==================== design 1
File: config.mk
export PLATFORM = sky130hd
export DESIGN_NAME = sync_event_detector
export DESIGN_NICKNAME = d
export VERILOG_FILES = /design/src/rtl/sync_event_detector.sv
export SDC_FILE = /design/constraint.sdc
export NUM_CORES = 1
export LEC_CHECK = 0
export CAP_MARGIN = 5
export CORE_MARGIN = 2
export CORE_UTILIZATION = 35
export CTS_BUF_LIST = sky130_fd_sc_hd__clkbuf_2 sky130_fd_sc_hd__clkbuf_4 sky130_fd_sc_hd__clkbuf_8
export CTS_CLUSTER_DIAMETER = 30
export DETAILED_ROUTE_END_ITERATION = 16
export GPL_TIMING_DRIVEN = 1
export MAX_ROUTING_LAYER = met4
export PLACE_DENSITY = 0.64
export SETUP_SLACK_MARGIN = 0.3
export SLEW_MARGIN = 20
export SYNTH_ARGS = -nofsm -noshare
export SYNTH_HDL_FRONTEND = slang
export SYNTH_SLANG_ARGS = --single-unit
File: constraint.sdc
create_clock -name clk_b -period 1.95 [get_ports clk_b]
set_input_delay 0.39 -clock clk_b [delete_from_list [all_inputs] [get_ports clk_b]]
set_output_delay 0.39 -clock clk_b [all_outputs]
set_load 0.05 [all_outputs]
File: src/rtl/sync_event_detector.sv
// rtl/sync_event_detector.sv - glitch filter, edge pulses, valid/ready event and saturating count for a synchronized level
module sync_event_detector #(
    parameter int FILTER_LEN  = 4,
    parameter int EDGE_SEL    = 2,
    parameter int CNT_W       = 8,
    parameter bit RESET_LEVEL = 1'b0
) (
    input  logic             clk_b,
    input  logic             rst,
    input  logic             signal_b,
    output logic             filt_level,
    output logic             rise_pulse,
    output logic             fall_pulse,
    output logic             evt_valid,
    output logic             evt_rising,
    input  logic             evt_ready,
    output logic             evt_overflow,
    output logic [CNT_W-1:0] evt_count,
    input  logic             cnt_clear
);

    localparam int             SW         = $clog2(FILTER_LEN) + 1;
    localparam logic [SW-1:0]  STAB_LAST  = SW'(FILTER_LEN - 1);
    localparam logic [CNT_W-1:0] CNT_MAX  = '1;

    logic [SW-1:0]    stab_q, stab_d;
    logic             filt_q, filt_d;
    logic             rise_q, rise_d;
    logic             fall_q, fall_d;
    logic             valid_q, valid_d;
    logic             rising_q, rising_d;
    logic             ovf_q, ovf_d;
    logic [CNT_W-1:0] cnt_q, cnt_d;

    logic differ;
    logic accept;
    logic qual;
    logic take;
    logic drop;

    // Filter: count consecutive differing samples, accept the new level on the last one
    always_comb begin
        differ = (signal_b != filt_q);
        accept = differ && (stab_q == STAB_LAST);
        stab_d = '0;
        if (differ && !accept) begin
            stab_d = stab_q + SW'(1);
        end
        filt_d = accept ? signal_b : filt_q;
        rise_d = accept && signal_b;
        fall_d = accept && !signal_b;
    end

    // Event handshake, overflow flag and saturating counter driven by qualifying edges
    always_comb begin
        if (EDGE_SEL == 0) begin
            qual = rise_d;
        end else if (EDGE_SEL == 1) begin
            qual = fall_d;
        end else begin
            qual = accept;
        end
        take = qual && (!valid_q || evt_ready);
        drop = qual && valid_q && !evt_ready;

        valid_d  = valid_q;
        rising_d = rising_q;
        if (take) begin
            valid_d  = 1'b1;
            rising_d = signal_b;
        end else if (valid_q && evt_ready) begin
            valid_d = 1'b0;
        end

        // A drop in the same cycle as a clear still leaves the flag set
        ovf_d = drop || (ovf_q && !cnt_clear);

        cnt_d = cnt_q;
        if (cnt_clear) begin
            cnt_d = qual ? CNT_W'(1) : '0;
        end else if (qual && (cnt_q != CNT_MAX)) begin
            cnt_d = cnt_q + CNT_W'(1);
        end
    end

    // State registers with asynchronous reset
    always_ff @(posedge clk_b or posedge rst) begin
        if (rst) begin
            stab_q   <= '0;
            filt_q   <= RESET_LEVEL;
            rise_q   <= 1'b0;
            fall_q   <= 1'b0;
            valid_q  <= 1'b0;
            rising_q <= 1'b0;
            ovf_q    <= 1'b0;
            cnt_q    <= '0;
        end else begin
            stab_q   <= stab_d;
            filt_q   <= filt_d;
            rise_q   <= rise_d;
            fall_q   <= fall_d;
            valid_q  <= valid_d;
            rising_q <= rising_d;
            ovf_q    <= ovf_d;
            cnt_q    <= cnt_d;
        end
    end

    assign filt_level   = filt_q;
    assign rise_pulse   = rise_q;
    assign fall_pulse   = fall_q;
    assign evt_valid    = valid_q;
    assign evt_rising   = rising_q;
    assign evt_overflow = ovf_q;
    assign evt_count    = cnt_q;

endmodule

==> README.md <==
| Item | Value |
| --- | --- |
| Result of the run | completed |
| Resized Gates After CTS | 10 |
| Worst setup path category | flip-flop to primary output |
| Post-route ant nets | 0 |
| Average wire per standard cell | 12.4 microns |
| Final tally of max-slew violations | 0 |
| Top Layout Cells | sky130_fd_sc_hd__dfrtp_1, sky130_fd_sc_hd__buf_4, sky130_fd_sc_hd__nor2_1 |
| Residual overflow from global routing | 0 |
| Top non-seq family | simple AND/OR/NAND/NOR gates |
| Most instantiated flip-flop cell in the synthesis netlist | sky130_fd_sc_hd__dfrtp_1 |
| Die boundary width | 51.7 microns |
| Number of distinct library cells after synthesis | 28 |
| Overall routed net length | 1.60 mm |
| M2 GR Usage | 23.1% |
| Critical Path RT | 1.56 ns |
| Maximum number of pins on one net before global-route repair | 12 |
| IR drop worst, VDD | 0.000815 V |
| P_clk | 202 uW |
| Buffers inserted during post-CTS setup optimization | 2 |
| Hold slack | 0.394 ns |
| Final Instance Area | 1090 sq um |
| Max-capacitance violation count | 0 |
| Iteration tally of the first detailed-router pass | 4 |
| Setup repair after global routing missed its margin | true |
| ANT cells | 0 |
| Chip area | 2670 sq um |
| Clock buffers created by TritonCTS | 3 |
| Gate count after technology mapping | 73 |
| Sequential Power Share | 43.0% |
| Floorplan core area | 2190 sq um |
| Count of buffer and inverter cells on the critical path | 1 |
| DRC violations left | 0 |
| Most numerous logic cell after layout | sky130_fd_sc_hd__dfrtp_1 |
| Wire length of the first global-routing pass | 2.81 mm |
| Data arrival time of the critical path | 1.22 ns |
| Number of I/O pins | 19 |
| Non-filler cells, final | 129 |
| Final core utilization | 49.9% |
| Count of cells along the worst register-to-register path | 5 |
| Switch share | 37.8% |
| Max stage delay cell, worst path | sky130_fd_sc_hd__dlygate4sd2_1 |
| Clock latency at the later pin of the worst-skew pair | 0.29 ns |
| Path category of the worst min-delay check | input port to async pin |
| Register clock-pin slew on the reported worst setup and hold paths | 0.10 ns |
| Met2 wire len | 786 microns |
| Number of sinks driven by the clock tree | 17 |
| Avg Cell Area, Syn | 10.9 sq um |
| Netlist Area Pre-Place | 796 sq um |
| Pwr per Cell Area | 974 nW/um^2 |
## area by class of cell
| cell class | count | area (sq um) |
|---|---|---|
| Clock buffer | 4 | 30.0 |
| Fill cell | 220 | 1100 |
| Inverter | 5 | 18.8 |
| Multi-Input combinational cell | 50 | 368 |
| Sequential cell | 17 | 429 |
| Tap cell | 28 | 35.0 |
| Timing Repair Buffer | 25 | 211 |
## flip-flops by register name, indices dropped and copies added, names as in the netlist
signal and count:
rise_pulse 1, evt_overflow 1, evt_rising 1, fall_pulse 1
filt_level 1, evt_count 8, evt_valid 1, stab_q 3
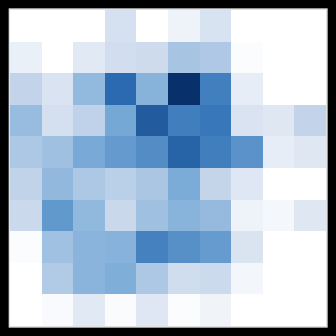
(design_1/metal_density.png)
The die is cut into 10 by 10 equal tiles; white is low, dark blue is high, scaled to the fullest tile. Values are wire area over tile area, all layers added.
The densest ninth of the die: middle. The mean over all tiles is 0.093. 25% of the tiles are nearly empty. 16% of the tiles are over half the peak.

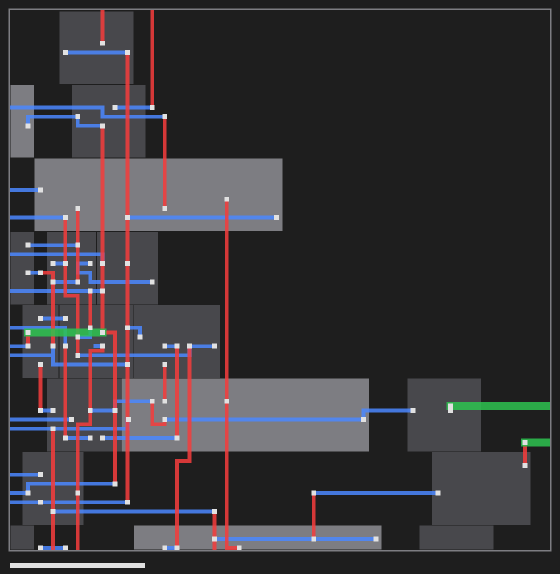
(design_1/detail.png)
Scale bar: 5 microns. Region (29, 29) to (49, 49) microns. Cells in gray, sequential cells in the stronger gray; small squares are vias.
Key: red = metal 2; blue = metal 1; green = metal 3
Most frequent: buf_4 (3), dfrtp_1 (2). Sequential cells in the window: 2. Netlist names of flops here include evt_count (2). 13 logic cells have their middle in the window.

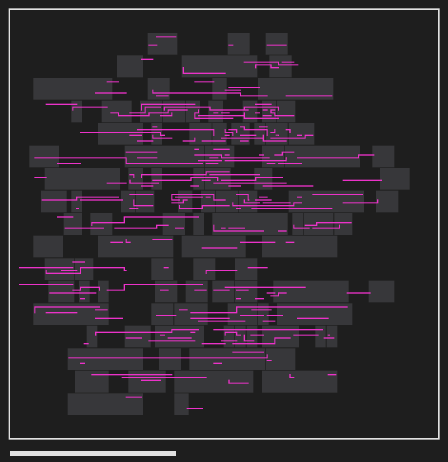
(design_1/layer_met1.png)
Scale bar: 20 microns.
The layer holds 46% of the routed length. The wires run mostly horizontal.


==================== design 2
==> design_2/detail.png <==
Scale bar: 5 microns. Region (57, 57) to (77, 77) microns. Cells in gray, sequential cells in the stronger gray; small squares are vias.
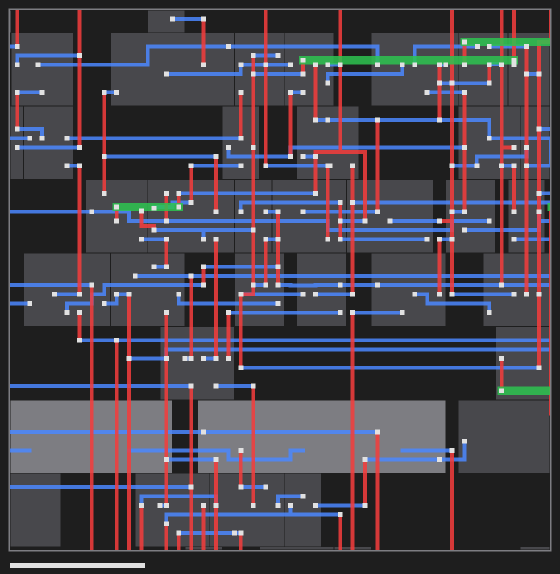
## src/rtl/game_pkg.sv

```systemverilog
// rtl/game_pkg.sv - shared status codes, block geometry and cat geometry for the game sequencer
package game_pkg;

    localparam logic [1:0] ST_PLAY    = 2'b00;
    localparam logic [1:0] ST_FAIL    = 2'b01;
    localparam logic [1:0] ST_WIN     = 2'b10;
    localparam logic [1:0] ST_INITIAL = 2'b11;

    typedef enum logic [1:0] {
        S_PLAY    = ST_PLAY,
        S_FAIL    = ST_FAIL,
        S_WIN     = ST_WIN,
        S_INITIAL = ST_INITIAL
    } state_t;

    localparam logic [11:0] TILE = 12'd32;

    localparam logic [11:0] BLK1_X    = 12'd480;
    localparam logic [11:0] BLK2_X    = 12'd640;
    localparam logic [11:0] BLK3_X    = 12'd704;
    localparam logic [11:0] BLK_TOP_Y = 12'd608;

    localparam logic [11:0] CAT_W        = 12'd32;
    localparam logic [11:0] CAT_BODY_OFF = 12'd8;
    localparam logic [11:0] CAT_H        = 12'd64;

    // Widening add so that coordinate sums near the top of the 12-bit range never wrap.
    function automatic logic [12:0] sum13(input logic [11:0] a, input logic [11:0] b);
        return {1'b0, a} + {1'b0, b};
    endfunction

endpackage

```

## src/rtl/game_ctrl_if.sv

```systemverilog
// rtl/game_ctrl_if.sv - bundle between cat physics, renderer and the game sequencer
interface game_ctrl_if;

    logic        frame_tick;
    logic        start_btn;
    logic [11:0] cat_x;
    logic [11:0] cat_y;
    logic [1:0]  game_status;
    logic        hit_unknown1;
    logic        hit_unknown2;
    logic        hit_unknown3;
    logic [1:0]  lives;
    logic        respawn;

    modport master (
        output frame_tick, start_btn, cat_x, cat_y,
        input  game_status, hit_unknown1, hit_unknown2, hit_unknown3, lives, respawn
    );

    modport slave (
        input  frame_tick, start_btn, cat_x, cat_y,
        output game_status, hit_unknown1, hit_unknown2, hit_unknown3, lives, respawn
    );

endinterface

```

## src/rtl/unknown_hit_det.sv

```systemverilog
// rtl/unknown_hit_det.sv - combinational detector for the cat's head striking one unknown block from below
module unknown_hit_det
    import game_pkg::*;
(
    input  logic [11:0] i_cat_x,
    input  logic [11:0] i_cat_y,
    input  logic [11:0] i_prev_y,
    input  logic [11:0] i_blk_x,
    output logic        o_hit
);

    logic [12:0] w_head_y;
    logic [12:0] w_cat_right;
    logic [12:0] w_blk_right;
    logic [12:0] w_blk_bottom;
    logic        w_rising;
    logic        w_head_in_row;
    logic        w_overlap;

    assign w_head_y     = sum13(i_cat_y, CAT_BODY_OFF);
    assign w_cat_right  = sum13(i_cat_x, CAT_W);
    assign w_blk_right  = sum13(i_blk_x, TILE);
    assign w_blk_bottom = sum13(BLK_TOP_Y, TILE);

    // Screen y grows downward, so a shrinking y means the cat is moving up.
    assign w_rising      = (i_cat_y < i_prev_y);
    assign w_head_in_row = (w_head_y >= {1'b0, BLK_TOP_Y}) && (w_head_y < w_blk_bottom);
    assign w_overlap     = (w_cat_right > {1'b0, i_blk_x}) && ({1'b0, i_cat_x} < w_blk_right);

    assign o_hit = w_rising && w_head_in_row && w_overlap;

endmodule

```

## src/rtl/game_ctrl.sv

```systemverilog
// rtl/game_ctrl.sv - game-flow sequencer: status FSM, lives, screen hold timer, respawn and sticky block hits
module game_ctrl
    import game_pkg::*;
#(
    parameter int LIVES       = 3,
    parameter int HOLD_FRAMES = 180,
    parameter int WIN_X       = 1600,
    parameter int FLOOR_Y     = 800
) (
    input  logic        clk,
    input  logic        rst_n,
    game_ctrl_if.slave  bus
);

    localparam logic [1:0]  LIVES_INIT = 2'(LIVES);
    localparam logic [15:0] HOLD_LOAD  = (HOLD_FRAMES < 1) ? 16'd1 : 16'(HOLD_FRAMES);
    localparam logic [12:0] WIN_X13    = 13'(WIN_X);
    localparam logic [12:0] FLOOR_Y13  = 13'(FLOOR_Y);

    logic        r_sync_meta;
    logic        r_sync_q;
    logic        r_btn_prev;
    logic [11:0] r_prev_y;
    state_t      r_state;
    logic [15:0] r_hold;
    logic [1:0]  r_lives;
    logic [2:0]  r_hits;
    logic        r_respawn;

    state_t      w_state_nxt;
    logic [15:0] w_hold_nxt;
    logic [1:0]  w_lives_nxt;
    logic [2:0]  w_hits_nxt;
    logic        w_respawn_nxt;
    logic        w_start_edge;
    logic        w_fall;
    logic        w_win;
    logic [2:0]  w_hit;

    unknown_hit_det u_hit1 (
        .i_cat_x  (bus.cat_x),
        .i_cat_y  (bus.cat_y),
        .i_prev_y (r_prev_y),
        .i_blk_x  (BLK1_X),
        .o_hit    (w_hit[0])
    );

    unknown_hit_det u_hit2 (
        .i_cat_x  (bus.cat_x),
        .i_cat_y  (bus.cat_y),
        .i_prev_y (r_prev_y),
        .i_blk_x  (BLK2_X),
        .o_hit    (w_hit[1])
    );

    unknown_hit_det u_hit3 (
        .i_cat_x  (bus.cat_x),
        .i_cat_y  (bus.cat_y),
        .i_prev_y (r_prev_y),
        .i_blk_x  (BLK3_X),
        .o_hit    (w_hit[2])
    );

    assign w_start_edge = r_sync_q && !r_btn_prev;
    assign w_fall       = sum13(bus.cat_y, CAT_H) >= FLOOR_Y13;
    assign w_win        = {1'b0, bus.cat_x} >= WIN_X13;

    // Button synchroniser and previous-row tracker run in every state.
    always_ff @(posedge clk or negedge rst_n) begin
        if (!rst_n) begin
            r_sync_meta <= 1'b0;
            r_sync_q    <= 1'b0;
            r_btn_prev  <= 1'b0;
            r_prev_y    <= 12'd0;
        end else begin
            r_sync_meta <= bus.start_btn;
            r_sync_q    <= r_sync_meta;
            r_btn_prev  <= r_sync_q;
            if (bus.frame_tick) begin
                r_prev_y <= bus.cat_y;
            end
        end
    end

    always_ff @(posedge clk or negedge rst_n) begin
        if (!rst_n) begin
            r_state   <= S_INITIAL;
            r_hold    <= 16'd0;
            r_lives   <= LIVES_INIT;
            r_hits    <= 3'b000;
            r_respawn <= 1'b0;
        end else begin
            r_state   <= w_state_nxt;
            r_hold    <= w_hold_nxt;
            r_lives   <= w_lives_nxt;
            r_hits    <= w_hits_nxt;
            r_respawn <= w_respawn_nxt;
        end
    end

    always_comb begin
        w_state_nxt   = r_state;
        w_hold_nxt    = r_hold;
        w_lives_nxt   = r_lives;
        w_hits_nxt    = r_hits;
        w_respawn_nxt = 1'b0;

        case (r_state)
            S_INITIAL: begin
                if (w_start_edge) begin
                    w_state_nxt   = S_PLAY;
                    w_lives_nxt   = LIVES_INIT;
                    w_hits_nxt    = 3'b000;
                    w_respawn_nxt = 1'b1;
                end
            end
            S_PLAY: begin
                if (bus.frame_tick) begin
                    if (w_fall) begin
                        w_state_nxt = S_FAIL;
                        w_hold_nxt  = HOLD_LOAD;
                        w_lives_nxt = (r_lives != 2'd0) ? (r_lives - 2'd1) : 2'd0;
                    end else begin
                        w_hits_nxt = r_hits | w_hit;
                        if (w_win) begin
                            w_state_nxt = S_WIN;
                            w_hold_nxt  = HOLD_LOAD;
                        end
                    end
                end
            end
            S_FAIL: begin
                if (bus.frame_tick) begin
                    if (r_hold <= 16'd1) begin
                        w_hold_nxt = 16'd0;
                        if (r_lives == 2'd0) begin
                            w_state_nxt = S_INITIAL;
                        end else begin
                            w_state_nxt   = S_PLAY;
                            w_respawn_nxt = 1'b1;
                        end
                    end else begin
                        w_hold_nxt = r_hold - 16'd1;
                    end
                end
            end
            S_WIN: begin
                if (bus.frame_tick) begin
                    if (r_hold <= 16'd1) begin
                        w_hold_nxt  = 16'd0;
                        w_state_nxt = S_INITIAL;
                    end else begin
                        w_hold_nxt = r_hold - 16'd1;
                    end
                end
            end
        endcase
    end

    assign bus.game_status  = r_state;
    assign bus.hit_unknown1 = r_hits[0];
    assign bus.hit_unknown2 = r_hits[1];
    assign bus.hit_unknown3 = r_hits[2];
    assign bus.lives        = r_lives;
    assign bus.respawn      = r_respawn;

endmodule

```

## src/flat_wrapper.sv

```systemverilog
// flat-port wrapper written by rule: the top's interface ports become plain ports
module game_ctrl_flat import game_pkg::*;
#(
    parameter int LIVES       = 3,
    parameter int HOLD_FRAMES = 180,
    parameter int WIN_X       = 1600,
    parameter int FLOOR_Y     = 800
)
  (clk, rst_n, bus_frame_tick, bus_start_btn, bus_cat_x, bus_cat_y, bus_game_status, bus_hit_unknown1, bus_hit_unknown2, bus_hit_unknown3, bus_lives, bus_respawn);
  game_ctrl_if bus_i ();
  input  logic clk;
  input  logic rst_n;
  input wire logic [$bits(bus_i.frame_tick)-1:0] bus_frame_tick;
  input wire logic [$bits(bus_i.start_btn)-1:0] bus_start_btn;
  input wire logic [$bits(bus_i.cat_x)-1:0] bus_cat_x;
  input wire logic [$bits(bus_i.cat_y)-1:0] bus_cat_y;
  output wire logic [$bits(bus_i.game_status)-1:0] bus_game_status;
  output wire logic [$bits(bus_i.hit_unknown1)-1:0] bus_hit_unknown1;
  output wire logic [$bits(bus_i.hit_unknown2)-1:0] bus_hit_unknown2;
  output wire logic [$bits(bus_i.hit_unknown3)-1:0] bus_hit_unknown3;
  output wire logic [$bits(bus_i.lives)-1:0] bus_lives;
  output wire logic [$bits(bus_i.respawn)-1:0] bus_respawn;
  assign bus_i.frame_tick = bus_frame_tick;
  assign bus_i.start_btn = bus_start_btn;
  assign bus_i.cat_x = bus_cat_x;
  assign bus_i.cat_y = bus_cat_y;
  assign bus_game_status = bus_i.game_status;
  assign bus_hit_unknown1 = bus_i.hit_unknown1;
  assign bus_hit_unknown2 = bus_i.hit_unknown2;
  assign bus_hit_unknown3 = bus_i.hit_unknown3;
  assign bus_lives = bus_i.lives;
  assign bus_respawn = bus_i.respawn;
  game_ctrl #(.LIVES(LIVES), .HOLD_FRAMES(HOLD_FRAMES), .WIN_X(WIN_X), .FLOOR_Y(FLOOR_Y)) u_core (.clk(clk), .rst_n(rst_n), .bus(bus_i));
endmodule
```

## config.mk

```make
export PLATFORM = sky130hd
export DESIGN_NAME = game_ctrl_flat
export DESIGN_NICKNAME = d
export VERILOG_FILES = /design/src/rtl/game_pkg.sv /design/src/rtl/game_ctrl_if.sv /design/src/rtl/unknown_hit_det.sv /design/src/rtl/game_ctrl.sv /design/src/flat_wrapper.sv
export SDC_FILE = /design/constraint.sdc
export NUM_CORES = 1
export LEC_CHECK = 0
export CAP_MARGIN = 20
export CORE_MARGIN = 4
export CORE_UTILIZATION = 40
export DETAILED_ROUTE_END_ITERATION = 8
export HOLD_SLACK_MARGIN = 0.03
export PLACE_DENSITY = 0.61
export SLEW_MARGIN = 20
export SYNTH_ARGS = -nofsm -noshare
export SYNTH_HDL_FRONTEND = slang
export SYNTH_SLANG_ARGS = --single-unit
```

## constraint.sdc

```tcl
create_clock -name clk -period 2.75 [get_ports clk]
set_input_delay 0.275 -clock clk [delete_from_list [all_inputs] [get_ports clk]]
set_output_delay 0.275 -clock clk [all_outputs]
set_load 0.02 [all_outputs]
```

==> README.md <==
| Item | Value |
| --- | --- |
| Result of the run | completed |
| Syn. warnings | 0 |
| Gate count after technology mapping | 305 |
| Wire length of the first global-routing pass | 10.1 mm |
| AND-OR/OR-AND share of the synthesized area | 23.8% |
| Highest metal layer with signal wires | met4 |
| Sum of internal, switching and leakage power | 2600 uW |
| Number of distinct library cells after synthesis | 56 |
| Iteration tally of the first detailed-router pass | 5 |
| Number of flip-flops in the largest register | 16 |
| Chip area | 8000 sq um |
| Start point of the critical path | u_core.r_hold[7] |
| Placement row count | 29 |
| Top power group | combinational cells |
| Comb pwr share | 47.1% |
| Maximum number of pins on one net before global-route repair | 40 |
Notes on design_2/detail.png above:
Key: red = metal 2; green = metal 3; blue = metal 1
Sequential cells in the window: 2. 33 logic cells have their middle in the window. Netlist names of flops here include u_core.r_hits (2). Most frequent: nand2_1 (4), o31ai_1 (4), o21ai_0 (3).

cell type report:
type,instances,area (sq um),area share (%)
Timing Repair Buffer,43,418,12.9
Tap cell,77,96.3,2.97
Inverter,18,67.6,2.08
Sequential cell,39,981,30.2
Multi-Input combinational cell,236,1550,47.8
Clock inverter,2,60.1,1.85
Clock buffer,6,72.6,2.24
critical path, delay by kind of cell, from the launching register on:
family          cells  cell delay (ns)
compound gates      1             0.09
flops               1             0.43
mux                 1             0.31
simple gates        4             1.65
logic make-up after synthesis:
logic type	Yosys count
compound gates	98
simple gates	107
xor+xnor	6
flops	39
buf+inv	30
mux	4
fa+ha+maj	21

==================== design 3
## src/rtl/toggle_ram_pkg.sv

```systemverilog
// Shared types and constant helpers for the toggle-handshake RAM controller.
// Optional feature macro used by the controller: TOGGLE_RAM_BOUNDS_CHECK_EN.
package toggle_ram_pkg;

  // Controller FSM: one idle/grant cycle followed by one access cycle.
  typedef enum logic {
    IDLE   = 1'b0,
    ACCESS = 1'b1
  } state_t;

  // Ceiling log2; returns 0 for values of 0 or 1.
  function automatic int clog2_f(input int value);
    int r;
    r = 0;
    while ((1 << r) < value) r++;
    return r;
  endfunction

  // Index width for an n-entry table, never narrower than one bit.
  function automatic int idx_width(input int n);
    return (n <= 1) ? 1 : clog2_f(n);
  endfunction

  // Number of byte-offset bits dropped from a byte address to form a word address.
  function automatic int byte_shift(input int width);
    return clog2_f(width / 8);
  endfunction

endpackage

```

## src/rtl/toggle_ram_ctrl_if.sv

```systemverilog
// Requester bus of the toggle-handshake RAM controller, all channels packed flat.
// The err vector exists only when TOGGLE_RAM_BOUNDS_CHECK_EN is defined.
interface toggle_ram_ctrl_if #(
  parameter int WIDTH  = 32,
  parameter int ADDR_W = 32,
  parameter int NUM_CH = 2
);
  logic [NUM_CH-1:0]          req_tgl;
  logic [NUM_CH-1:0]          wr_en;
  logic [NUM_CH*ADDR_W-1:0]   addr;
  logic [NUM_CH*WIDTH-1:0]    wdata;
  logic [NUM_CH*WIDTH/8-1:0]  be;
  logic [NUM_CH-1:0]          ack_tgl;
  logic [NUM_CH*WIDTH-1:0]    rdata;
  logic                       busy;
`ifdef TOGGLE_RAM_BOUNDS_CHECK_EN
  logic [NUM_CH-1:0]          err;
`endif

  // Requester side.
  modport master (
    output req_tgl, wr_en, addr, wdata, be,
    input  ack_tgl, rdata, busy
`ifdef TOGGLE_RAM_BOUNDS_CHECK_EN
    , input err
`endif
  );

  // Controller side.
  modport slave (
    input  req_tgl, wr_en, addr, wdata, be,
    output ack_tgl, rdata, busy
`ifdef TOGGLE_RAM_BOUNDS_CHECK_EN
    , output err
`endif
  );
endinterface

```

## src/rtl/toggle_ram_ctrl_rr_arbiter.sv

```systemverilog
// Round-robin arbiter: search starts at the channel after the last grant;
// the pointer only moves when the grant is actually taken (advance).
module rr_arbiter #(
  parameter int N  = 2,
  parameter int IW = 1
) (
  input  logic          clk,
  input  logic          reset,
  input  logic [N-1:0]  req,
  input  logic          advance,
  output logic [N-1:0]  gnt,
  output logic [IW-1:0] gnt_idx,
  output logic          any
);
  logic [IW-1:0] ptr_reg;

  // First requesting channel at or after the pointer, wrapping around.
  always_comb begin
    int cand;
    cand    = 0;
    any     = 1'b0;
    gnt_idx = '0;
    for (int i = 0; i < N; i++) begin
      cand = int'(ptr_reg) + i;
      if (cand >= N) cand = cand - N;
      if (!any && req[cand]) begin
        any     = 1'b1;
        gnt_idx = IW'(cand);
      end
    end
    gnt = any ? (N'(1) << gnt_idx) : '0;
  end

  // Pointer moves to the channel after the one just granted.
  always_ff @(posedge clk or negedge reset) begin
    if (!reset) begin
      ptr_reg <= '0;
    end else if (advance) begin
      ptr_reg <= (gnt_idx == IW'(N - 1)) ? '0 : gnt_idx + IW'(1);
    end
  end
endmodule

```

## src/rtl/toggle_ram_ctrl.sv

```systemverilog
// Multi-channel toggle-handshake controller in front of one single-port RAM.
// Optional TOGGLE_RAM_BOUNDS_CHECK_EN: out-of-range accesses are suppressed
// (reads return 0) and flag a sticky per-channel err bit; otherwise they wrap.
module toggle_ram_ctrl
  import toggle_ram_pkg::*;
#(
  parameter int WIDTH  = 32,
  parameter int DEPTH  = 2,
  parameter int ADDR_W = 32,
  parameter int NUM_CH = 2
) (
  input logic              clk,
  input logic              reset,
  toggle_ram_ctrl_if.slave bus
);
  localparam int NB    = WIDTH / 8;
  localparam int SHIFT = byte_shift(WIDTH);
  localparam int IDX_W = idx_width(DEPTH);
  localparam int CH_W  = idx_width(NUM_CH);

  state_t            state_reg, state_next;
  logic              ack_bit   [NUM_CH];
  logic [WIDTH-1:0]  rdata_reg [NUM_CH];
  logic [NUM_CH-1:0] pending;
  logic [NUM_CH-1:0] arb_gnt;
  logic [CH_W-1:0]   arb_idx;
  logic              arb_any;

  logic              access_busy, grant_fire, complete, ram_we;
  logic              sel_wr;
  logic [ADDR_W-1:0] sel_addr, word_full;
  logic [WIDTH-1:0]  sel_wdata;
  logic [NB-1:0]     sel_be;
  logic [IDX_W-1:0]  word_next;

  logic [CH_W-1:0]   gnt_reg;
  logic              wr_reg;
  logic [IDX_W-1:0]  word_reg;
  logic [WIDTH-1:0]  wdata_reg;
  logic [NB-1:0]     be_reg;
  logic [WIDTH-1:0]  ram_q, rd_word;

  (* ram_style = "block" *) logic [WIDTH-1:0] ram [DEPTH];

  rr_arbiter #(.N(NUM_CH), .IW(CH_W)) u_arb (
    .clk     (clk),
    .reset   (reset),
    .req     (pending),
    .advance (grant_fire),
    .gnt     (arb_gnt),
    .gnt_idx (arb_idx),
    .any     (arb_any)
  );

  // FSM state register.
  always_ff @(posedge clk or negedge reset) begin
    if (!reset) state_reg <= IDLE;
    else        state_reg <= state_next;
  end

  // FSM next state: grant cycle then exactly one access cycle.
  always_comb begin
    state_next = state_reg;
    case (state_reg)
      IDLE:    if (arb_any) state_next = ACCESS;
      ACCESS:  state_next = IDLE;
      default: state_next = IDLE;
    endcase
  end

  // FSM outputs: grant strobe in IDLE, completion strobe and busy in ACCESS.
  always_comb begin
    access_busy = 1'b0;
    grant_fire  = 1'b0;
    complete    = 1'b0;
    case (state_reg)
      IDLE:   grant_fire = arb_any;
      ACCESS: begin
        access_busy = 1'b1;
        complete    = 1'b1;
      end
      default: ;
    endcase
  end

  // Route the granted channel's request fields using the one-hot grant.
  always_comb begin
    sel_wr    = 1'b0;
    sel_addr  = '0;
    sel_wdata = '0;
    sel_be    = '0;
    for (int c = 0; c < NUM_CH; c++) begin
      if (arb_gnt[c]) begin
        sel_wr    = bus.wr_en[c];
        sel_addr  = bus.addr[c*ADDR_W +: ADDR_W];
        sel_wdata = bus.wdata[c*WIDTH +: WIDTH];
        sel_be    = bus.be[c*NB +: NB];
      end
    end
  end

  assign word_full = sel_addr >> SHIFT;

`ifdef TOGGLE_RAM_BOUNDS_CHECK_EN
  logic              word_oob;
  logic              oob_reg;
  logic [NUM_CH-1:0] err_bit;

  // Out-of-range words park the RAM index at 0; the access itself is squashed.
  assign word_oob  = (word_full >= ADDR_W'(DEPTH));
  assign word_next = word_oob ? '0 : word_full[IDX_W-1:0];
  assign ram_we    = complete && wr_reg && !oob_reg;
  assign rd_word   = oob_reg ? '0 : ram_q;
  assign bus.err   = err_bit;

  // Remember whether the latched access is out of range.
  always_ff @(posedge clk or negedge reset) begin
    if (!reset)          oob_reg <= 1'b0;
    else if (grant_fire) oob_reg <= word_oob;
  end
`else
  // Out-of-range words wrap modulo DEPTH.
  assign word_next = IDX_W'(word_full % ADDR_W'(DEPTH));
  assign ram_we    = complete && wr_reg;
  assign rd_word   = ram_q;
`endif

  // Latch the granted request for the access cycle.
  always_ff @(posedge clk or negedge reset) begin
    if (!reset) begin
      gnt_reg   <= '0;
      wr_reg    <= 1'b0;
      word_reg  <= '0;
      wdata_reg <= '0;
      be_reg    <= '0;
    end else if (grant_fire) begin
      gnt_reg   <= arb_idx;
      wr_reg    <= sel_wr;
      word_reg  <= word_next;
      wdata_reg <= sel_wdata;
      be_reg    <= sel_be;
    end
  end

  // RAM port: registered read on the grant edge, byte-masked write on the access edge.
  always_ff @(posedge clk) begin
    if (grant_fire) ram_q <= ram[word_next];
    if (ram_we) begin
      for (int b = 0; b < NB; b++) begin
        if (be_reg[b]) ram[word_reg][b*8 +: 8] <= wdata_reg[b*8 +: 8];
      end
    end
  end

  assign bus.busy = access_busy;

  for (genvar gi = 0; gi < NUM_CH; gi++) begin : g_ch
    assign pending[gi]                   = bus.req_tgl[gi] ^ ack_bit[gi];
    assign bus.ack_tgl[gi]               = ack_bit[gi];
    assign bus.rdata[gi*WIDTH +: WIDTH]  = rdata_reg[gi];

    // Completion: flip this channel's ack and capture read data.
    always_ff @(posedge clk or negedge reset) begin
      if (!reset) begin
        ack_bit[gi]   <= 1'b0;
        rdata_reg[gi] <= '0;
      end else if (complete && gnt_reg == CH_W'(gi)) begin
        ack_bit[gi] <= ~ack_bit[gi];
        if (!wr_reg) rdata_reg[gi] <= rd_word;
      end
    end

`ifdef TOGGLE_RAM_BOUNDS_CHECK_EN
    // Sticky out-of-range flag, cleared only by reset.
    always_ff @(posedge clk or negedge reset) begin
      if (!reset)                                          err_bit[gi] <= 1'b0;
      else if (complete && gnt_reg == CH_W'(gi) && oob_reg) err_bit[gi] <= 1'b1;
    end
`endif
  end
endmodule

```

## src/flat_wrapper.sv

```systemverilog
// flat-port wrapper written by rule: the top's interface ports become plain ports
module toggle_ram_ctrl_flat import toggle_ram_pkg::*;
#(
  parameter int WIDTH  = 32,
  parameter int DEPTH  = 2,
  parameter int ADDR_W = 32,
  parameter int NUM_CH = 2
)
  (clk, reset, bus_req_tgl, bus_wr_en, bus_addr, bus_wdata, bus_be, bus_ack_tgl, bus_rdata, bus_busy);
  toggle_ram_ctrl_if #(.WIDTH(WIDTH), .ADDR_W(ADDR_W), .NUM_CH(NUM_CH)) bus_i ();
  input logic clk;
  input logic reset;
  input wire logic [$bits(bus_i.req_tgl)-1:0] bus_req_tgl;
  input wire logic [$bits(bus_i.wr_en)-1:0] bus_wr_en;
  input wire logic [$bits(bus_i.addr)-1:0] bus_addr;
  input wire logic [$bits(bus_i.wdata)-1:0] bus_wdata;
  input wire logic [$bits(bus_i.be)-1:0] bus_be;
  output wire logic [$bits(bus_i.ack_tgl)-1:0] bus_ack_tgl;
  output wire logic [$bits(bus_i.rdata)-1:0] bus_rdata;
  output wire logic [$bits(bus_i.busy)-1:0] bus_busy;
  assign bus_i.req_tgl = bus_req_tgl;
  assign bus_i.wr_en = bus_wr_en;
  assign bus_i.addr = bus_addr;
  assign bus_i.wdata = bus_wdata;
  assign bus_i.be = bus_be;
  assign bus_ack_tgl = bus_i.ack_tgl;
  assign bus_rdata = bus_i.rdata;
  assign bus_busy = bus_i.busy;
  toggle_ram_ctrl #(.WIDTH(WIDTH), .DEPTH(DEPTH), .ADDR_W(ADDR_W), .NUM_CH(NUM_CH)) u_core (.clk(clk), .reset(reset), .bus(bus_i));
endmodule
```

## config.mk

```make
export PLATFORM = sky130hd
export DESIGN_NAME = toggle_ram_ctrl_flat
export DESIGN_NICKNAME = d
export VERILOG_FILES = /design/src/rtl/toggle_ram_pkg.sv /design/src/rtl/toggle_ram_ctrl_if.sv /design/src/rtl/toggle_ram_ctrl_rr_arbiter.sv /design/src/rtl/toggle_ram_ctrl.sv /design/src/flat_wrapper.sv
export SDC_FILE = /design/constraint.sdc
export NUM_CORES = 1
export LEC_CHECK = 0
export CAP_MARGIN = 30
export CELL_PAD_IN_SITES_DETAIL_PLACEMENT = 1
export CELL_PAD_IN_SITES_GLOBAL_PLACEMENT = 1
export CORE_ASPECT_RATIO = 1.2
export CORE_MARGIN = 5
export CORE_UTILIZATION = 38
export CTS_BUF_LIST = sky130_fd_sc_hd__clkbuf_16
export CTS_CLUSTER_SIZE = 16
export DETAILED_ROUTE_END_ITERATION = 12
export DONT_BUFFER_PORTS = 1
export PLACE_DENSITY_LB_ADDON = 0.1
export SLEW_MARGIN = 10
export SYNTH_ARGS = -nofsm -noshare
export SYNTH_HDL_FRONTEND = slang
export SYNTH_SLANG_ARGS = --single-unit
```

## constraint.sdc

```tcl
create_clock -name clk -period 4.95 [get_ports clk]
set_input_delay 0.99 -clock clk [delete_from_list [all_inputs] [get_ports clk]]
set_output_delay 0.99 -clock clk [all_outputs]
set_load 0.005 [all_outputs]
```

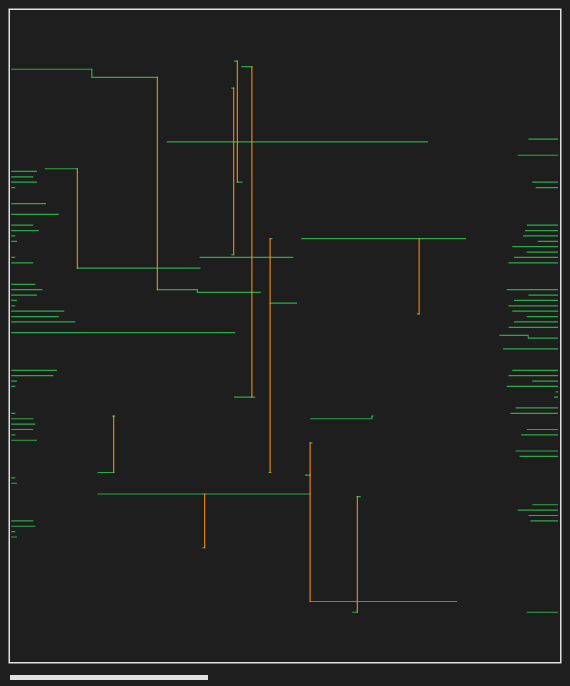
(design_3/wires.png)
Scale bar: 50 microns. Two of the layers only.
Key: orange = metal 4 [wire length 411 microns]; green = metal 3 [wire length 958 microns]
average wire per standard cell: 21.0 microns
overall routed net length: 15.7 mm
total global routing track utilization: 13.6%
via total after detailed routing: 3858

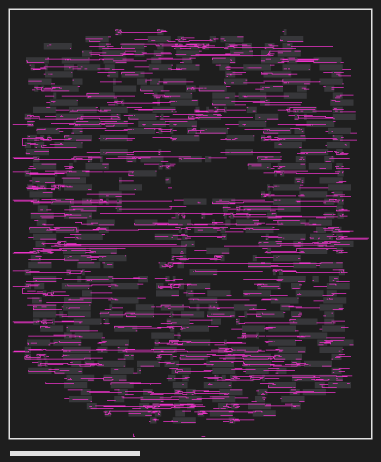
(design_3/layer_met1.png)
Scale bar: 50 microns.
The layer carries 6210 microns of wire. The longest straight run is 57.0 microns. 502 nets have wire on it. The layer holds 40% of the routed length.
routing usage on met1: 16.3%

==> README.md <==
| Item | Value |
| --- | --- |
| Clock latency at the later pin of the worst-skew pair | 0.48 ns |
| Buffers inserted during post-CTS setup optimization | 0 |
| Number of distinct library cells after synthesis | 25 |
| Number of warnings in the stage logs | 90 |
| Sum of internal, switching and leakage power | 6220 uW |
| Count of buffer and inverter cells on the critical path | 1 |
| Post-Place Setup Slack | 1.72 ns |
| Routed length on met1 | 6.21 mm |
| Count of cells along the worst register-to-register path | 5 |
| Well Taps | 261 |
| Result of the run | completed |
| Via density per instance | 5.17 |
| Avg Cell Area, Syn | 16.3 sq um |
| Gate count after technology mapping | 467 |
| Master cell of the clock root buffer | sky130_fd_sc_hd__clkbuf_16 |
| Reported net switching power | 2020 uW |
| ANT cells | 0 |
| Max stage delay cell, worst path | sky130_fd_sc_hd__a22oi_4 |
| Chip area | 22900 sq um |
| Cts hold-fix bufs | 0 |
| Bufs on Longest Clock Path | 3 |
| Wire length of the first global-routing pass | 24.6 mm |
| Number of port buffers | 0 |
| Signal inverters | 2 |
| Family with the most delay on the worst path | AND-OR/OR-AND gates |
| Total setup violations reported at the end of the flow | 0 |
| Number of clock-tree buffers in the layout | 21 |
| Data arrival time of the critical path | 2.91 ns |
| Synth async-reset ratio | 52.7% |
| DIE HEIGHT | 165 microns |
| Clock-cell share | 7.08% |
| Cell Int Power | 4200 uW |
| Iteration tally of the first detailed-router pass | 4 |
| Mapped Nets | 609 |
| Netlist Area Pre-Place | 7600 sq um |
| Die boundary width | 139 microns |
| Register clock-pin slew on the reported worst setup and hold paths | 0.06 ns |
| Most instantiated flip-flop cell in the synthesis netlist | sky130_fd_sc_hd__dfrtp_1 |
| TritonCTS clock tree | yes |
| Syn. warnings | 0 |
[cells by family after synthesis]
group           count (synthesis)  share of synthesized area (%)
flops                         203                           73.2
mux                            96                           14.2
compound gates                 81                           6.93
simple gates                   54                           3.13
buf+inv                        28                           1.99
xor+xnor                        5                          0.576
[placed cells by master, fill, tap and decap left out, drive strengths merged]
cell and n:
o21a 2, buf 7, o21ai 1, nor2 39
edfxtp 96, mux2 96, a22oi 38, and2 8
a21oi 40, nor3 1, nand2b 1, xnor2 4
nand2 3, xor2 1, clkinvlp 1, and3 1
inv 5, clkbuf 21, clkinv 12, dfrtp 107
nand3b 1

==================== design 4
==> design_4/congestion.png <==
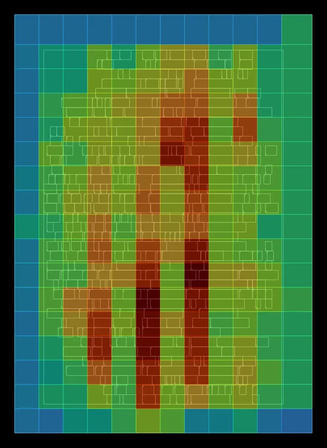
==> design_4/wires.png <==
Scale bar: 20 microns. Two of the layers only.
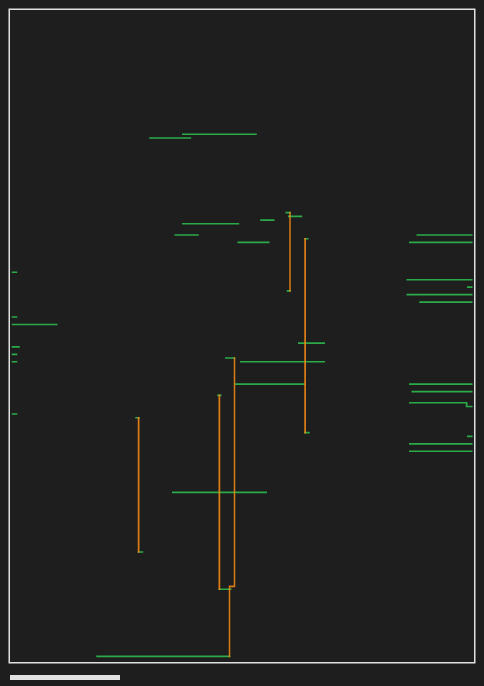
`config.mk`:
```
export PLATFORM = sky130hd
export DESIGN_NAME = demux_router_1to4
export DESIGN_NICKNAME = d
export VERILOG_FILES = /design/src/rtl/demux_pkg.sv /design/src/rtl/demux_chan_fifo.sv /design/src/rtl/demux_router_1to4.sv
export SDC_FILE = /design/constraint.sdc
export NUM_CORES = 1
export LEC_CHECK = 0
export CORE_ASPECT_RATIO = 1.5
export CORE_MARGIN = 8
export CORE_UTILIZATION = 48
export DETAILED_ROUTE_END_ITERATION = 8
export PLACE_DENSITY = 0.76
export SYNTH_ARGS = -nofsm -noshare
export SYNTH_HDL_FRONTEND = slang
export SYNTH_SLANG_ARGS = --single-unit
```
`constraint.sdc`:
```
create_clock -name clk -period 1.8 [get_ports clk]
set_input_delay 0.36 -clock clk [delete_from_list [all_inputs] [get_ports clk]]
set_output_delay 0.36 -clock clk [all_outputs]
set_load 0.02 [all_outputs]
```
`src/rtl/demux_pkg.sv`:
```
// Shared definitions for the 1-to-4 demux router.
// Channel count, select width, channel index type, select decoder.
package demux_pkg;

   localparam int NUM_CH = 4;
   localparam int SEL_W  = 2;

   typedef logic [SEL_W-1:0] chan_idx_t;

   function automatic logic [NUM_CH-1:0] chan_onehot(
      input chan_idx_t idx
   );
      logic [NUM_CH-1:0] v;
      v      = '0;
      v[idx] = 1'b1;
      return v;
   endfunction

endpackage

```
`src/rtl/demux_chan_fifo.sv`:
```
// Per-channel FIFO buffer: depth entries of width bits.
// Ports: clk, rst, i_push, i_pop, i_data, o_data (raw head), o_count, o_full, o_empty.
module demux_chan_fifo #(
   parameter  int width = 8,
   parameter  int depth = 2,
   localparam int AW    = $clog2(depth),
   localparam int CW    = AW + 1
) (
   input  logic             clk,
   input  logic             rst,
   input  logic             i_push,
   input  logic             i_pop,
   input  logic [width-1:0] i_data,
   output logic [width-1:0] o_data,
   output logic [CW-1:0]    o_count,
   output logic             o_full,
   output logic             o_empty
);

   logic [width-1:0] r_mem [depth];
   logic [AW-1:0]    r_wptr;
   logic [AW-1:0]    r_rptr;
   logic [CW-1:0]    r_count;
   logic             w_push;
   logic             w_pop;

   assign o_full  = (r_count == CW'(depth));
   assign o_empty = (r_count == '0);
   assign o_count = r_count;
   assign o_data  = r_mem[r_rptr];

   // Guard locally so a full push or empty pop can never corrupt state.
   assign w_push = i_push & ~o_full;
   assign w_pop  = i_pop  & ~o_empty;

   // Storage carries no reset; emptiness masks stale contents.
   always_ff @(posedge clk) begin
      if (w_push && !rst) begin
         r_mem[r_wptr] <= i_data;
      end
   end

   // Pointers wrap naturally because depth is a power of two.
   always_ff @(posedge clk) begin
      if (rst) begin
         r_wptr  <= '0;
         r_rptr  <= '0;
         r_count <= '0;
      end else begin
         if (w_push) begin
            r_wptr <= r_wptr + AW'(1);
         end
         if (w_pop) begin
            r_rptr <= r_rptr + AW'(1);
         end
         unique case ({w_push, w_pop})
            2'b10:   r_count <= r_count + CW'(1);
            2'b01:   r_count <= r_count - CW'(1);
            default: r_count <= r_count;
         endcase
      end
   end

endmodule

```
`src/rtl/demux_router_1to4.sv`:
```
// 1-to-4 demux router: input word steered by sel into one of four FIFOs.
// Ports: clk, rst, i/sel/i_valid/i_ready in; o0..o3 with _valid/_ready out.
module demux_router_1to4
   import demux_pkg::*;
#(
   parameter int width = 8,
   parameter int depth = 2
) (
   input  logic             clk,
   input  logic             rst,
   input  logic [width-1:0] i,
   input  logic [SEL_W-1:0] sel,
   input  logic             i_valid,
   output logic             i_ready,
   output logic [width-1:0] o0,
   output logic [width-1:0] o1,
   output logic [width-1:0] o2,
   output logic [width-1:0] o3,
   output logic             o0_valid,
   output logic             o1_valid,
   output logic             o2_valid,
   output logic             o3_valid,
   input  logic             o0_ready,
   input  logic             o1_ready,
   input  logic             o2_ready,
   input  logic             o3_ready
);

   localparam int CW = $clog2(depth) + 1;

   logic [width-1:0]  w_data  [NUM_CH];
   logic [width-1:0]  w_out   [NUM_CH];
   logic [CW-1:0]     w_count [NUM_CH];
   logic [NUM_CH-1:0] w_full;
   logic [NUM_CH-1:0] w_empty;
   logic [NUM_CH-1:0] w_valid;
   logic [NUM_CH-1:0] w_ordy;
   logic [NUM_CH-1:0] w_push;
   logic [NUM_CH-1:0] w_pop;

   // Ready follows sel only; a full channel never passes through.
   assign i_ready = ~rst & ~w_full[sel];

   assign w_push = (i_valid & i_ready) ? chan_onehot(sel) : '0;
   assign w_ordy = {o3_ready, o2_ready, o1_ready, o0_ready};
   assign w_pop  = w_ordy & w_valid;

   for (genvar n = 0; n < NUM_CH; n++) begin : g_ch
      demux_chan_fifo #(
         .width (width),
         .depth (depth)
      ) u_fifo (
         .clk     (clk),
         .rst     (rst),
         .i_push  (w_push[n]),
         .i_pop   (w_pop[n]),
         .i_data  (i),
         .o_data  (w_data[n]),
         .o_count (w_count[n]),
         .o_full  (w_full[n]),
         .o_empty (w_empty[n])
      );

      assign w_valid[n] = (w_count[n] != '0);
      assign w_out[n]   = w_empty[n] ? '0 : w_data[n];
   end

   assign o0 = w_out[0];
   assign o1 = w_out[1];
   assign o2 = w_out[2];
   assign o3 = w_out[3];

   assign o0_valid = w_valid[0];
   assign o1_valid = w_valid[1];
   assign o2_valid = w_valid[2];
   assign o3_valid = w_valid[3];

endmodule

```
==> README.md <==
| Item | Value |
| --- | --- |
| Worst setup path endpoint | g_ch[2].u_fifo.o_count[1] |
| Gate count after technology mapping | 255 |
| Register clock-pin slew on the reported worst setup and hold paths | 0.08 ns |
| Signal inverters | 12 |
| Placed cell count | 409 |
| Fraction of synthesized cell area in xor and xnor cells | 3.10% |
| Family with the most delay on the worst path | simple AND/OR/NAND/NOR gates |
| RD Place Congestion | 0.743 |
| Worst-case register-to-register setup slack | 0.05 ns |
| Via count of the first global-routing pass | 2244 |
| Area grow syn2layout | 33.8% |
| Fraction of layout cells with a size suffix above 1 | 29.3% |
| Result of the run | completed |
| Storage cell area | 2350 sq um |
| Startpoint of the worst-slack reg-to-reg timing path | g_ch[0].u_fifo.o_count[0] |
| Worst setup path category | flip-flop to flip-flop |
| Post-layout worst setup margin | 0.0490 ns |
| Resized Gates After CTS | 80 |
| TritonCTS clock tree | yes |
Notes on design_4/congestion.png above:
final core utilization: 66.1%
average wire per standard cell: 15.9 microns
routing usage on met1: 14.5%
most used routing layer: met2
global routing met3 resource utilization: 3.51%

Notes on design_4/wires.png above:
Key: orange = metal 4 [wire length 165 microns]; green = metal 3 [wire length 250 microns]

report_power, final:
group	internal (uW)	total (uW)	switching [uW]
sequential	2140	2210	66.8
clock	652	1230	574
combinational	316	671	354
flip-flops by register name (all words and copies together) (netlist names), named ones only:
signal / flops
g_ch.u_fifo.r_rptr: 4
g_ch.u_fifo.o_count: 8
g_ch.u_fifo.r_wptr: 4
g_ch.u_fifo.r_mem: 64
layer usage:
metal	GRT usage, %	vias up	wire length (microns)
met2	24.8	54	3820
li1	-	1088	-
met4	7.95	0	164
met5	0	-	0
met1	14.5	1030	2650
met3	3.51	10	249

==================== design 5
===== config.mk =====
export PLATFORM = sky130hd
export DESIGN_NAME = ex_ctrl_pipe
export DESIGN_NICKNAME = d
export VERILOG_FILES = /design/src/rtl/ex_ctrl_pipe.sv
export SDC_FILE = /design/constraint.sdc
export NUM_CORES = 1
export LEC_CHECK = 0
export CAP_MARGIN = 5
export CORE_ASPECT_RATIO = 0.7
export CORE_MARGIN = 8
export CORE_UTILIZATION = 47
export DETAILED_ROUTE_END_ITERATION = 8
export HOLD_SLACK_MARGIN = 0.05
export PLACE_DENSITY = 0.86
export SLEW_MARGIN = 20
export SYNTH_ARGS = -nofsm -noshare
export SYNTH_HDL_FRONTEND = slang
export SYNTH_SLANG_ARGS = --single-unit

===== constraint.sdc =====
create_clock -name clock -period 2.8 [get_ports clock]
set_input_delay 0.42 -clock clock [delete_from_list [all_inputs] [get_ports clock]]
set_output_delay 0.42 -clock clock [all_outputs]
set_load 0.02 [all_outputs]

===== src/rtl/ex_ctrl_pipe.sv =====
// EX-stage control: decodes IR3 into registered ALU/memory/writeback controls,
// resolves N/Z branches with a one-cycle redirect and squashes younger slots.
module ex_ctrl_pipe #(
    parameter int DW          = 8,
    parameter int FLUSH_DEPTH = 2,
    parameter int CNT_W       = 16
) (
    input  logic             clock,
    input  logic             reset,
    input  logic [7:0]       ir3,
    input  logic             ir3_valid,
    input  logic             stall,
    input  logic             n,
    input  logic             z,
    input  logic [DW-1:0]    pc,
    input  logic [DW-1:0]    se4,
    output logic [2:0]       alu_op,
    output logic [1:0]       alu2,
    output logic             flag_write,
    output logic             alu_out_write,
    output logic             mem_write,
    output logic             mdr_load,
    output logic             ir4_load,
    output logic             redirect,
    output logic [DW-1:0]    redirect_pc,
    output logic             squash,
    output logic [CNT_W-1:0] taken_count
);
    localparam int FW = (FLUSH_DEPTH < 2) ? 1 : $clog2(FLUSH_DEPTH + 1);

    typedef enum logic {RUN, FLUSH} state_t;

    state_t         state, state_d;
    logic [FW-1:0]  flush_cnt, flush_cnt_d;

    logic           is_alu, is_ld, is_st, is_br, br_cond;
    logic [2:0]     op_dec;
    logic [1:0]     b_dec;

    logic [2:0]       alu_op_d;
    logic [1:0]       alu2_d;
    logic             fw_d, aw_d, mw_d, ml_d, il_d, redirect_d, squash_d;
    logic [DW-1:0]    redirect_pc_d;
    logic [CNT_W-1:0] taken_count_d;

    // Instruction decode; the 3-bit shift/ori opcodes take priority over 4-bit ones.
    always_comb begin
        is_alu  = 1'b0;
        is_ld   = 1'b0;
        is_st   = 1'b0;
        is_br   = 1'b0;
        br_cond = 1'b0;
        op_dec  = 3'b000;
        b_dec   = 2'b00;
        if (ir3[2:0] == 3'b011) begin
            is_alu = 1'b1;
            op_dec = 3'b100;
            b_dec  = 2'b11;
        end else if (ir3[2:0] == 3'b111) begin
            is_alu = 1'b1;
            op_dec = 3'b010;
            b_dec  = 2'b10;
        end else begin
            case (ir3[3:0])
                4'b0100: is_alu = 1'b1;
                4'b0110: begin is_alu = 1'b1; op_dec = 3'b001; end
                4'b1000: begin is_alu = 1'b1; op_dec = 3'b011; end
                4'b0000: is_ld = 1'b1;
                4'b0010: is_st = 1'b1;
                4'b0101: begin is_br = 1'b1; br_cond = z;  end
                4'b1001: begin is_br = 1'b1; br_cond = !z; end
                4'b1101: begin is_br = 1'b1; br_cond = !n; end
                default: ;
            endcase
        end
    end

    always_comb begin
        state_d       = state;
        flush_cnt_d   = flush_cnt;
        alu_op_d      = 3'b000;
        alu2_d        = 2'b00;
        fw_d          = 1'b0;
        aw_d          = 1'b0;
        mw_d          = 1'b0;
        ml_d          = 1'b0;
        il_d          = 1'b0;
        redirect_d    = 1'b0;
        squash_d      = 1'b0;
        redirect_pc_d = redirect_pc;
        taken_count_d = taken_count;
        if (state == FLUSH) begin
            squash_d    = 1'b1;
            flush_cnt_d = flush_cnt - FW'(1);
            if (flush_cnt == FW'(1))
                state_d = RUN;
        end else if (ir3_valid) begin
            alu_op_d = op_dec;
            alu2_d   = b_dec;
            fw_d     = is_alu;
            aw_d     = is_alu;
            mw_d     = is_st;
            ml_d     = is_ld;
            il_d     = is_alu | is_ld | is_st;
            if (is_br) begin
                // Target is relative to the fetch PC, two ahead of the branch.
                redirect_pc_d = pc - DW'(2) + se4;
                if (br_cond) begin
                    redirect_d  = 1'b1;
                    state_d     = FLUSH;
                    flush_cnt_d = FW'(FLUSH_DEPTH);
                    if (taken_count != {CNT_W{1'b1}})
                        taken_count_d = taken_count + CNT_W'(1);
                end
            end
        end
    end

    always_ff @(posedge clock) begin
        if (reset) begin
            state         <= RUN;
            flush_cnt     <= '0;
            alu_op        <= 3'b000;
            alu2          <= 2'b00;
            flag_write    <= 1'b0;
            alu_out_write <= 1'b0;
            mem_write     <= 1'b0;
            mdr_load      <= 1'b0;
            ir4_load      <= 1'b0;
            redirect      <= 1'b0;
            redirect_pc   <= '0;
            squash        <= 1'b0;
            taken_count   <= '0;
        end else if (stall) begin
            // Everything holds except the redirect pulse, which must not repeat.
            redirect <= 1'b0;
        end else begin
            state         <= state_d;
            flush_cnt     <= flush_cnt_d;
            alu_op        <= alu_op_d;
            alu2          <= alu2_d;
            flag_write    <= fw_d;
            alu_out_write <= aw_d;
            mem_write     <= mw_d;
            mdr_load      <= ml_d;
            ir4_load      <= il_d;
            redirect      <= redirect_d;
            redirect_pc   <= redirect_pc_d;
            squash        <= squash_d;
            taken_count   <= taken_count_d;
        end
    end
endmodule

==> README.md <==
| Item | Value |
| --- | --- |
| Max stage delay cell, worst path | sky130_fd_sc_hd__a2111oi_0 |
| Signal inverters | 30 |
| Clock buffers created by TritonCTS | 5 |
| Share of synthesized cell area in and, or, nand and nor gates | 25.0% |
| Reported net switching power | 279 uW |
| Instance count along the most critical hold path | 2 |
| Clock-cell share | 3.99% |
| Post-route ant nets | 0 |
| Final tally of max-slew violations | 0 |
| Slowest Stage Delay on Critical Path | 0.49 ns |
| Kind of capture point of the worst setup path | flip-flop |
| Flops | 37 |
| Count of cell instances traversed by the critical path | 12 |
| Placed cell count | 366 |
| Setup repair after global routing missed its margin | false |
| Library cell with the highest instance count after synthesis | sky130_fd_sc_hd__nor2_1 |
| Register bit total from synthesis | 37 |
| Top Layout Cells | sky130_fd_sc_hd__clkdlybuf4s50_1, sky130_fd_sc_hd__nor2_1, sky130_fd_sc_hd__dfxtp_1, sky130_fd_sc_hd__inv_1, sky130_fd_sc_hd__a21oi_1 |
| Netlist Area Pre-Place | 2110 sq um |
| Cell Int Power | 922 uW |
| Mux share of post-synthesis cell area | 1.96% |
| Data arrival time of the critical path | 2.94 ns |
| Non-filler cells, final | 374 |
| Result of the run | completed |
| Count of cells along the worst register-to-register path | 7 |
## layer usage
| layer | vias up | global-route usage (%) | part of all wire, % |
|---|---|---|---|
| met5 | - | 0 | 0 |
| met3 | 7 | 6.08 | 9.0 |
| met2 | 48 | 23.4 | 45 |
| li1 | 998 | - | - |
| met4 | 0 | 4.07 | 1.1 |
| met1 | 884 | 19.2 | 45 |
## state kept, by name, summed over array words and instances (netlist names)
name,flops
taken_count,16
alu_op,2
flush_cnt,2
alu_out_write,1
mdr_load,1
mem_write,1
squash,1
alu2,2
ir4_load,1
state,1
redirect_pc,8
redirect,1
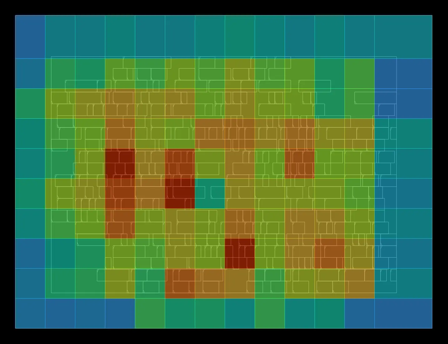
(design_5/congestion.png)
most used routing layer: met2
routing usage on met1: 19.2%
global routing met3 resource utilization: 6.08%
final core utilization: 67.3%
average wire per standard cell: 13.7 microns

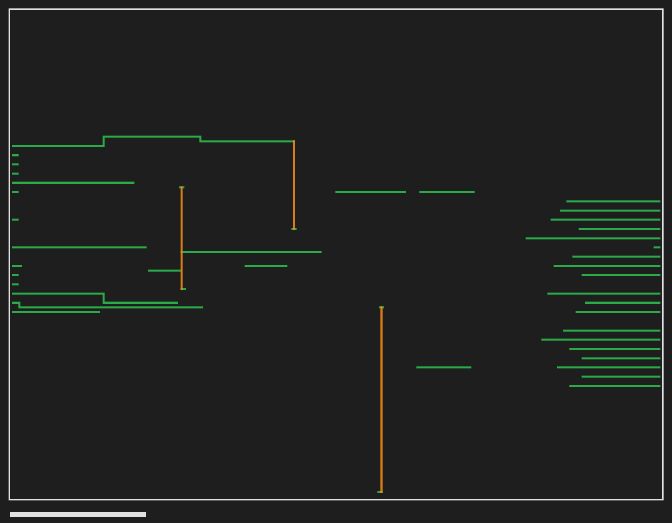
(design_5/wires.png)
Scale bar: 20 microns. Two of the layers only.
Key: green = metal 3 [wire length 461 microns]; orange = metal 4 [wire length 55.1 microns]
overall routed net length: 5.14 mm
via total after detailed routing: 1937
total global routing track utilization: 15.2%


==================== design 6
==> design_6/detail.png <==
Scale bar: 5 microns. Region (62, 55) to (82, 75) microns. Cells in gray, sequential cells in the stronger gray; small squares are vias.
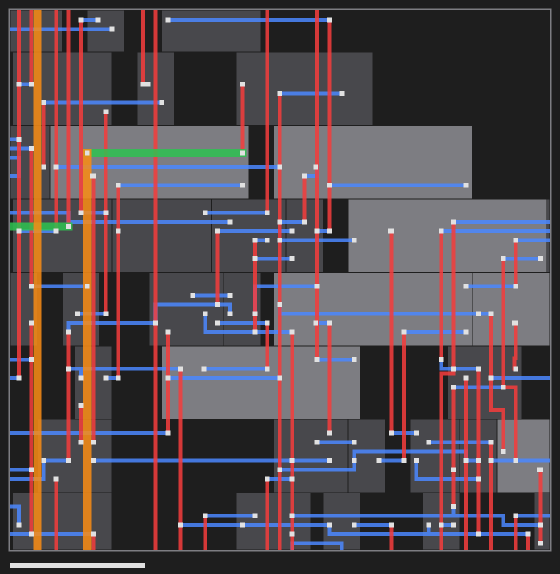
==> design_6/layer_met1.png <==
Scale bar: 20 microns.
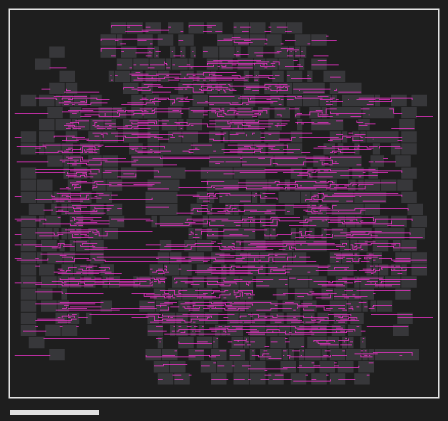
[src/rtl/u_rca16_rr_arbiter_if.sv]
// Handshake bundle between the operand-producing requesters, the shared-adder
// arbiter and the result consumer.
interface u_rca16_rr_arbiter_if #(
    parameter int NREQ  = 4,
    parameter int WIDTH = 16,
    parameter int IDW   = $clog2(NREQ)
);
    logic [NREQ-1:0]       req_valid;
    logic [NREQ*WIDTH-1:0] req_a;
    logic [NREQ*WIDTH-1:0] req_b;
    logic [NREQ-1:0]       req_ready;
    logic                  res_valid;
    logic                  res_ready;
    logic [WIDTH:0]        res_sum;
    logic [IDW-1:0]        res_id;

    // Requesters and consumer side.
    modport master (
        output req_valid, req_a, req_b, res_ready,
        input  req_ready, res_valid, res_sum, res_id
    );

    // Arbiter side.
    modport slave (
        input  req_valid, req_a, req_b, res_ready,
        output req_ready, res_valid, res_sum, res_id
    );
endinterface

[src/rtl/u_rca16_rr_arbiter.sv]
// Round-robin arbiter sharing one ripple-carry adder between NREQ requesters,
// with a one-entry result register tagged by the winning requester ID.
module u_rca16_rr_arbiter #(
    parameter int NREQ  = 4,
    parameter int WIDTH = 16,
    parameter int IDW   = $clog2(NREQ)
) (
    input logic                 clk,
    input logic                 rst,
    u_rca16_rr_arbiter_if.slave bus
);
    typedef enum logic {EMPTY = 1'b0, FULL = 1'b1} state_t;

    state_t           state, state_nxt;
    logic [IDW-1:0]   ptr;
    logic [IDW-1:0]   winner;
    logic             any_req;
    logic             accept_en;
    logic             xfer;
    logic [NREQ-1:0]  req_ready;
    logic [WIDTH-1:0] op_a, op_b;
    logic [WIDTH:0]   carry;
    logic [WIDTH:0]   sum;
    logic [WIDTH:0]   res_sum_q;
    logic [IDW-1:0]   res_id_q;

    // Scan from the farthest candidate to the nearest so the last hit is ptr+1 onwards.
    always_comb begin
        // NOTE: every combinational output gets a default first so no path leaves it unassigned (no latch).
        winner  = ptr;
        any_req = |bus.req_valid;
        for (int k = NREQ; k >= 1; k--) begin
            if (bus.req_valid[(int'(ptr) + k) % NREQ])
                winner = IDW'((int'(ptr) + k) % NREQ);
        end
    end

    assign accept_en = (state == EMPTY) | bus.res_ready;
    assign xfer      = !rst & any_req & accept_en;

    always_comb begin
        req_ready = '0;
        if (xfer)
            req_ready[winner] = 1'b1;
    end

    assign op_a = bus.req_a[winner*WIDTH +: WIDTH];
    assign op_b = bus.req_b[winner*WIDTH +: WIDTH];

    // Shared ripple-carry adder: generate/propagate per bit, carry rippling upward.
    always_comb begin
        carry    = '0;
        sum      = '0;
        carry[0] = 1'b0;
        for (int i = 0; i < WIDTH; i++) begin
            sum[i]     = op_a[i] ^ op_b[i] ^ carry[i];
            carry[i+1] = (op_a[i] & op_b[i]) | ((op_a[i] ^ op_b[i]) & carry[i]);
        end
        sum[WIDTH] = carry[WIDTH];
    end

    always_comb begin
        state_nxt = state;
        case (state)
            EMPTY: if (xfer) state_nxt = FULL;
            FULL:  if (bus.res_ready && !xfer) state_nxt = EMPTY;
            default: state_nxt = EMPTY;
        endcase
    end

    always_ff @(posedge clk) begin
        // NOTE: sequential state uses non-blocking assignments so all registers update from pre-edge values.
        if (rst) begin
            state     <= EMPTY;
            res_sum_q <= '0;
            res_id_q  <= '0;
            ptr       <= IDW'(NREQ - 1);
        end else begin
            state <= state_nxt;
            if (xfer) begin
                res_sum_q <= sum;
                res_id_q  <= winner;
                ptr       <= winner;
            end
        end
    end

    assign bus.req_ready = req_ready;
    assign bus.res_valid = (state == FULL);
    assign bus.res_sum   = res_sum_q;
    assign bus.res_id    = res_id_q;
endmodule
[src/flat_wrapper.sv]
// flat-port wrapper written by rule: the top's interface ports become plain ports
module u_rca16_rr_arbiter_flat 
#(
    parameter int NREQ  = 4,
    parameter int WIDTH = 16,
    parameter int IDW   = $clog2(NREQ)
)
  (clk, rst, bus_req_valid, bus_req_a, bus_req_b, bus_res_ready, bus_req_ready, bus_res_valid, bus_res_sum, bus_res_id);
  u_rca16_rr_arbiter_if #(.NREQ(NREQ), .WIDTH(WIDTH), .IDW(IDW)) bus_i ();
  input logic clk;
  input logic rst;
  input wire logic [$bits(bus_i.req_valid)-1:0] bus_req_valid;
  input wire logic [$bits(bus_i.req_a)-1:0] bus_req_a;
  input wire logic [$bits(bus_i.req_b)-1:0] bus_req_b;
  input wire logic [$bits(bus_i.res_ready)-1:0] bus_res_ready;
  output wire logic [$bits(bus_i.req_ready)-1:0] bus_req_ready;
  output wire logic [$bits(bus_i.res_valid)-1:0] bus_res_valid;
  output wire logic [$bits(bus_i.res_sum)-1:0] bus_res_sum;
  output wire logic [$bits(bus_i.res_id)-1:0] bus_res_id;
  assign bus_i.req_valid = bus_req_valid;
  assign bus_i.req_a = bus_req_a;
  assign bus_i.req_b = bus_req_b;
  assign bus_i.res_ready = bus_res_ready;
  assign bus_req_ready = bus_i.req_ready;
  assign bus_res_valid = bus_i.res_valid;
  assign bus_res_sum = bus_i.res_sum;
  assign bus_res_id = bus_i.res_id;
  u_rca16_rr_arbiter #(.NREQ(NREQ), .WIDTH(WIDTH), .IDW(IDW)) u_core (.clk(clk), .rst(rst), .bus(bus_i));
endmodule
[config.mk]
export PLATFORM = sky130hd
export DESIGN_NAME = u_rca16_rr_arbiter_flat
export DESIGN_NICKNAME = d
export VERILOG_FILES = /design/src/rtl/u_rca16_rr_arbiter_if.sv /design/src/rtl/u_rca16_rr_arbiter.sv /design/src/flat_wrapper.sv
export SDC_FILE = /design/constraint.sdc
export NUM_CORES = 1
export LEC_CHECK = 0
export CAP_MARGIN = 0
export CORE_ASPECT_RATIO = 0.9
export CORE_MARGIN = 2
export CORE_UTILIZATION = 41
export DETAILED_ROUTE_END_ITERATION = 8
export GPL_ROUTABILITY_DRIVEN = 1
export PLACE_DENSITY = 0.82
export SYNTH_ARGS = -nofsm -noshare
export SYNTH_HDL_FRONTEND = slang
export SYNTH_SLANG_ARGS = --single-unit
export TNS_END_PERCENT = 20
[constraint.sdc]
create_clock -name clk -period 9.5 [get_ports clk]
set_input_delay 0.95 -clock clk [delete_from_list [all_inputs] [get_ports clk]]
set_output_delay 0.95 -clock clk [all_outputs]
set_load 0.02 [all_outputs]
==> README.md <==
| Item | Value |
| --- | --- |
| Setup repair after global routing missed its margin | false |
| Multi-input gate share of total cell area | 46.6% |
| Post-synthesis chip area from yosys | 3140 sq um |
| Netlist Area Pre-Place | 3140 sq um |
| Post-Place Setup Slack | 0.908 ns |
| Syn. warnings | 0 |
| Plain + repair buffers | 166 |
| Worst setup path category | input port to flip-flop |
| Final tally of max-slew violations | 0 |
| Yosys cell count | 400 |
| Placement row count | 30 |
| RD Place Congestion | 0.863 |
| Top cells by instance count after synthesis | sky130_fd_sc_hd__inv_1, sky130_fd_sc_hd__o32ai_1, sky130_fd_sc_hd__o211ai_1 |
| Placed cell count | 608 |
| Total global routing track utilization | 24.7% |
| Result of the run | completed |
| Routed length on met1 | 4.43 mm |
| Number of I/O pins | 159 |
| Start point of the worst min-delay path | u_core.bus.res_sum[1] |
## Picture notes: design_6/detail.png
Key: blue = metal 1; red = metal 2; orange = metal 4; green = metal 3
Sequential cells in the window: 5. Netlist names of flops here include u_core.bus.res_sum (4), u_core.bus.res_id (1). 29 logic cells have their middle in the window. Most frequent: nor2_1 (7), a211oi_1 (6), clkdlybuf4s50_1 (6).

## Picture notes: design_6/layer_met1.png
The layer carries 4430 microns of wire. 568 nets have wire on it. The wires run mostly horizontal.
routing usage on met1: 33.4%
via total after detailed routing: 3604

## flip-flops by register name (all words and copies together), names as in the netlist
signal	count
u_core.bus.res_id	2
u_core.bus.res_sum	17
u_core.bus.res_valid	1
u_core.ptr	2
## power by group through the flow
stage                     clock, uW  combinational (uW)  sequential [uW]
final                          67.1                 465              145
after global routing           71.2                 510              147
after CTS                      67.9                 466              144
after detailed placement          0                 465              146
after global placement            0                 454              145
after floorplan                   0                 253              173
## cell families after synthesis
group / share of synthesized area (%)
muxes: 10.6
DFF: 14.0
adders and majority gates: 9.97
AOI/OAI and AO/OA: 39.4
buffers and inverters: 17.3
and+or+nand+nor: 8.66

==================== design 7
==> design_7/metal_density.png <==
The die is cut into 16 by 16 equal tiles; white is low, dark blue is high, scaled to the fullest tile. Values are wire area over tile area, all layers added.
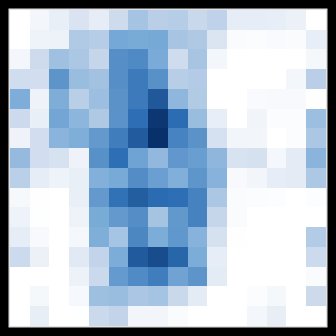
==> design_7/wires.png <==
Scale bar: 20 microns. Two of the layers only.
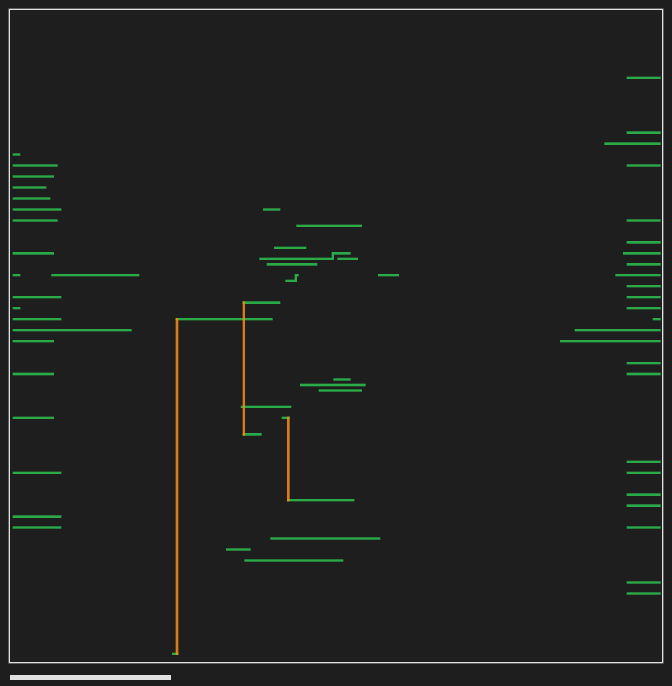
## src/rtl/cpu_ctrl_fsm.sv

```systemverilog
// cpu_ctrl_fsm: multi-cycle control sequencer for the RV32I core.
// Each instruction steps through FETCH -> DECODE -> EXEC -> (MEM) -> (WB).
// The block enables the decoder, runs the imem/dmem request handshakes and
// drives the PC, IR and register-file write strobes. Illegal decodes and
// bus timeouts drop it into a sticky TRAP that only rst_n leaves.
//
// Optional build macro: CPU_PERF_CNT_EN enables the cycle and
// retired-instruction counters. When it is undefined, both ports read 0.
//
// Ports:
//   clk, rst_n               clock (rising edge), async active-low reset
//   halt                     hold in FETCH before a request is raised
//   imem_req/imem_ack        instruction fetch handshake; ir_we on ack
//   dec_en                   decoder enable (DECODE, EXEC, MEM)
//   is_* / invalid_instruction  decoder class flags, sampled in DECODE
//   rd                       destination index (rf_we suppressed for x0)
//   branch_taken             branch compare result, used in EXEC
//   alu_src_imm              ALU operand B select
//   dmem_req/dmem_we/dmem_ack  data memory handshake
//   rf_we, wb_sel            register write strobe, writeback source select
//   pc_we, pc_sel            PC update strobe, 0 = PC+PC_STEP, 1 = target
//   trap, trap_cause         sticky trap flag and cause code
//   state                    current state encoding for debug
//   cycle_cnt, instret_cnt   performance counters
module cpu_ctrl_fsm #(
  parameter int unsigned TO_CYCLES = 255,
  parameter int unsigned PC_STEP   = 4
) (
  input  logic        clk,
  input  logic        rst_n,
  input  logic        halt,
  output logic        imem_req,
  input  logic        imem_ack,
  output logic        ir_we,
  output logic        dec_en,
  input  logic        is_alu_r,
  input  logic        is_alu_i,
  input  logic        is_load,
  input  logic        is_store,
  input  logic        is_branch,
  input  logic        invalid_instruction,
  input  logic [4:0]  rd,
  input  logic        branch_taken,
  output logic        alu_src_imm,
  output logic        dmem_req,
  output logic        dmem_we,
  input  logic        dmem_ack,
  output logic        rf_we,
  output logic        wb_sel,
  output logic        pc_we,
  output logic        pc_sel,
  output logic        trap,
  output logic [1:0]  trap_cause,
  output logic [2:0]  state,
  output logic [31:0] cycle_cnt,
  output logic [31:0] instret_cnt
);

  typedef enum logic [2:0] {
    S_FETCH  = 3'd0,
    S_DECODE = 3'd1,
    S_EXEC   = 3'd2,
    S_MEM    = 3'd3,
    S_WB     = 3'd4,
    S_TRAP   = 3'd5
  } state_t;

  // Last count value at which a missing ack still gets one more cycle;
  // a request without ack while the count equals this value times out.
  localparam logic [15:0] TO_LAST = 16'(TO_CYCLES - 1);

  // PC_STEP only documents the datapath adder that pc_sel=0 selects.
  if (PC_STEP == 0) begin : g_pc_step_zero
  end

  state_t      st;
  logic [15:0] to_cnt;
  logic        fetch_busy;  // fetch request already raised; halt no longer applies
  logic [1:0]  cause_q;

  // Decoded class captured in DECODE so later states do not depend on
  // the decoder flags staying stable.
  logic        c_alu;
  logic        c_load;
  logic        c_store;
  logic        c_branch;
  logic        c_imm;

  logic        fetch_req;
  logic        class_ok;

  assign fetch_req = (st == S_FETCH) && (fetch_busy || !halt);
  assign class_ok  = !invalid_instruction &&
                     $onehot({is_alu_r, is_alu_i, is_load, is_store, is_branch});

  always_ff @(posedge clk or negedge rst_n) begin
    if (!rst_n) begin
      st         <= S_FETCH;
      to_cnt     <= '0;
      fetch_busy <= 1'b0;
      cause_q    <= 2'b00;
      c_alu      <= 1'b0;
      c_load     <= 1'b0;
      c_store    <= 1'b0;
      c_branch   <= 1'b0;
      c_imm      <= 1'b0;
    end else begin
      case (st)
        S_FETCH: begin
          if (fetch_req) begin
            if (imem_ack) begin
              st         <= S_DECODE;
              to_cnt     <= '0;
              fetch_busy <= 1'b0;
            end else if (to_cnt == TO_LAST) begin
              st         <= S_TRAP;
              cause_q    <= 2'b10;
              fetch_busy <= 1'b0;
            end else begin
              to_cnt     <= to_cnt + 16'd1;
              fetch_busy <= 1'b1;
            end
          end
        end
        S_DECODE: begin
          if (class_ok) begin
            st       <= S_EXEC;
            c_alu    <= is_alu_r | is_alu_i;
            c_load   <= is_load;
            c_store  <= is_store;
            c_branch <= is_branch;
            c_imm    <= is_alu_i | is_load | is_store;
          end else begin
            st      <= S_TRAP;
            cause_q <= 2'b01;
          end
        end
        S_EXEC: begin
          to_cnt <= '0;
          if (c_alu)         st <= S_WB;
          else if (c_branch) st <= S_FETCH;
          else               st <= S_MEM;
        end
        S_MEM: begin
          if (dmem_ack) begin
            to_cnt <= '0;
            st     <= c_store ? S_FETCH : S_WB;
          end else if (to_cnt == TO_LAST) begin
            st      <= S_TRAP;
            cause_q <= 2'b11;
          end else begin
            to_cnt <= to_cnt + 16'd1;
          end
        end
        S_WB: begin
          to_cnt <= '0;
          st     <= S_FETCH;
        end
        S_TRAP:  st <= S_TRAP;
        default: st <= S_FETCH;
      endcase
    end
  end

  // Strobes decode from registered state plus inputs only. Reset parks the
  // state in FETCH, so the fetch request is the one output that also needs
  // rst_n to stay low while reset is held.
  always_comb begin
    imem_req    = 1'b0;
    ir_we       = 1'b0;
    dec_en      = 1'b0;
    alu_src_imm = 1'b0;
    dmem_req    = 1'b0;
    dmem_we     = 1'b0;
    rf_we       = 1'b0;
    wb_sel      = 1'b0;
    pc_we       = 1'b0;
    pc_sel      = 1'b0;
    case (st)
      S_FETCH: begin
        imem_req = rst_n && fetch_req;
        ir_we    = rst_n && fetch_req && imem_ack;
      end
      S_DECODE: dec_en = 1'b1;
      S_EXEC: begin
        dec_en      = 1'b1;
        alu_src_imm = c_imm;
        pc_we       = c_branch;
        pc_sel      = c_branch && branch_taken;
      end
      S_MEM: begin
        dec_en      = 1'b1;
        alu_src_imm = 1'b1;
        dmem_req    = 1'b1;
        dmem_we     = c_store;
        pc_we       = c_store && dmem_ack;
      end
      S_WB: begin
        rf_we  = (rd != 5'd0);
        wb_sel = c_load;
        pc_we  = 1'b1;
      end
      default: ;
    endcase
  end

  assign trap       = (st == S_TRAP);
  assign trap_cause = cause_q;
  assign state      = st;

`ifdef CPU_PERF_CNT_EN
  logic [31:0] cyc_q;
  logic [31:0] ret_q;

  always_ff @(posedge clk or negedge rst_n) begin
    if (!rst_n) begin
      cyc_q <= '0;
      ret_q <= '0;
    end else begin
      if (st != S_TRAP) cyc_q <= cyc_q + 32'd1;
      if (pc_we)        ret_q <= ret_q + 32'd1;
    end
  end

  assign cycle_cnt   = cyc_q;
  assign instret_cnt = ret_q;
`else
  assign cycle_cnt   = '0;
  assign instret_cnt = '0;
`endif

endmodule

```

## config.mk

```make
export PLATFORM = sky130hd
export DESIGN_NAME = cpu_ctrl_fsm
export DESIGN_NICKNAME = d
export VERILOG_FILES = /design/src/rtl/cpu_ctrl_fsm.sv
export SDC_FILE = /design/constraint.sdc
export NUM_CORES = 1
export LEC_CHECK = 0
export CAP_MARGIN = 10
export CORE_MARGIN = 4
export CORE_UTILIZATION = 44
export DETAILED_ROUTE_END_ITERATION = 10
export HOLD_SLACK_MARGIN = 0.02
export PLACE_DENSITY = 0.91
export SETUP_SLACK_MARGIN = 0.02
export SLEW_MARGIN = 20
export SYNTH_ARGS = -nofsm -noshare
export SYNTH_HDL_FRONTEND = slang
export SYNTH_SLANG_ARGS = --single-unit
```

## constraint.sdc

```tcl
create_clock -name clk -period 2.54 [get_ports clk]
set_input_delay 0.381 -clock clk [delete_from_list [all_inputs] [get_ports clk]]
set_output_delay 0.381 -clock clk [all_outputs]
set_load 0.02 [all_outputs]
```

==> README.md <==
| Item | Value |
| --- | --- |
| Worst setup path endpoint | trap_cause[1] |
| Number of synthesized flops with an enable pin | 0 |
| Library cell with the highest instance count after synthesis | sky130_fd_sc_hd__buf_4 |
| Number of sinks driven by the clock tree | 27 |
| RD Place Congestion | 0.829 |
| Mux share of post-synthesis cell area | 2.20% |
| Comb pwr share | 54.0% |
| P_clk | 257 uW |
| Power dissipated in sequential cells | 615 uW |
| Total setup violations reported at the end of the flow | 1 |
| Final Instance Area | 2660 sq um |
| Number of port buffers | 32 |
| Share of synthesized cell area in and, or, nand and nor gates | 22.4% |
| Startpoint of the worst-slack reg-to-reg timing path | state[1] |
| Register clock-pin slew on the reported worst setup and hold paths | 0.09 ns |
| Portion of synthesized cell area occupied by the leading cell type | 29.0% |
| Post-layout worst setup margin | -0.0393 ns |
| Slowest Stage Delay on Critical Path | 0.51 ns |
| Via total after detailed routing | 1974 |
| Plain + repair buffers | 50 |
| H-tree depth | 1 |
| Non-clock buffering overhead | 17.4% |
| Top power group | combinational cells |
| Clock-cell share | 1.83% |
| Area grow syn2layout | 14.0% |
| Synth async-reset ratio | 100% |
| Power drawn by the combinational cells | 1020 uW |
| Violations in the final reports | negative setup slack |
| Family with the most delay on the worst path | adder cells |
| Number of I/O pins | 97 |
| Maximum number of pins on one net before global-route repair | 28 |
| Endpoint of the lowest-slack register-to-register path | to_cnt[12] |
| Result of the run | finished with violations |
| Floorplan core area | 5140 sq um |
| Number of flip-flops in the largest register | 16 |
| Gate count after technology mapping | 275 |
| Proportion of synthesized chip area in sequential cells | 29.0% |
| Post-Place Setup Slack | -0.730 ns |
| Final core utilization | 51.8% |
| Worst-case register-to-register setup slack | 0.41 ns |
| Path category of the worst min-delay check | input port to flip-flop |
## Picture notes: design_7/metal_density.png
24% of the tiles are nearly empty. The emptiest ninth of the die: bottom right. 20% of the tiles are over half the peak. The fullest tile reaches 0.48. The densest ninth of the die: middle. The mean over all tiles is 0.12.
average wire per standard cell: 12.9 microns
overall routed net length: 4.97 mm

## Picture notes: design_7/wires.png
Key: orange = metal 4 [wire length 68.0 microns]; green = metal 3 [wire length 328 microns]

layer usage:
metal	vias to the layer above	GRT usage (%)
met3	6	2.11
met4	0	5.57
met2	84	26.8
met5	-	0
li1	930	-
met1	954	18.6
through the flow:
stage	setup TNS [ns]	power [uW]	cells
finish	-0.0393	1890	386
global route	-0.119	2030	386
CTS	-0.154	1880	385
detailed placement	-5.36	1610	379
global placement	-4.64	1570	379
floorplan	-0.249	1320	338
what timing repair did:
action | in CTS | in global routing
gates resized | 22 | 5
buffers inserted | 2 | 1
cloned | 0 | 0
pin swaps | 8 | 7
endpoints found under the setup margin | 10 | 6

==================== design 8
$ cat src/rtl/axi_sid_tracker.sv
// Outstanding-transaction tracker for one AXI address channel: range-checks requests,
// keeps an age-ordered queue of in-flight source IDs and flags decode/unmatched-response errors.
module axi_sid_tracker #(
  parameter int                SID_W   = 7,
  parameter int                ADDR_W  = 32,
  parameter logic [ADDR_W-1:0] LO_ADDR = 32'h0000_0000,
  parameter logic [ADDR_W-1:0] HI_ADDR = 32'h4FFF_FFFF
) (
  input  logic              clk,
  input  logic              rst,
  input  logic              s_valid,
  output logic              s_ready,
  input  logic [ADDR_W-1:0] s_addr,
  input  logic [SID_W-1:0]  s_sid,
  output logic              m_valid,
  input  logic              m_ready,
  output logic [ADDR_W-1:0] m_addr,
  output logic [SID_W-1:0]  m_sid,
  output logic              dec_err_pulse,
  output logic [SID_W-1:0]  dec_err_sid,
  input  logic              rsp_done,
  input  logic [SID_W-1:0]  rsp_sid,
  input  logic              err_clr,
  output logic              decode_err_reg,
  output logic              rsp_err_reg,
  output logic [SID_W:0]    sid_buffer0,
  output logic [SID_W:0]    sid_buffer1,
  output logic [SID_W:0]    sid_buffer2,
  output logic [SID_W:0]    sid_buffer3,
  output logic [2:0]        outstanding
);

  localparam int SLOT_W = SID_W + 1;
  localparam int DEPTH  = 4;

  logic [SLOT_W-1:0] slot_p1  [DEPTH];
  logic [SLOT_W-1:0] slot_nxt [DEPTH];
  logic [2:0]        cnt_p1, cnt_nxt, cnt_free;
  logic [1:0]        hit_idx, wr_idx;
  logic              in_range, not_full, alloc, oor_acc, hit, free;
  logic              dec_vld_p1, dec_err_p1, rsp_err_p1;
  logic [SID_W-1:0]  dec_sid_p1;

  // Offset compare: an address below LO_ADDR wraps to a value larger than the window size.
  assign in_range = (s_addr - LO_ADDR) <= (HI_ADDR - LO_ADDR);
  assign not_full = (cnt_p1 != 3'd4);
  assign s_ready  = in_range ? (m_ready & not_full) : 1'b1;
  assign m_valid  = s_valid & in_range & not_full;
  assign m_addr   = s_addr;
  assign m_sid    = s_sid;
  assign alloc    = m_valid & m_ready;
  assign oor_acc  = s_valid & ~in_range;

  always_comb begin
    hit     = 1'b0;
    hit_idx = '0;
    for (int k = DEPTH - 1; k >= 0; k--) begin
      if (slot_p1[k][SLOT_W-1] && (slot_p1[k][SID_W-1:0] == rsp_sid)) begin
        hit     = 1'b1;
        hit_idx = k[1:0];
      end
    end
  end

  assign free = rsp_done & hit;

  always_comb begin
    for (int k = 0; k < DEPTH; k++) slot_nxt[k] = slot_p1[k];
    cnt_free = cnt_p1 - {2'b00, free};
    wr_idx   = cnt_free[1:0];
    if (free) begin
      for (int k = 0; k < DEPTH - 1; k++) begin
        if (k[1:0] >= hit_idx) slot_nxt[k] = slot_p1[k+1];
      end
      slot_nxt[DEPTH-1] = '0;
    end
    // The new entry goes after the compacted queue, so it can never be the one freed.
    if (alloc) slot_nxt[wr_idx] = {1'b1, s_sid};
    cnt_nxt = cnt_free + {2'b00, alloc};
  end

  // ---- stage p1: registered queue, count and error state ----
  always_ff @(posedge clk) begin
    if (rst) begin
      for (int k = 0; k < DEPTH; k++) slot_p1[k] <= '0;
      cnt_p1     <= '0;
      dec_vld_p1 <= 1'b0;
      dec_sid_p1 <= '0;
      dec_err_p1 <= 1'b0;
      rsp_err_p1 <= 1'b0;
    end else begin
      for (int k = 0; k < DEPTH; k++) slot_p1[k] <= slot_nxt[k];
      cnt_p1     <= cnt_nxt;
      dec_vld_p1 <= oor_acc;
      if (oor_acc) dec_sid_p1 <= s_sid;
      if (oor_acc)      dec_err_p1 <= 1'b1;
      else if (err_clr) dec_err_p1 <= 1'b0;
      if (rsp_done && !hit) rsp_err_p1 <= 1'b1;
      else if (err_clr)     rsp_err_p1 <= 1'b0;
    end
  end

  assign sid_buffer0    = slot_p1[0];
  assign sid_buffer1    = slot_p1[1];
  assign sid_buffer2    = slot_p1[2];
  assign sid_buffer3    = slot_p1[3];
  assign outstanding    = cnt_p1;
  assign dec_err_pulse  = dec_vld_p1;
  assign dec_err_sid    = dec_sid_p1;
  assign decode_err_reg = dec_err_p1;
  assign rsp_err_reg    = rsp_err_p1;

endmodule

$ cat config.mk
export PLATFORM = sky130hd
export DESIGN_NAME = axi_sid_tracker
export DESIGN_NICKNAME = d
export VERILOG_FILES = /design/src/rtl/axi_sid_tracker.sv
export SDC_FILE = /design/constraint.sdc
export NUM_CORES = 1
export LEC_CHECK = 0
export ABC_AREA = 1
export CAP_MARGIN = 20
export CORE_MARGIN = 8
export CORE_UTILIZATION = 35
export DETAILED_ROUTE_END_ITERATION = 7
export PLACE_DENSITY_LB_ADDON = 0.12
export SYNTH_ARGS = -nofsm -noshare
export SYNTH_HDL_FRONTEND = slang
export SYNTH_SLANG_ARGS = --single-unit
$ cat constraint.sdc
create_clock -name clk -period 3.35 [get_ports clk]
set_clock_uncertainty 0.2 [all_clocks]
set_input_delay 1.005 -clock clk [delete_from_list [all_inputs] [get_ports clk]]
set_output_delay 1.005 -clock clk [all_outputs]
set_load 0.02 [all_outputs]
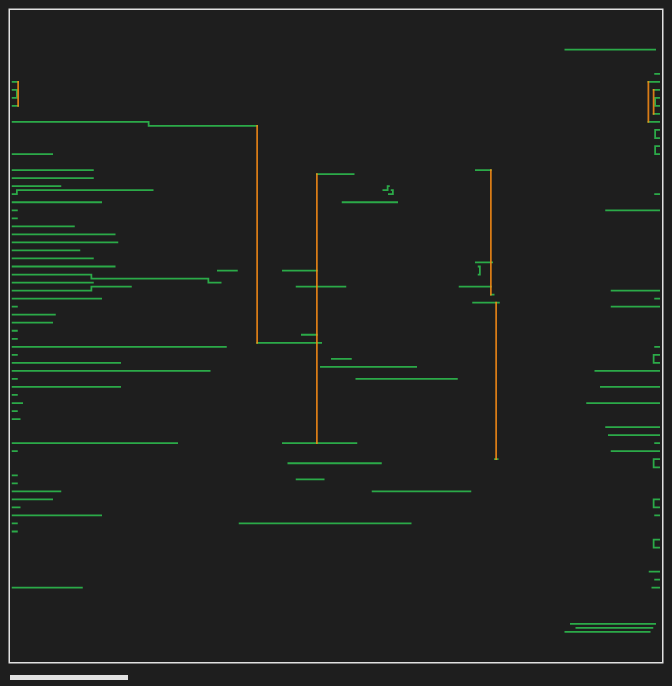
(design_8/wires.png)
Scale bar: 20 microns. Two of the layers only.
Key: green = metal 3 [wire length 858 microns]; orange = metal 4 [wire length 145 microns]
overall routed net length: 10.0 mm
total global routing track utilization: 16.0%
via total after detailed routing: 3261
average wire per standard cell: 14.5 microns

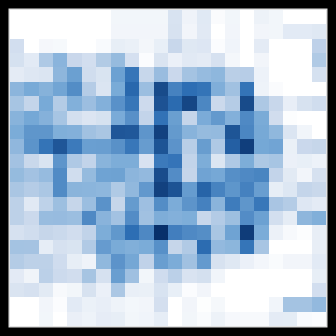
(design_8/metal_density.png)
The die is cut into 22 by 22 equal tiles; white is low, dark blue is high, scaled to the fullest tile. Values are wire area over tile area, all layers added.
22% of the tiles are over half the peak. The fullest tile reaches 0.46. The densest ninth of the die: middle. The mean over all tiles is 0.13. 15% of the tiles are nearly empty.

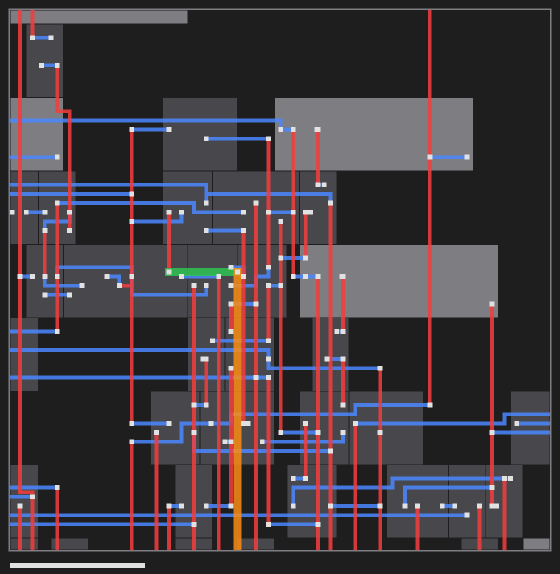
(design_8/detail.png)
Scale bar: 5 microns. Region (73, 73) to (93, 93) microns. Cells in gray, sequential cells in the stronger gray; small squares are vias.
Key: red = metal 2; green = metal 3; blue = metal 1; orange = metal 4
26 logic cells have their middle in the window. Netlist names of flops here include slot_p1 (2). Most frequent: inv_1 (8), nand2_1 (4), o21ai_0 (3). Sequential cells in the window: 2.

==> README.md <==
| Item | Value |
| --- | --- |
| Result of the run | completed |
| Wire length of the first global-routing pass | 16.5 mm |
| Top power group | sequential cells |
| Share of power burned in the clock network | 30.5% |
| Worst-case register-to-register setup slack | 0.82 ns |
| Avg Cell Area, Syn | 6.14 sq um |
| Floorplan core area | 8680 sq um |
| Clock buffers created by TritonCTS | 5 |
| Number of multi-input combinational cells | 329 |
| Power dissipated in sequential cells | 558 uW |
| Number of flip-flops in the largest register | 32 |
| Start point of the worst min-delay path | decode_err_reg |
| Mapped Nets | 562 |
| Post-layout worst setup margin | 0.0351 ns |
| Sequential Power Share | 48.4% |
| Final Instance Area | 4110 sq um |
| Library cell appearing most often on the critical path | sky130_fd_sc_hd__clkdlybuf4s50_1 |
| Number of port buffers | 81 |
| Final core utilization | 47.4% |
| Maximum number of pins on one net before global-route repair | 40 |
| Top Layout Cells | sky130_fd_sc_hd__nand2_1, sky130_fd_sc_hd__clkdlybuf4s50_1, sky130_fd_sc_hd__inv_1, sky130_fd_sc_hd__nor2_1, sky130_fd_sc_hd__dfxtp_1 |
| Multi-input gate share of total cell area | 38.4% |
| Plain + repair buffers | 120 |
| Post-Place Setup Slack | -0.495 ns |
| Total setup violations reported at the end of the flow | 0 |
| Post-synthesis chip area from yosys | 3120 sq um |
| Total area of multi-input combinational cells | 1580 sq um |
| Residual overflow from global routing | 0 |
| Final tally of max-slew violations | 0 |
| Worst setup path endpoint | m_sid[0] |
| Via count of the first global-routing pass | 3353 |
| Chain of cells forming the critical path | clkdlybuf4s50_1, clkdlybuf4s50_1 |
| Well Taps | 108 |
| Tmin final | 3.31 ns |
| Number of synthesized flops with an enable pin | 0 |
| Register with the most flip-flops | slot_p1 |
| Area grow syn2layout | 31.8% |
| Library cell with the highest instance count after synthesis | sky130_fd_sc_hd__nand2_1 |
| Via density per instance | 4.72 |
| Signal inverters | 81 |
| Switch share | 30.3% |
| Count of cell instances traversed by the critical path | 2 |
| End point of the most critical hold path | decode_err_reg |
| Start point of the critical path | s_sid[0] |
| Clock latency at the later pin of the worst-skew pair | 0.31 ns |
| Register clock-pin slew on the reported worst setup and hold paths | 0.09 ns |
| DRC violations left | 0 |
| Number of nets in the finished design | 636 |
| Instance count along the most critical hold path | 2 |
| P_leak | 0.00203 uW |
| Count of cells along the worst register-to-register path | 18 |
| Flops | 45 |
| Initial antenna violation count | 0 |
| RD Place Congestion | 0.883 |
| Chip area | 12200 sq um |
| Bufs on Longest Clock Path | 2 |
| Netlist Area Pre-Place | 3120 sq um |
| Non-clock buffering overhead | 26.8% |
| Post-detailed-placement half-perimeter wirelength | 7.88 mm |
| Max-capacitance violation count | 0 |
| Violation count after the first detailed-route iteration | 128 |
| Portion of synthesized cell area occupied by the leading cell type | 28.9% |
| Number of clock-tree buffers in the layout | 6 |
| Yosys cell count | 508 |
kinds of logic after synthesis:
family,synth area share [%]
flip-flops,28.9
buffers and inverters,21.7
AND-OR/OR-AND,14.9
adder cells (fa/ha/maj),0.802
AND/OR/NAND/NOR,33.4
XOR/XNOR,0.281
routing by layer:
layer	global-route usage [%]	up-vias	routed length (microns)
met5	0	-	0
met4	5.23	0	144
met3	5.68	17	858
met2	27.2	112	4750
met1	18.3	1466	4270
li1	-	1666	-
timing repair:
action / CTS / global route
endpoints found under the setup margin: 34 / 30
cloned: 0 / 0
gates resized: 15 / 18
pin swaps: 0 / 3
buffers inserted: 0 / 1

==================== design 9
==> config.mk <==
export PLATFORM = sky130hd
export DESIGN_NAME = blk_scan_gen
export DESIGN_NICKNAME = d
export VERILOG_FILES = /design/src/rtl/blk_scan_gen.sv
export SDC_FILE = /design/constraint.sdc
export NUM_CORES = 1
export LEC_CHECK = 0
export CAP_MARGIN = 5
export CORE_MARGIN = 5
export CORE_UTILIZATION = 45
export CTS_BUF_LIST = sky130_fd_sc_hd__clkbuf_8
export CTS_CLUSTER_SIZE = 20
export DETAILED_ROUTE_END_ITERATION = 16
export GPL_TIMING_DRIVEN = 0
export PLACE_DENSITY_LB_ADDON = 0.12
export SLEW_MARGIN = 20
export SYNTH_ARGS = -nofsm -noshare
export SYNTH_HDL_FRONTEND = slang
export SYNTH_SLANG_ARGS = --single-unit
==> constraint.sdc <==
create_clock -name clk -period 5.6 [get_ports clk]
set_input_delay 1.12 -clock clk [delete_from_list [all_inputs] [get_ports clk]]
set_output_delay 1.12 -clock clk [all_outputs]
set_load 0.01 [all_outputs]
==> src/rtl/blk_scan_gen.sv <==
// blk_scan_gen: walks every BLK_SIZE x BLK_SIZE block of a frame once per start and emits
// the linear block index y*COLUMNS + x in raster, interleaved-column or serpentine order.
//
// Ports:
//   clk       clock
//   rst       synchronous active-high reset
//   i_start   one-cycle pulse that begins a scan (honoured only when idle)
//   i_abort   terminates a running scan
//   i_mode    scan mode (0 raster, 1 interleave, 2 serpentine, 3 raster), latched on start
//   i_stride  interleave step, latched on start and clamped to 1..COLUMNS
//   o_busy    high while scanning
//   o_vld     o_adr/o_x/o_y valid
//   i_rdy     downstream accepts the current address
//   o_adr     linear block index
//   o_x, o_y  block column / row
//   o_sof     first address of the frame
//   o_eof     last address of the frame
module blk_scan_gen #(
   parameter int unsigned IMG_WIDTH  = 640,
   parameter int unsigned IMG_HEIGHT = 480,
   parameter int unsigned BLK_SIZE   = 32,
   parameter int unsigned COLUMNS    = IMG_WIDTH / BLK_SIZE,
   parameter int unsigned ROWS       = IMG_HEIGHT / BLK_SIZE,
   parameter int unsigned ADDR_W     = (COLUMNS * ROWS > 1) ? $clog2(COLUMNS * ROWS) : 1,
   parameter int unsigned STRIDE_W   = 4,
   localparam int unsigned XW        = $clog2(COLUMNS) + 1,
   localparam int unsigned YW        = $clog2(ROWS) + 1
) (
   input  logic                clk,
   input  logic                rst,
   input  logic                i_start,
   input  logic                i_abort,
   input  logic [1:0]          i_mode,
   input  logic [STRIDE_W-1:0] i_stride,
   output logic                o_busy,
   output logic                o_vld,
   input  logic                i_rdy,
   output logic [ADDR_W-1:0]   o_adr,
   output logic [XW-1:0]       o_x,
   output logic [YW-1:0]       o_y,
   output logic                o_sof,
   output logic                o_eof
);

   typedef enum logic {StIdle, StRun} state_e;

   state_e              state_q;
   logic [1:0]          mode_q;    // normalised: 3 is stored as 0
   logic [STRIDE_W-1:0] k_q;       // clamped interleave stride
   logic [STRIDE_W-1:0] g_q;       // current interleave group
   logic [XW-1:0]       x_q;
   logic [YW-1:0]       y_q;
   logic [ADDR_W-1:0]   adr_q;
   logic                sof_q;
   logic                eof_q;

   // True when (x, y, g) is the last block visited in its row for the given mode.
   function automatic logic row_end(input logic [1:0] m, input int unsigned k,
                                    input int unsigned x, input int unsigned y,
                                    input int unsigned g);
      case (m)
         2'd1:    return (g == k - 1) && (x + k >= COLUMNS);
         2'd2:    return (y % 2 == 1) ? (x == 0) : (x == COLUMNS - 1);
         default: return x == COLUMNS - 1;
      endcase
   endfunction

   function automatic int unsigned clamp_k(input logic [STRIDE_W-1:0] s);
      int unsigned si;
      si = 32'(s);
      if (si == 0) return 1;
      if (si > COLUMNS) return COLUMNS;
      return si;
   endfunction

   int unsigned xi, yi, gi, ki, nx, ny, ng, sk;
   logic        n_eof, s_eof;
   logic [1:0]  s_mode;

   always_comb begin
      xi = 32'(x_q);
      yi = 32'(y_q);
      gi = 32'(g_q);
      ki = 32'(k_q);
      nx = xi;
      ny = yi;
      ng = gi;
      if (row_end(mode_q, ki, xi, yi, gi)) begin
         ny = yi + 1;
         ng = 0;
         // Serpentine: an odd row starts from the right-hand edge.
         nx = (mode_q == 2'd2 && yi % 2 == 0) ? COLUMNS - 1 : 0;
      end else begin
         case (mode_q)
            2'd1: begin
               if (xi + ki < COLUMNS) begin
                  nx = xi + ki;
               end else begin
                  ng = gi + 1;
                  nx = gi + 1;
               end
            end
            2'd2:    nx = (yi % 2 == 1) ? xi - 1 : xi + 1;
            default: nx = xi + 1;
         endcase
      end
      n_eof  = (ny == ROWS - 1) && row_end(mode_q, ki, nx, ny, ng);

      s_mode = (i_mode == 2'd3) ? 2'd0 : i_mode;
      sk     = clamp_k(i_stride);
      s_eof  = (ROWS == 1) && row_end(s_mode, sk, 0, 0, 0);
   end

   always_ff @(posedge clk) begin
      if (rst) begin
         state_q <= StIdle;
         mode_q  <= '0;
         k_q     <= '0;
         g_q     <= '0;
         x_q     <= '0;
         y_q     <= '0;
         adr_q   <= '0;
         sof_q   <= 1'b0;
         eof_q   <= 1'b0;
      end else begin
         case (state_q)
            StIdle: begin
               if (i_start) begin
                  state_q <= StRun;
                  mode_q  <= s_mode;
                  k_q     <= STRIDE_W'(sk);
                  g_q     <= '0;
                  x_q     <= '0;
                  y_q     <= '0;
                  adr_q   <= '0;
                  sof_q   <= 1'b1;
                  eof_q   <= s_eof;
               end
            end
            StRun: begin
               // Abort, or the final handshake, both return to an all-zero idle.
               if (i_abort || (i_rdy && eof_q)) begin
                  state_q <= StIdle;
                  g_q     <= '0;
                  x_q     <= '0;
                  y_q     <= '0;
                  adr_q   <= '0;
                  sof_q   <= 1'b0;
                  eof_q   <= 1'b0;
               end else if (i_rdy) begin
                  g_q   <= STRIDE_W'(ng);
                  x_q   <= XW'(nx);
                  y_q   <= YW'(ny);
                  adr_q <= ADDR_W'(ny * COLUMNS + nx);
                  sof_q <= 1'b0;
                  eof_q <= n_eof;
               end
            end
            default: state_q <= StIdle;
         endcase
      end
   end

   assign o_busy = (state_q == StRun);
   assign o_vld  = (state_q == StRun);
   assign o_adr  = adr_q;
   assign o_x    = x_q;
   assign o_y    = y_q;
   assign o_sof  = sof_q;
   assign o_eof  = eof_q;

endmodule

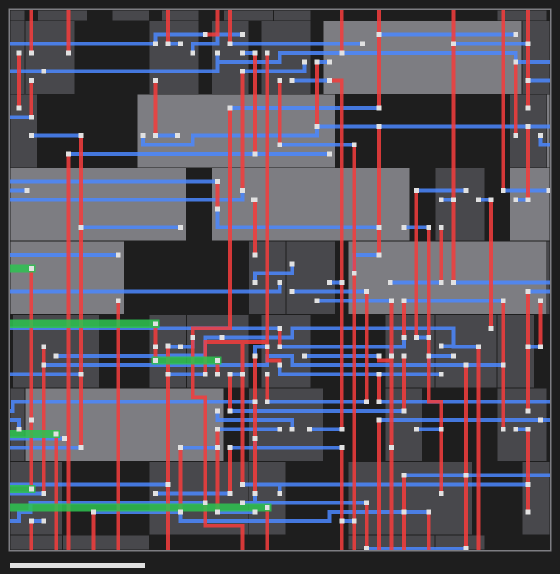
(design_9/detail.png)
Scale bar: 5 microns. Region (62, 62) to (82, 82) microns. Cells in gray, sequential cells in the stronger gray; small squares are vias.
Key: red = metal 2; green = metal 3; blue = metal 1
Most frequent: dfxtp_1 (7), a21oi_1 (5), nand2_1 (4). 32 logic cells have their middle in the window. Netlist names of flops here include k_q (4), g_q (3). Sequential cells in the window: 7.

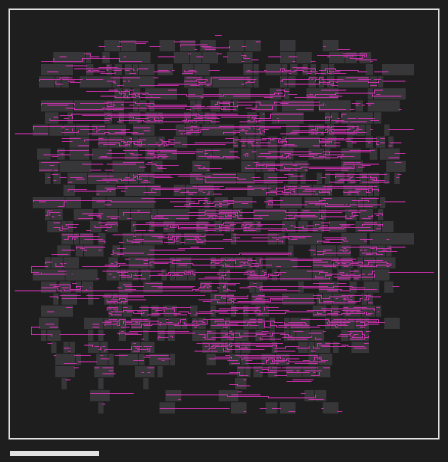
(design_9/layer_met1.png)
Scale bar: 20 microns.
The longest straight run is 29.0 microns. The layer holds 46% of the routed length. The wires run mostly horizontal. 520 nets have wire on it. The layer carries 4480 microns of wire.
overall routed net length: 9.76 mm
via total after detailed routing: 3506
routing usage on met1: 30.1%

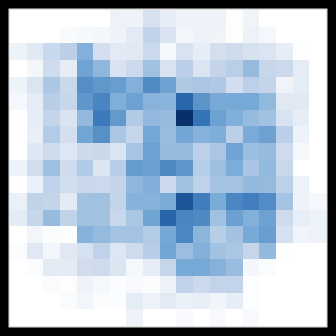
(design_9/metal_density.png)
The die is cut into 19 by 19 equal tiles; white is low, dark blue is high, scaled to the fullest tile. Values are wire area over tile area, all layers added.
The mean over all tiles is 0.17. 22% of the tiles are nearly empty. 13% of the tiles are over half the peak. The fullest tile reaches 0.72. The densest ninth of the die: middle.

==> README.md <==
| Item | Value |
| --- | --- |
| Result of the run | completed |
| Syn. warnings | 0 |
| Top cells by instance count after synthesis | sky130_fd_sc_hd__nor2_1, sky130_fd_sc_hd__a21oi_1, sky130_fd_sc_hd__ha_1 |
| End point of the most critical hold path | o_adr[8] |
| Critical Path RT | 5.81 ns |
| Crit start category | flip-flop |
| Area grow syn2layout | 21.1% |
| Post-route ant nets | 0 |
| Chip area | 9290 sq um |
| Share of power burned in the clock network | 38.1% |
| Number of distinct library cells after synthesis | 69 |
| Portion of synthesized cell area occupied by the leading cell type | 18.5% |
| Initial antenna violation count | 0 |
| Count of cells along the worst register-to-register path | 21 |
| Worst setup path endpoint | o_adr[8] |
| Pin slew with the least headroom to its limit | 0.639 ns |
| Global routing met3 resource utilization | 3.18% |
| DRC violations left | 0 |
| Clock Skew | 0.00628 ns |
| Top power group | sequential cells |
| AND-OR/OR-AND share of the synthesized area | 26.4% |
| Fraction of synthesized cell area in xor and xnor cells | 8.83% |
| Clock-cell share | 2.89% |
| Number of sinks driven by the clock tree | 31 |
| Number of port buffers | 34 |
| Cell Int Power | 427 uW |
| Reported net switching power | 183 uW |
| Startpoint of the worst-slack reg-to-reg timing path | k_q[0] |
| Worst rel slew slack | 57.4% |
| Well Taps | 99 |
| Placed cell count | 587 |
| P_clk | 232 uW |
| Total setup violations reported at the end of the flow | 0 |
| Die boundary width | 96.4 microns |
| Post-detailed-placement half-perimeter wirelength | 7.48 mm |
| Data arrival time of the critical path | 5.59 ns |
| Mux share of post-synthesis cell area | 2.20% |
| Floorplan core area | 7250 sq um |
| Non-clock buffering overhead | 11.9% |
| Total global routing track utilization | 21.5% |
| Post-Place Setup Slack | -0.504 ns |
| Number of multi-input combinational cells | 379 |
| Signal inverters | 18 |
| Maximum number of pins on one net before global-route repair | 11 |
| IR drop worst, VDD | 0.000141 V |
| Crit share post-route | 96.0% |
| Register bit total from synthesis | 31 |
| Clock latency at the later pin of the worst-skew pair | 0.28 ns |
| Chain of cells forming the critical path | ha_1, fa_2, a211o_1, and3_4, a2111oi_4, nor2_4, o31ai_4, buf_6, buf_4, mux2_2, ha_1, ha_1, fa_1, ha_1, inv_1, o21bai_1, a21oi_1, xnor2_1, xnor2_1, nand3_1, a21oi_1 |
| Final core utilization | 56.1% |
| Number of I/O pins | 35 |
==> sequential cells by signal, indices dropped and copies added, names as in the netlist <==
name	flops
o_adr	7
o_eof	1
k_q	4
o_y	5
o_sof	1
g_q	4
o_busy	1
o_x	6
mode_q	2
==> stage by stage <==
step	hold WS [ns]	total power [uW]
2_1_floorplan	0.449	331
3_3_place_gp	0.444	371
3_5_place_dp	0.450	374
4_1_cts	0.458	607
5_1_grt	0.488	640
6_report	0.451	610
==> timing repair <==
item,in CTS,in global routing
cloned,0,0
hold buffers,0,0
endpoints found under the setup margin,4,2
gates resized,8,5
pin swaps,1,4
buffers inserted,0,3

==================== design 10
$ cat src/rtl/spi_slave_transceiver.sv
// SPI slave endpoint: synchronises SCLK/SS/MOSI into PCLK, shifts one byte
// out on MISO while shifting one in, with a TX holding register and acked RX.
module spi_slave_transceiver #(
  parameter int DATA_W      = 8,
  parameter int SYNC_STAGES = 2
) (
  input  logic              PCLK,
  input  logic              PRESET,
  input  logic              spe_i,
  input  logic              cpol_i,
  input  logic              cpha_i,
  input  logic              lsbfe_i,
  input  logic              sclk_i,
  input  logic              ss_i,
  input  logic              mosi_i,
  output logic              miso_o,
  output logic              miso_oe_o,
  input  logic [DATA_W-1:0] tx_data_i,
  input  logic              tx_valid_i,
  output logic              tx_ready_o,
  output logic [DATA_W-1:0] rx_data_o,
  output logic              rx_valid_o,
  input  logic              rx_ack_i,
  output logic              rx_overrun_o,
  output logic              tx_underrun_o,
  output logic              busy_o
);

  localparam int CW = $clog2(DATA_W + 1);

  typedef enum logic [1:0] {
    IDLE, LOAD, SHIFT, DONE
  } state_t;

  state_t state;

  logic [SYNC_STAGES-1:0] sclk_sync;
  logic [SYNC_STAGES-1:0] ss_sync;
  logic [SYNC_STAGES-1:0] mosi_sync;
  logic                   sclk_d;
  logic                   ss_d;

  logic [DATA_W-1:0] hold_q;
  logic              hold_full;
  logic [DATA_W-1:0] tx_sr;
  logic [DATA_W-1:0] rx_sr;
  logic [CW-1:0]     cnt;

  logic sclk_s, ss_s, mosi_s;
  logic sclk_edge, lead_e, trail_e;
  logic sample_e, shift_e;
  logic ss_fall, ss_rise, abort;

  logic [DATA_W-1:0] reload_src;
  logic              reload_bit;
  logic [DATA_W-1:0] tx_adv;
  logic              tx_adv_bit;
  logic [DATA_W-1:0] rx_next;

  always_ff @(posedge PCLK) begin
    if (PRESET) begin
      sclk_sync <= {SYNC_STAGES{cpol_i}};
      ss_sync   <= '1;
      mosi_sync <= '0;
      sclk_d    <= cpol_i;
      ss_d      <= 1'b1;
    end else begin
      sclk_sync <= {sclk_sync[SYNC_STAGES-2:0], sclk_i};
      ss_sync   <= {ss_sync[SYNC_STAGES-2:0], ss_i};
      mosi_sync <= {mosi_sync[SYNC_STAGES-2:0], mosi_i};
      sclk_d    <= sclk_s;
      ss_d      <= ss_s;
    end
  end

  assign sclk_s = sclk_sync[SYNC_STAGES-1];
  assign ss_s   = ss_sync[SYNC_STAGES-1];
  assign mosi_s = mosi_sync[SYNC_STAGES-1];

  assign sclk_edge = sclk_s ^ sclk_d;
  assign lead_e    = sclk_edge & (sclk_d == cpol_i);
  assign trail_e   = sclk_edge & (sclk_s == cpol_i);
  assign sample_e  = cpha_i ? trail_e : lead_e;
  assign shift_e   = cpha_i ? lead_e : trail_e;

  assign ss_fall = ss_d & ~ss_s;
  assign ss_rise = ~ss_d & ss_s;
  assign abort   = ss_rise | ~spe_i;

  assign reload_src = hold_full ? hold_q : '1;
  assign reload_bit = lsbfe_i ? reload_src[0] : reload_src[DATA_W-1];
  assign tx_adv     = lsbfe_i ? (tx_sr >> 1) : (tx_sr << 1);
  assign tx_adv_bit = lsbfe_i ? tx_sr[1] : tx_sr[DATA_W-2];
  assign rx_next    = lsbfe_i ? {mosi_s, rx_sr[DATA_W-1:1]}
                              : {rx_sr[DATA_W-2:0], mosi_s};

  assign tx_ready_o = ~hold_full;

  always_ff @(posedge PCLK) begin
    if (PRESET) begin
      state         <= IDLE;
      hold_q        <= '0;
      hold_full     <= 1'b0;
      tx_sr         <= '0;
      rx_sr         <= '0;
      cnt           <= '0;
      miso_o        <= 1'b0;
      miso_oe_o     <= 1'b0;
      busy_o        <= 1'b0;
      rx_data_o     <= '0;
      rx_valid_o    <= 1'b0;
      rx_overrun_o  <= 1'b0;
      tx_underrun_o <= 1'b0;
    end else begin
      rx_overrun_o  <= 1'b0;
      tx_underrun_o <= 1'b0;
      if (rx_ack_i)
        rx_valid_o <= 1'b0;
      if (tx_valid_i && !hold_full) begin
        hold_q    <= tx_data_i;
        hold_full <= 1'b1;
      end
      unique case (state)
        IDLE: begin
          if (ss_fall && spe_i) begin
            state     <= LOAD;
            busy_o    <= 1'b1;
            miso_oe_o <= 1'b1;
          end
        end
        LOAD: begin
          if (abort) begin
            state     <= IDLE;
            busy_o    <= 1'b0;
            miso_oe_o <= 1'b0;
            miso_o    <= 1'b0;
            cnt       <= '0;
          end else begin
            tx_sr  <= reload_src;
            miso_o <= reload_bit;
            if (hold_full) hold_full <= 1'b0;
            else tx_underrun_o <= 1'b1;
            cnt   <= '0;
            state <= SHIFT;
          end
        end
        SHIFT: begin
          if (abort) begin
            state     <= IDLE;
            busy_o    <= 1'b0;
            miso_oe_o <= 1'b0;
            miso_o    <= 1'b0;
            cnt       <= '0;
          end else begin
            if (sample_e) begin
              rx_sr <= rx_next;
              cnt   <= cnt + 1'b1;
              if (cnt == CW'(DATA_W - 1))
                state <= DONE;
            end
            // cnt==0 marks the first shift edge after a reload: bit already out
            if (shift_e && cnt != '0) begin
              tx_sr  <= tx_adv;
              miso_o <= tx_adv_bit;
            end
          end
        end
        DONE: begin
          if (rx_valid_o && !rx_ack_i) begin
            rx_overrun_o <= 1'b1;
          end else begin
            rx_data_o  <= rx_sr;
            rx_valid_o <= 1'b1;
          end
          cnt <= '0;
          if (abort) begin
            state     <= IDLE;
            busy_o    <= 1'b0;
            miso_oe_o <= 1'b0;
            miso_o    <= 1'b0;
          end else begin
            tx_sr  <= reload_src;
            miso_o <= reload_bit;
            if (hold_full) hold_full <= 1'b0;
            else tx_underrun_o <= 1'b1;
            state <= SHIFT;
          end
        end
      endcase
    end
  end

endmodule

$ cat config.mk
export PLATFORM = sky130hd
export DESIGN_NAME = spi_slave_transceiver
export DESIGN_NICKNAME = d
export VERILOG_FILES = /design/src/rtl/spi_slave_transceiver.sv
export SDC_FILE = /design/constraint.sdc
export NUM_CORES = 1
export LEC_CHECK = 0
export CAP_MARGIN = 20
export CORE_ASPECT_RATIO = 1.2
export CORE_MARGIN = 8
export CORE_UTILIZATION = 28
export DETAILED_ROUTE_END_ITERATION = 8
export PLACE_DENSITY = 0.49
export SETUP_SLACK_MARGIN = 0.1
export SYNTH_ARGS = -nofsm -noshare
export SYNTH_HDL_FRONTEND = slang
export SYNTH_SLANG_ARGS = --single-unit
$ cat constraint.sdc
create_clock -name PCLK -period 2 [get_ports PCLK]
set_input_delay 0.6 -clock PCLK [delete_from_list [all_inputs] [get_ports PCLK]]
set_output_delay 0.6 -clock PCLK [all_outputs]
set_load 0.01 [all_outputs]
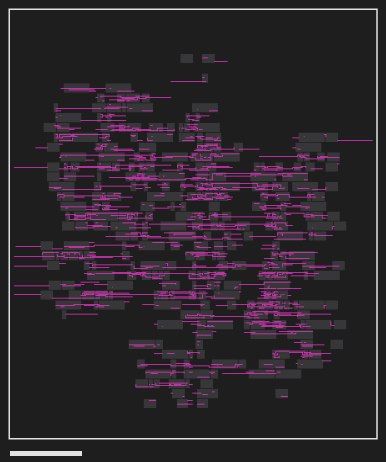
(design_10/layer_met1.png)
Scale bar: 20 microns.
The wires run mostly horizontal. The layer holds 43% of the routed length. 291 nets have wire on it. The layer carries 2500 microns of wire.
via total after detailed routing: 2039
routing usage on met1: 10.1%
overall routed net length: 5.77 mm

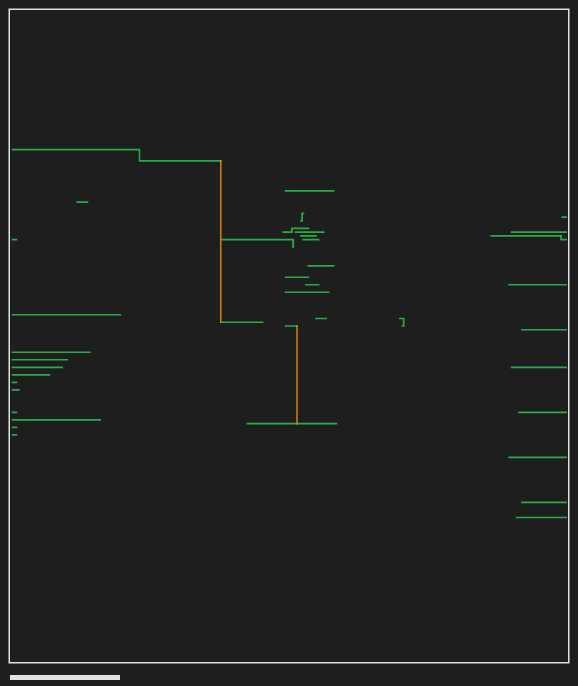
(design_10/wires.png)
Scale bar: 20 microns. Two of the layers only.
Key: orange = metal 4 [wire length 46.9 microns]; green = metal 3 [wire length 300 microns]
total global routing track utilization: 9.50%
average wire per standard cell: 13.6 microns

==> README.md <==
| Item | Value |
| --- | --- |
| Result of the run | completed |
| Portion of synthesized cell area occupied by the leading cell type | 42.8% |
| Iteration tally of the first detailed-router pass | 4 |
| Start point of the critical path | spe_i |
| Placed cell count | 415 |
| Number of distinct library cells after synthesis | 35 |
| P_clk | 593 uW |
| Top non-seq family | simple AND/OR/NAND/NOR gates |
| Floorplan core area | 8520 sq um |
| Library cell occupying the most area in the post-synthesis netlist | sky130_fd_sc_hd__dfxtp_1 |
| IR drop worst, VDD | 0.000277 V |
| Final total negative setup slack | 0 ns |
| Chip area | 11900 sq um |
| Comb pwr share | 12.0% |
| Netlist Area Pre-Place | 2430 sq um |
| Flops | 52 |
| Hold violation count in the final report | 0 |
| Violation count after the first detailed-route iteration | 50 |
| Storage cell area | 1040 sq um |
| Number of port buffers | 33 |
| Die boundary width | 101 microns |
| Startpoint of the worst-slack reg-to-reg timing path | ss_sync[1] |
| Mux share of post-synthesis cell area | 18.1% |
| Top Layout Cells | sky130_fd_sc_hd__dfxtp_1, sky130_fd_sc_hd__nor2_1, sky130_fd_sc_hd__clkdlybuf4s50_1, sky130_fd_sc_hd__mux2_2, sky130_fd_sc_hd__buf_4 |
| Max stage delay cell, worst path | sky130_fd_sc_hd__clkdlybuf4s50_1 |
| Library cell with the highest instance count after synthesis | sky130_fd_sc_hd__dfxtp_1 |
| Initial antenna violation count | 0 |
| Master cell of the clock root buffer | sky130_fd_sc_hd__clkbuf_8 |
| Fraction of synthesized cell area in xor and xnor cells | 0.669% |
| Number of sinks driven by the clock tree | 52 |
| Setup repair after global routing missed its margin | false |
| Path category of the worst min-delay check | flip-flop to flip-flop |
| Fraction of layout cells with a size suffix above 1 | 23.7% |
| Family with the most delay on the worst path | buffers and inverters |
| Reported net switching power | 478 uW |
| Wire length of the first global-routing pass | 9.34 mm |
| Clock Skew | 0.0101 ns |
| Worst-case register-to-register setup slack | 0.23 ns |
| Crit share post-route | 93.9% |
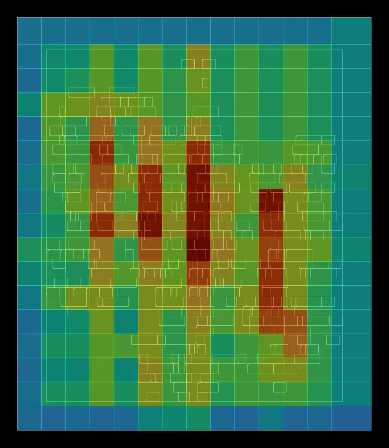
(design_10/congestion.png)
most used routing layer: met2
final core utilization: 37.2%
global routing met3 resource utilization: 2.43%
M2 GR Usage: 17.6%

[routing by layer]
layer | GRT usage, % | up-vias | wire length (microns)
met5 | 0 | - | 0
met4 | 2.80 | 0 | 46
met3 | 2.43 | 4 | 299
met2 | 17.6 | 55 | 2920
met1 | 10.1 | 960 | 2500
li1 | - | 1020 | -
[through the flow]
stage / power, uW / worst slack, ns / util [%]
global route: 1980 / 0.100 / 37.2
global placement: 1310 / -0.396 / 35.2
finish: 1890 / 0.121 / 37.2
floorplan: 1210 / 0.226 / -
CTS: 1920 / 0.114 / 36.8
detailed placement: 1310 / -0.430 / 35.2

==================== design 11
==> design_11/layer_met1.png <==
Scale bar: 50 microns.
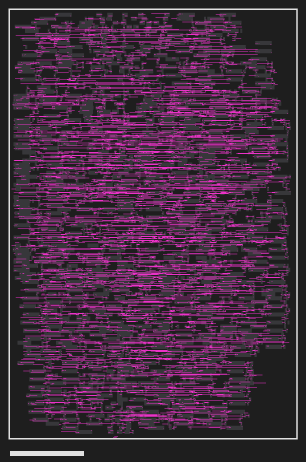
==> design_11/metal_density.png <==
The die is cut into 19 by 29 equal tiles; white is low, dark blue is high, scaled to the fullest tile. Values are wire area over tile area, all layers added.
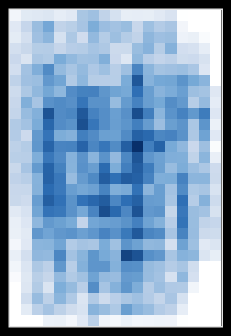
## config.mk

```make
export PLATFORM = sky130hd
export DESIGN_NAME = param_memory
export DESIGN_NICKNAME = d
export VERILOG_FILES = /design/src/rtl/param_memory.sv
export SDC_FILE = /design/constraint.sdc
export NUM_CORES = 1
export LEC_CHECK = 0
export ABC_AREA = 1
export CELL_PAD_IN_SITES_DETAIL_PLACEMENT = 1
export CELL_PAD_IN_SITES_GLOBAL_PLACEMENT = 2
export CORE_ASPECT_RATIO = 1.5
export CORE_UTILIZATION = 35
export DETAILED_ROUTE_END_ITERATION = 12
export GPL_TIMING_DRIVEN = 0
export PLACE_DENSITY_LB_ADDON = 0.1
export SETUP_SLACK_MARGIN = 0.05
export SYNTH_ARGS = -nofsm -noshare
export SYNTH_HDL_FRONTEND = slang
export SYNTH_SLANG_ARGS = --single-unit
```

## constraint.sdc

```tcl
create_clock -name clk -period 3.05 [get_ports clk]
set_clock_uncertainty 0.2 [all_clocks]
set_input_delay 0.61 -clock clk [delete_from_list [all_inputs] [get_ports clk]]
set_output_delay 0.61 -clock clk [all_outputs]
set_load 0.02 [all_outputs]
```

## src/rtl/param_memory.sv

```systemverilog
// Parameterised word memory with byte-lane write masks and a power-up clear
// sequence that fills every word with INITVAL before the first access is accepted.
module param_memory #(
    parameter int               DATAW   = 16,
    parameter int               ADDRW   = 5,
    parameter int               DEPTH   = 25,
    parameter logic [DATAW-1:0] INITVAL = '0
) (
    input  logic               clk,
    input  logic               rst,
    input  logic               req,
    input  logic               wr,
    input  logic [ADDRW-1:0]   addr,
    input  logic [DATAW-1:0]   datain,
    input  logic [DATAW/8-1:0] wmask,
    output logic               ready,
    output logic [DATAW-1:0]   dataout,
    output logic               rvalid,
    output logic               err
);

    localparam int             NLANE   = DATAW / 8;
    localparam logic [ADDRW-1:0] LAST  = ADDRW'(DEPTH - 1);
    localparam logic [ADDRW:0] DEPTH_X = (ADDRW + 1)'(DEPTH);

    typedef enum logic {CLEAR, IDLE} state_t;

    state_t           state, state_nxt;
    logic [ADDRW-1:0] clr_cnt, clr_cnt_nxt;
    logic [DATAW-1:0] mem [DEPTH];
    logic             acc;
    logic             in_range;

    assign acc      = req && ready;
    assign in_range = {1'b0, addr} < DEPTH_X;

    always_ff @(posedge clk or posedge rst) begin
        if (rst) begin
            state   <= CLEAR;
            clr_cnt <= '0;
        end else begin
            state   <= state_nxt;
            clr_cnt <= clr_cnt_nxt;
        end
    end

    always_comb begin
        state_nxt   = state;
        clr_cnt_nxt = clr_cnt;
        ready       = 1'b0;
        case (state)
            CLEAR: begin
                if (clr_cnt == LAST) begin
                    state_nxt = IDLE;
                end else begin
                    clr_cnt_nxt = clr_cnt + ADDRW'(1);
                end
            end
            IDLE: ready = 1'b1;
        endcase
    end

    // Storage has no reset; while rst is held the clear simply rewrites word 0.
    always_ff @(posedge clk) begin
        if (state == CLEAR) begin
            mem[clr_cnt] <= INITVAL;
        end else if (acc && wr && in_range) begin
            for (int i = 0; i < NLANE; i++) begin
                if (wmask[i]) begin
                    mem[addr][8*i +: 8] <= datain[8*i +: 8];
                end
            end
        end
    end

    always_ff @(posedge clk or posedge rst) begin
        if (rst) begin
            dataout <= '0;
            rvalid  <= 1'b0;
            err     <= 1'b0;
        end else begin
            rvalid <= acc && !wr;
            err    <= acc && !in_range;
            if (acc && !wr) begin
                dataout <= in_range ? mem[addr] : '0;
            end
        end
    end

endmodule

```

==> README.md <==
| Item | Value |
| --- | --- |
| Routed length on met1 | 25.7 mm |
| Post-layout worst setup margin | 0.00783 ns |
| Top non-seq family | simple AND/OR/NAND/NOR gates |
| Max-capacitance violation count | 0 |
| DRC violations left | 0 |
| Top cells by instance count after synthesis | sky130_fd_sc_hd__nand2_1, sky130_fd_sc_hd__edfxtp_1, sky130_fd_sc_hd__inv_1 |
| M2 GR Usage | 48.0% |
| Fraction of synthesized cell area in xor and xnor cells | 0.184% |
| Average wire per standard cell | 25.3 microns |
| Path category of the worst min-delay check | flip-flop to flip-flop |
| Register clock-pin slew on the reported worst setup and hold paths | 0.06 ns |
| Result of the run | completed |
| Resized Gates After CTS | 37 |
| Chain of cells forming the critical path | clkdlybuf4s50_1, nand2_1, inv_2, o21ai_4, nand2_1, o21ai_1, inv_2, buf_2, nor2_1 |
| Count of buffer and inverter cells on the critical path | 4 |
| Instance count along the most critical hold path | 2 |
| Start point of the worst min-delay path | dataout[10] |
| Share of synthesized cell area in and, or, nand and nor gates | 23.9% |
| IR drop worst, VDD | 0.000479 V |
| Violation count after the first detailed-route iteration | 695 |
| Library cell occupying the most area in the post-synthesis netlist | sky130_fd_sc_hd__edfxtp_1 |
| Cell Int Power | 10300 uW |
| Chip area | 55200 sq um |
| Area grow syn2layout | 23.2% |
| Count of cell instances traversed by the critical path | 9 |
| H-tree depth | 2 |
| Switch share | 24.0% |
| Share of the core filled by cells before placement | 35.4% |
| Placement row count | 104 |
| Wire length of the first global-routing pass | 98.1 mm |
| Startpoint of the worst-slack reg-to-reg timing path | state |
| Power dissipated in sequential cells | 6390 uW |
| Most numerous logic cell after layout | sky130_fd_sc_hd__nand2_1 |
| Top power group | sequential cells |
| Pin slew with the least headroom to its limit | 0.968 ns |
| Synth async-reset ratio | 5.66% |
| Placed cell count | 2584 |
| Count of cells along the worst register-to-register path | 7 |
| Power drawn by the combinational cells | 1100 uW |
| Sum of internal, switching and leakage power | 13600 uW |
| Number of sinks driven by the clock tree | 424 |
| Data arrival time of the critical path | 3.11 ns |
| Total setup violations reported at the end of the flow | 0 |
| Final Instance Area | 23400 sq um |
| P_leak | 0.0101 uW |
| Register bit total from synthesis | 424 |
| Post-Place Setup Slack | -0.987 ns |
| Comb pwr share | 8.1% |
| Mapped Nets | 1872 |
| Post-detailed-placement half-perimeter wirelength | 48.7 mm |
| Register with the most flip-flops | mem |
| Via density per instance | 4.97 |
| Via count of the first global-routing pass | 14.2k |
| Peak fanout along the critical path | 10 |
Notes on design_11/layer_met1.png above:
The wires run mostly horizontal. 1910 nets have wire on it. The layer carries 25.7 mm of wire.
routing usage on met1: 28.3%
overall routed net length: 69.0 mm

Notes on design_11/metal_density.png above:
The fullest tile reaches 0.49. 35% of the tiles are over half the peak. The emptiest ninth of the die: bottom right.

-- metrics by stage --
step	hold WS [ns]	setup TNS, ns
2_1_floorplan	0.284	0
3_3_place_gp	0.272	-909.41
3_5_place_dp	0.273	-469.50
4_1_cts	0.291	-5.07
5_1_grt	0.328	-2.37
6_report	0.285	0
-- final cells by class --
cell class / instances / share of cell area [%]
Inverter: 308 / 4.97
Buffer: 95 / 2.01
Clock buffer: 51 / 5.09
Timing Repair Buffer: 108 / 6.44
Sequential cell: 424 / 53.9
Clock inverter: 31 / 1.82
Multi-Input combinational cell: 1017 / 22.1
Tap cell: 689 / 3.68


==> screenshots <==
Routed metal, one color a layer.
shot_01.png
Scale bar: 20 microns. Two of the layers only.
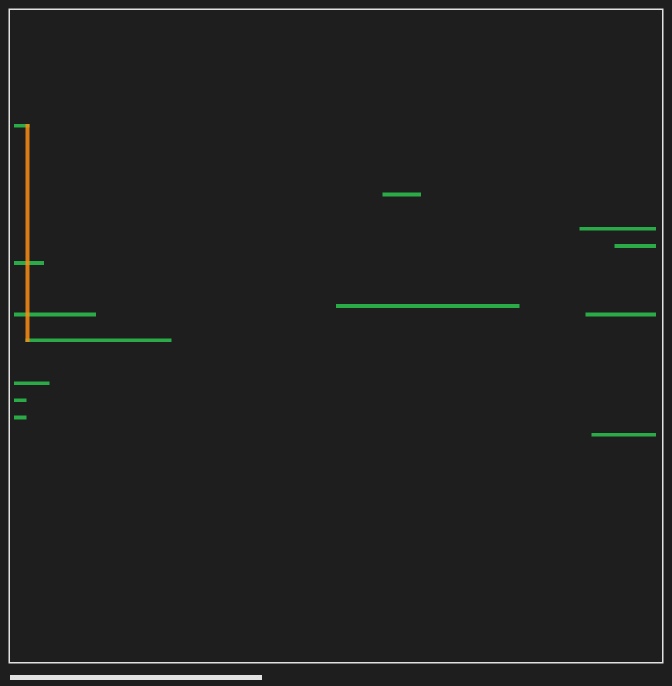
shot_02.png
Scale bar: 50 microns. Two of the layers only.
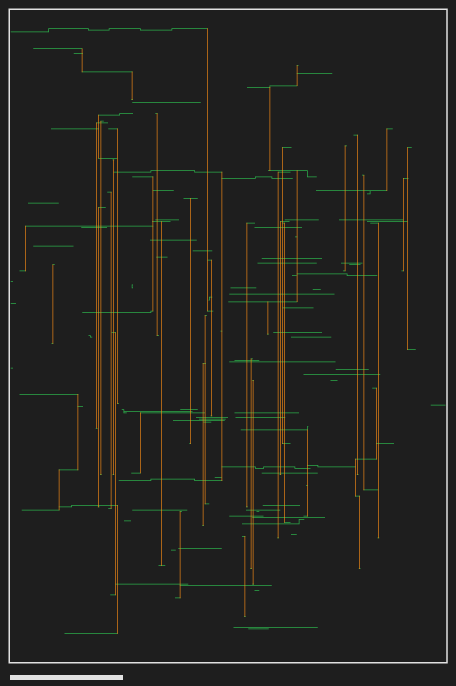
shot_03.png
Scale bar: 20 microns. Two of the layers only.
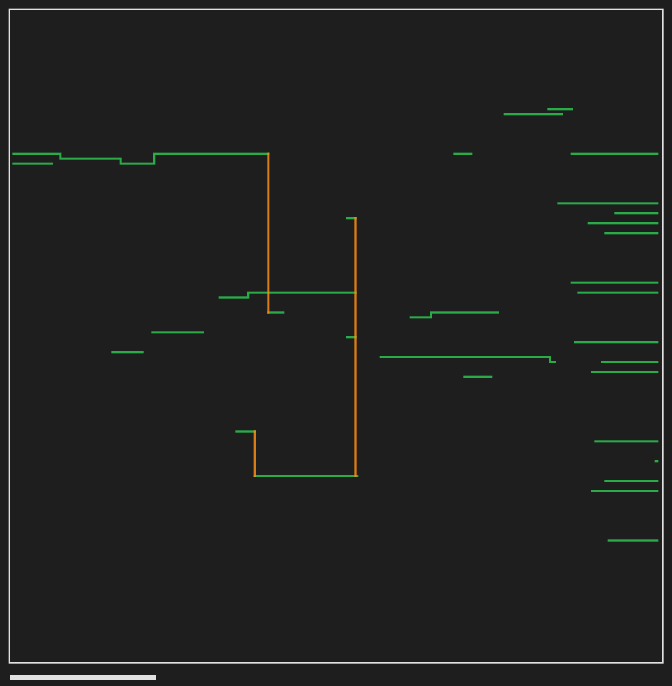
shot_04.png
Scale bar: 20 microns. Two of the layers only.
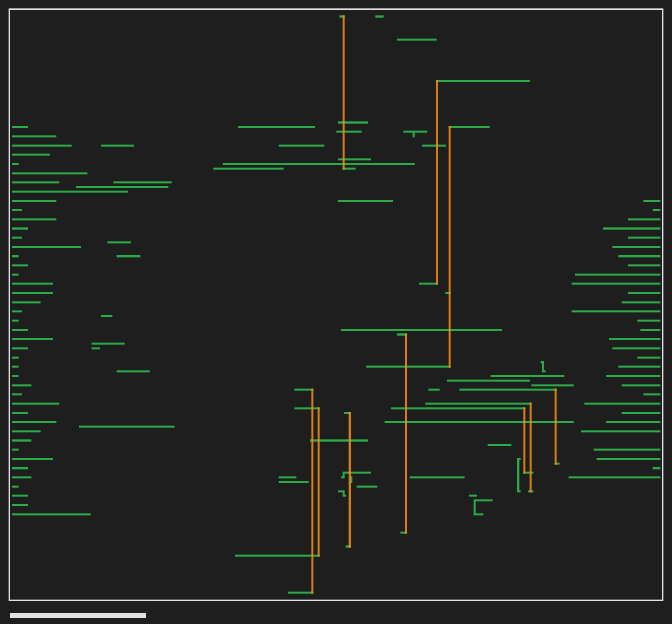
shot_05.png
Scale bar: 20 microns. Two of the layers only.
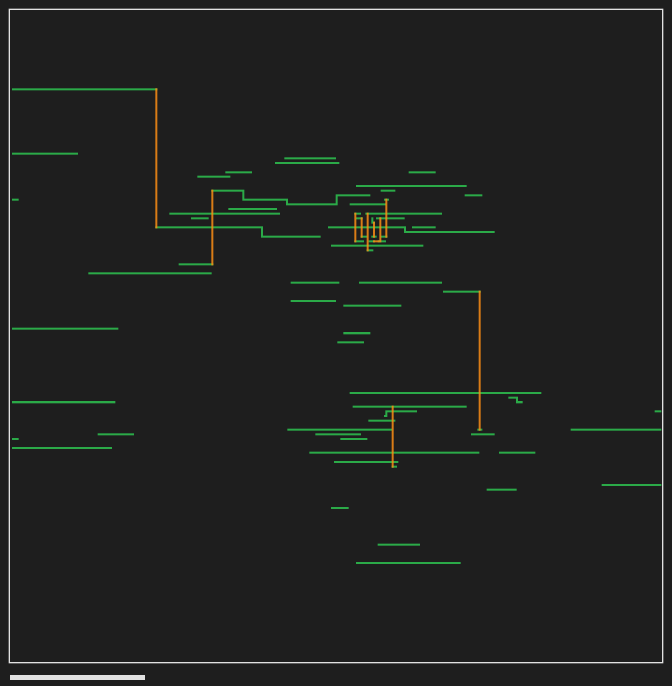
| from | picture |
|---|---|
| design 11 | shot_02.png |
| design 9 | shot_05.png |
| design 2 | shot_03.png |
| design 6 | shot_04.png |
| design 1 | shot_01.png |

Key to shot_02.png:
Key: green = metal 3 [wire length 1880 microns]; orange = metal 4 [wire length 3860 microns]


## Gallery

The metal 1 layer.
Scale bar: 20 microns.
Plate I
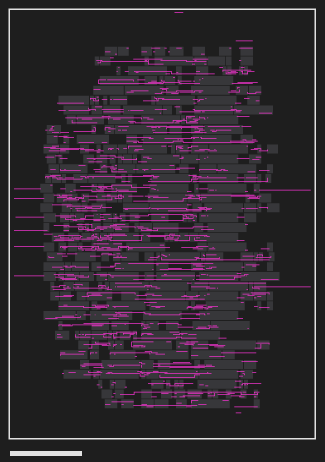
Plate II
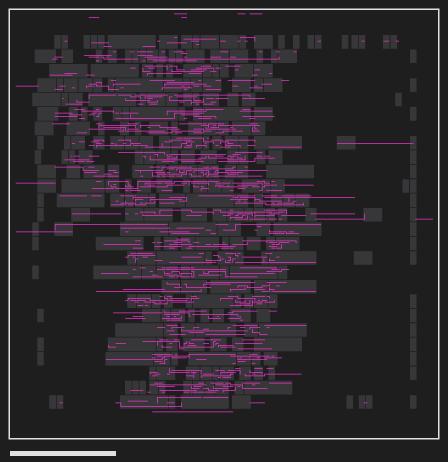
Plate III
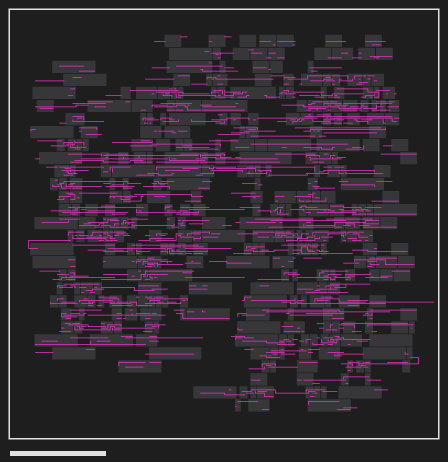
Plate IV
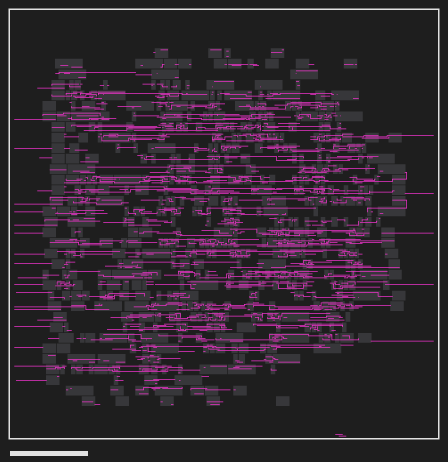
Plate V
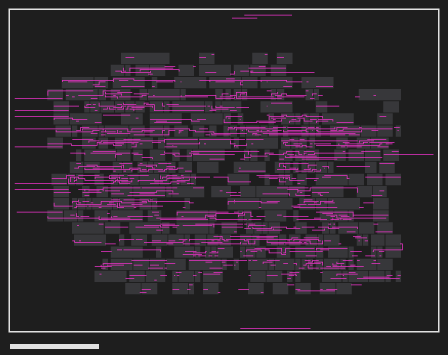
- Plate IV = design 8
- Plate III = design 2
- Plate V = design 5
- Plate II = design 7
- Plate I = design 4
- largest die: Plate IV

Power is estimated from default activity; no workload was simulated.
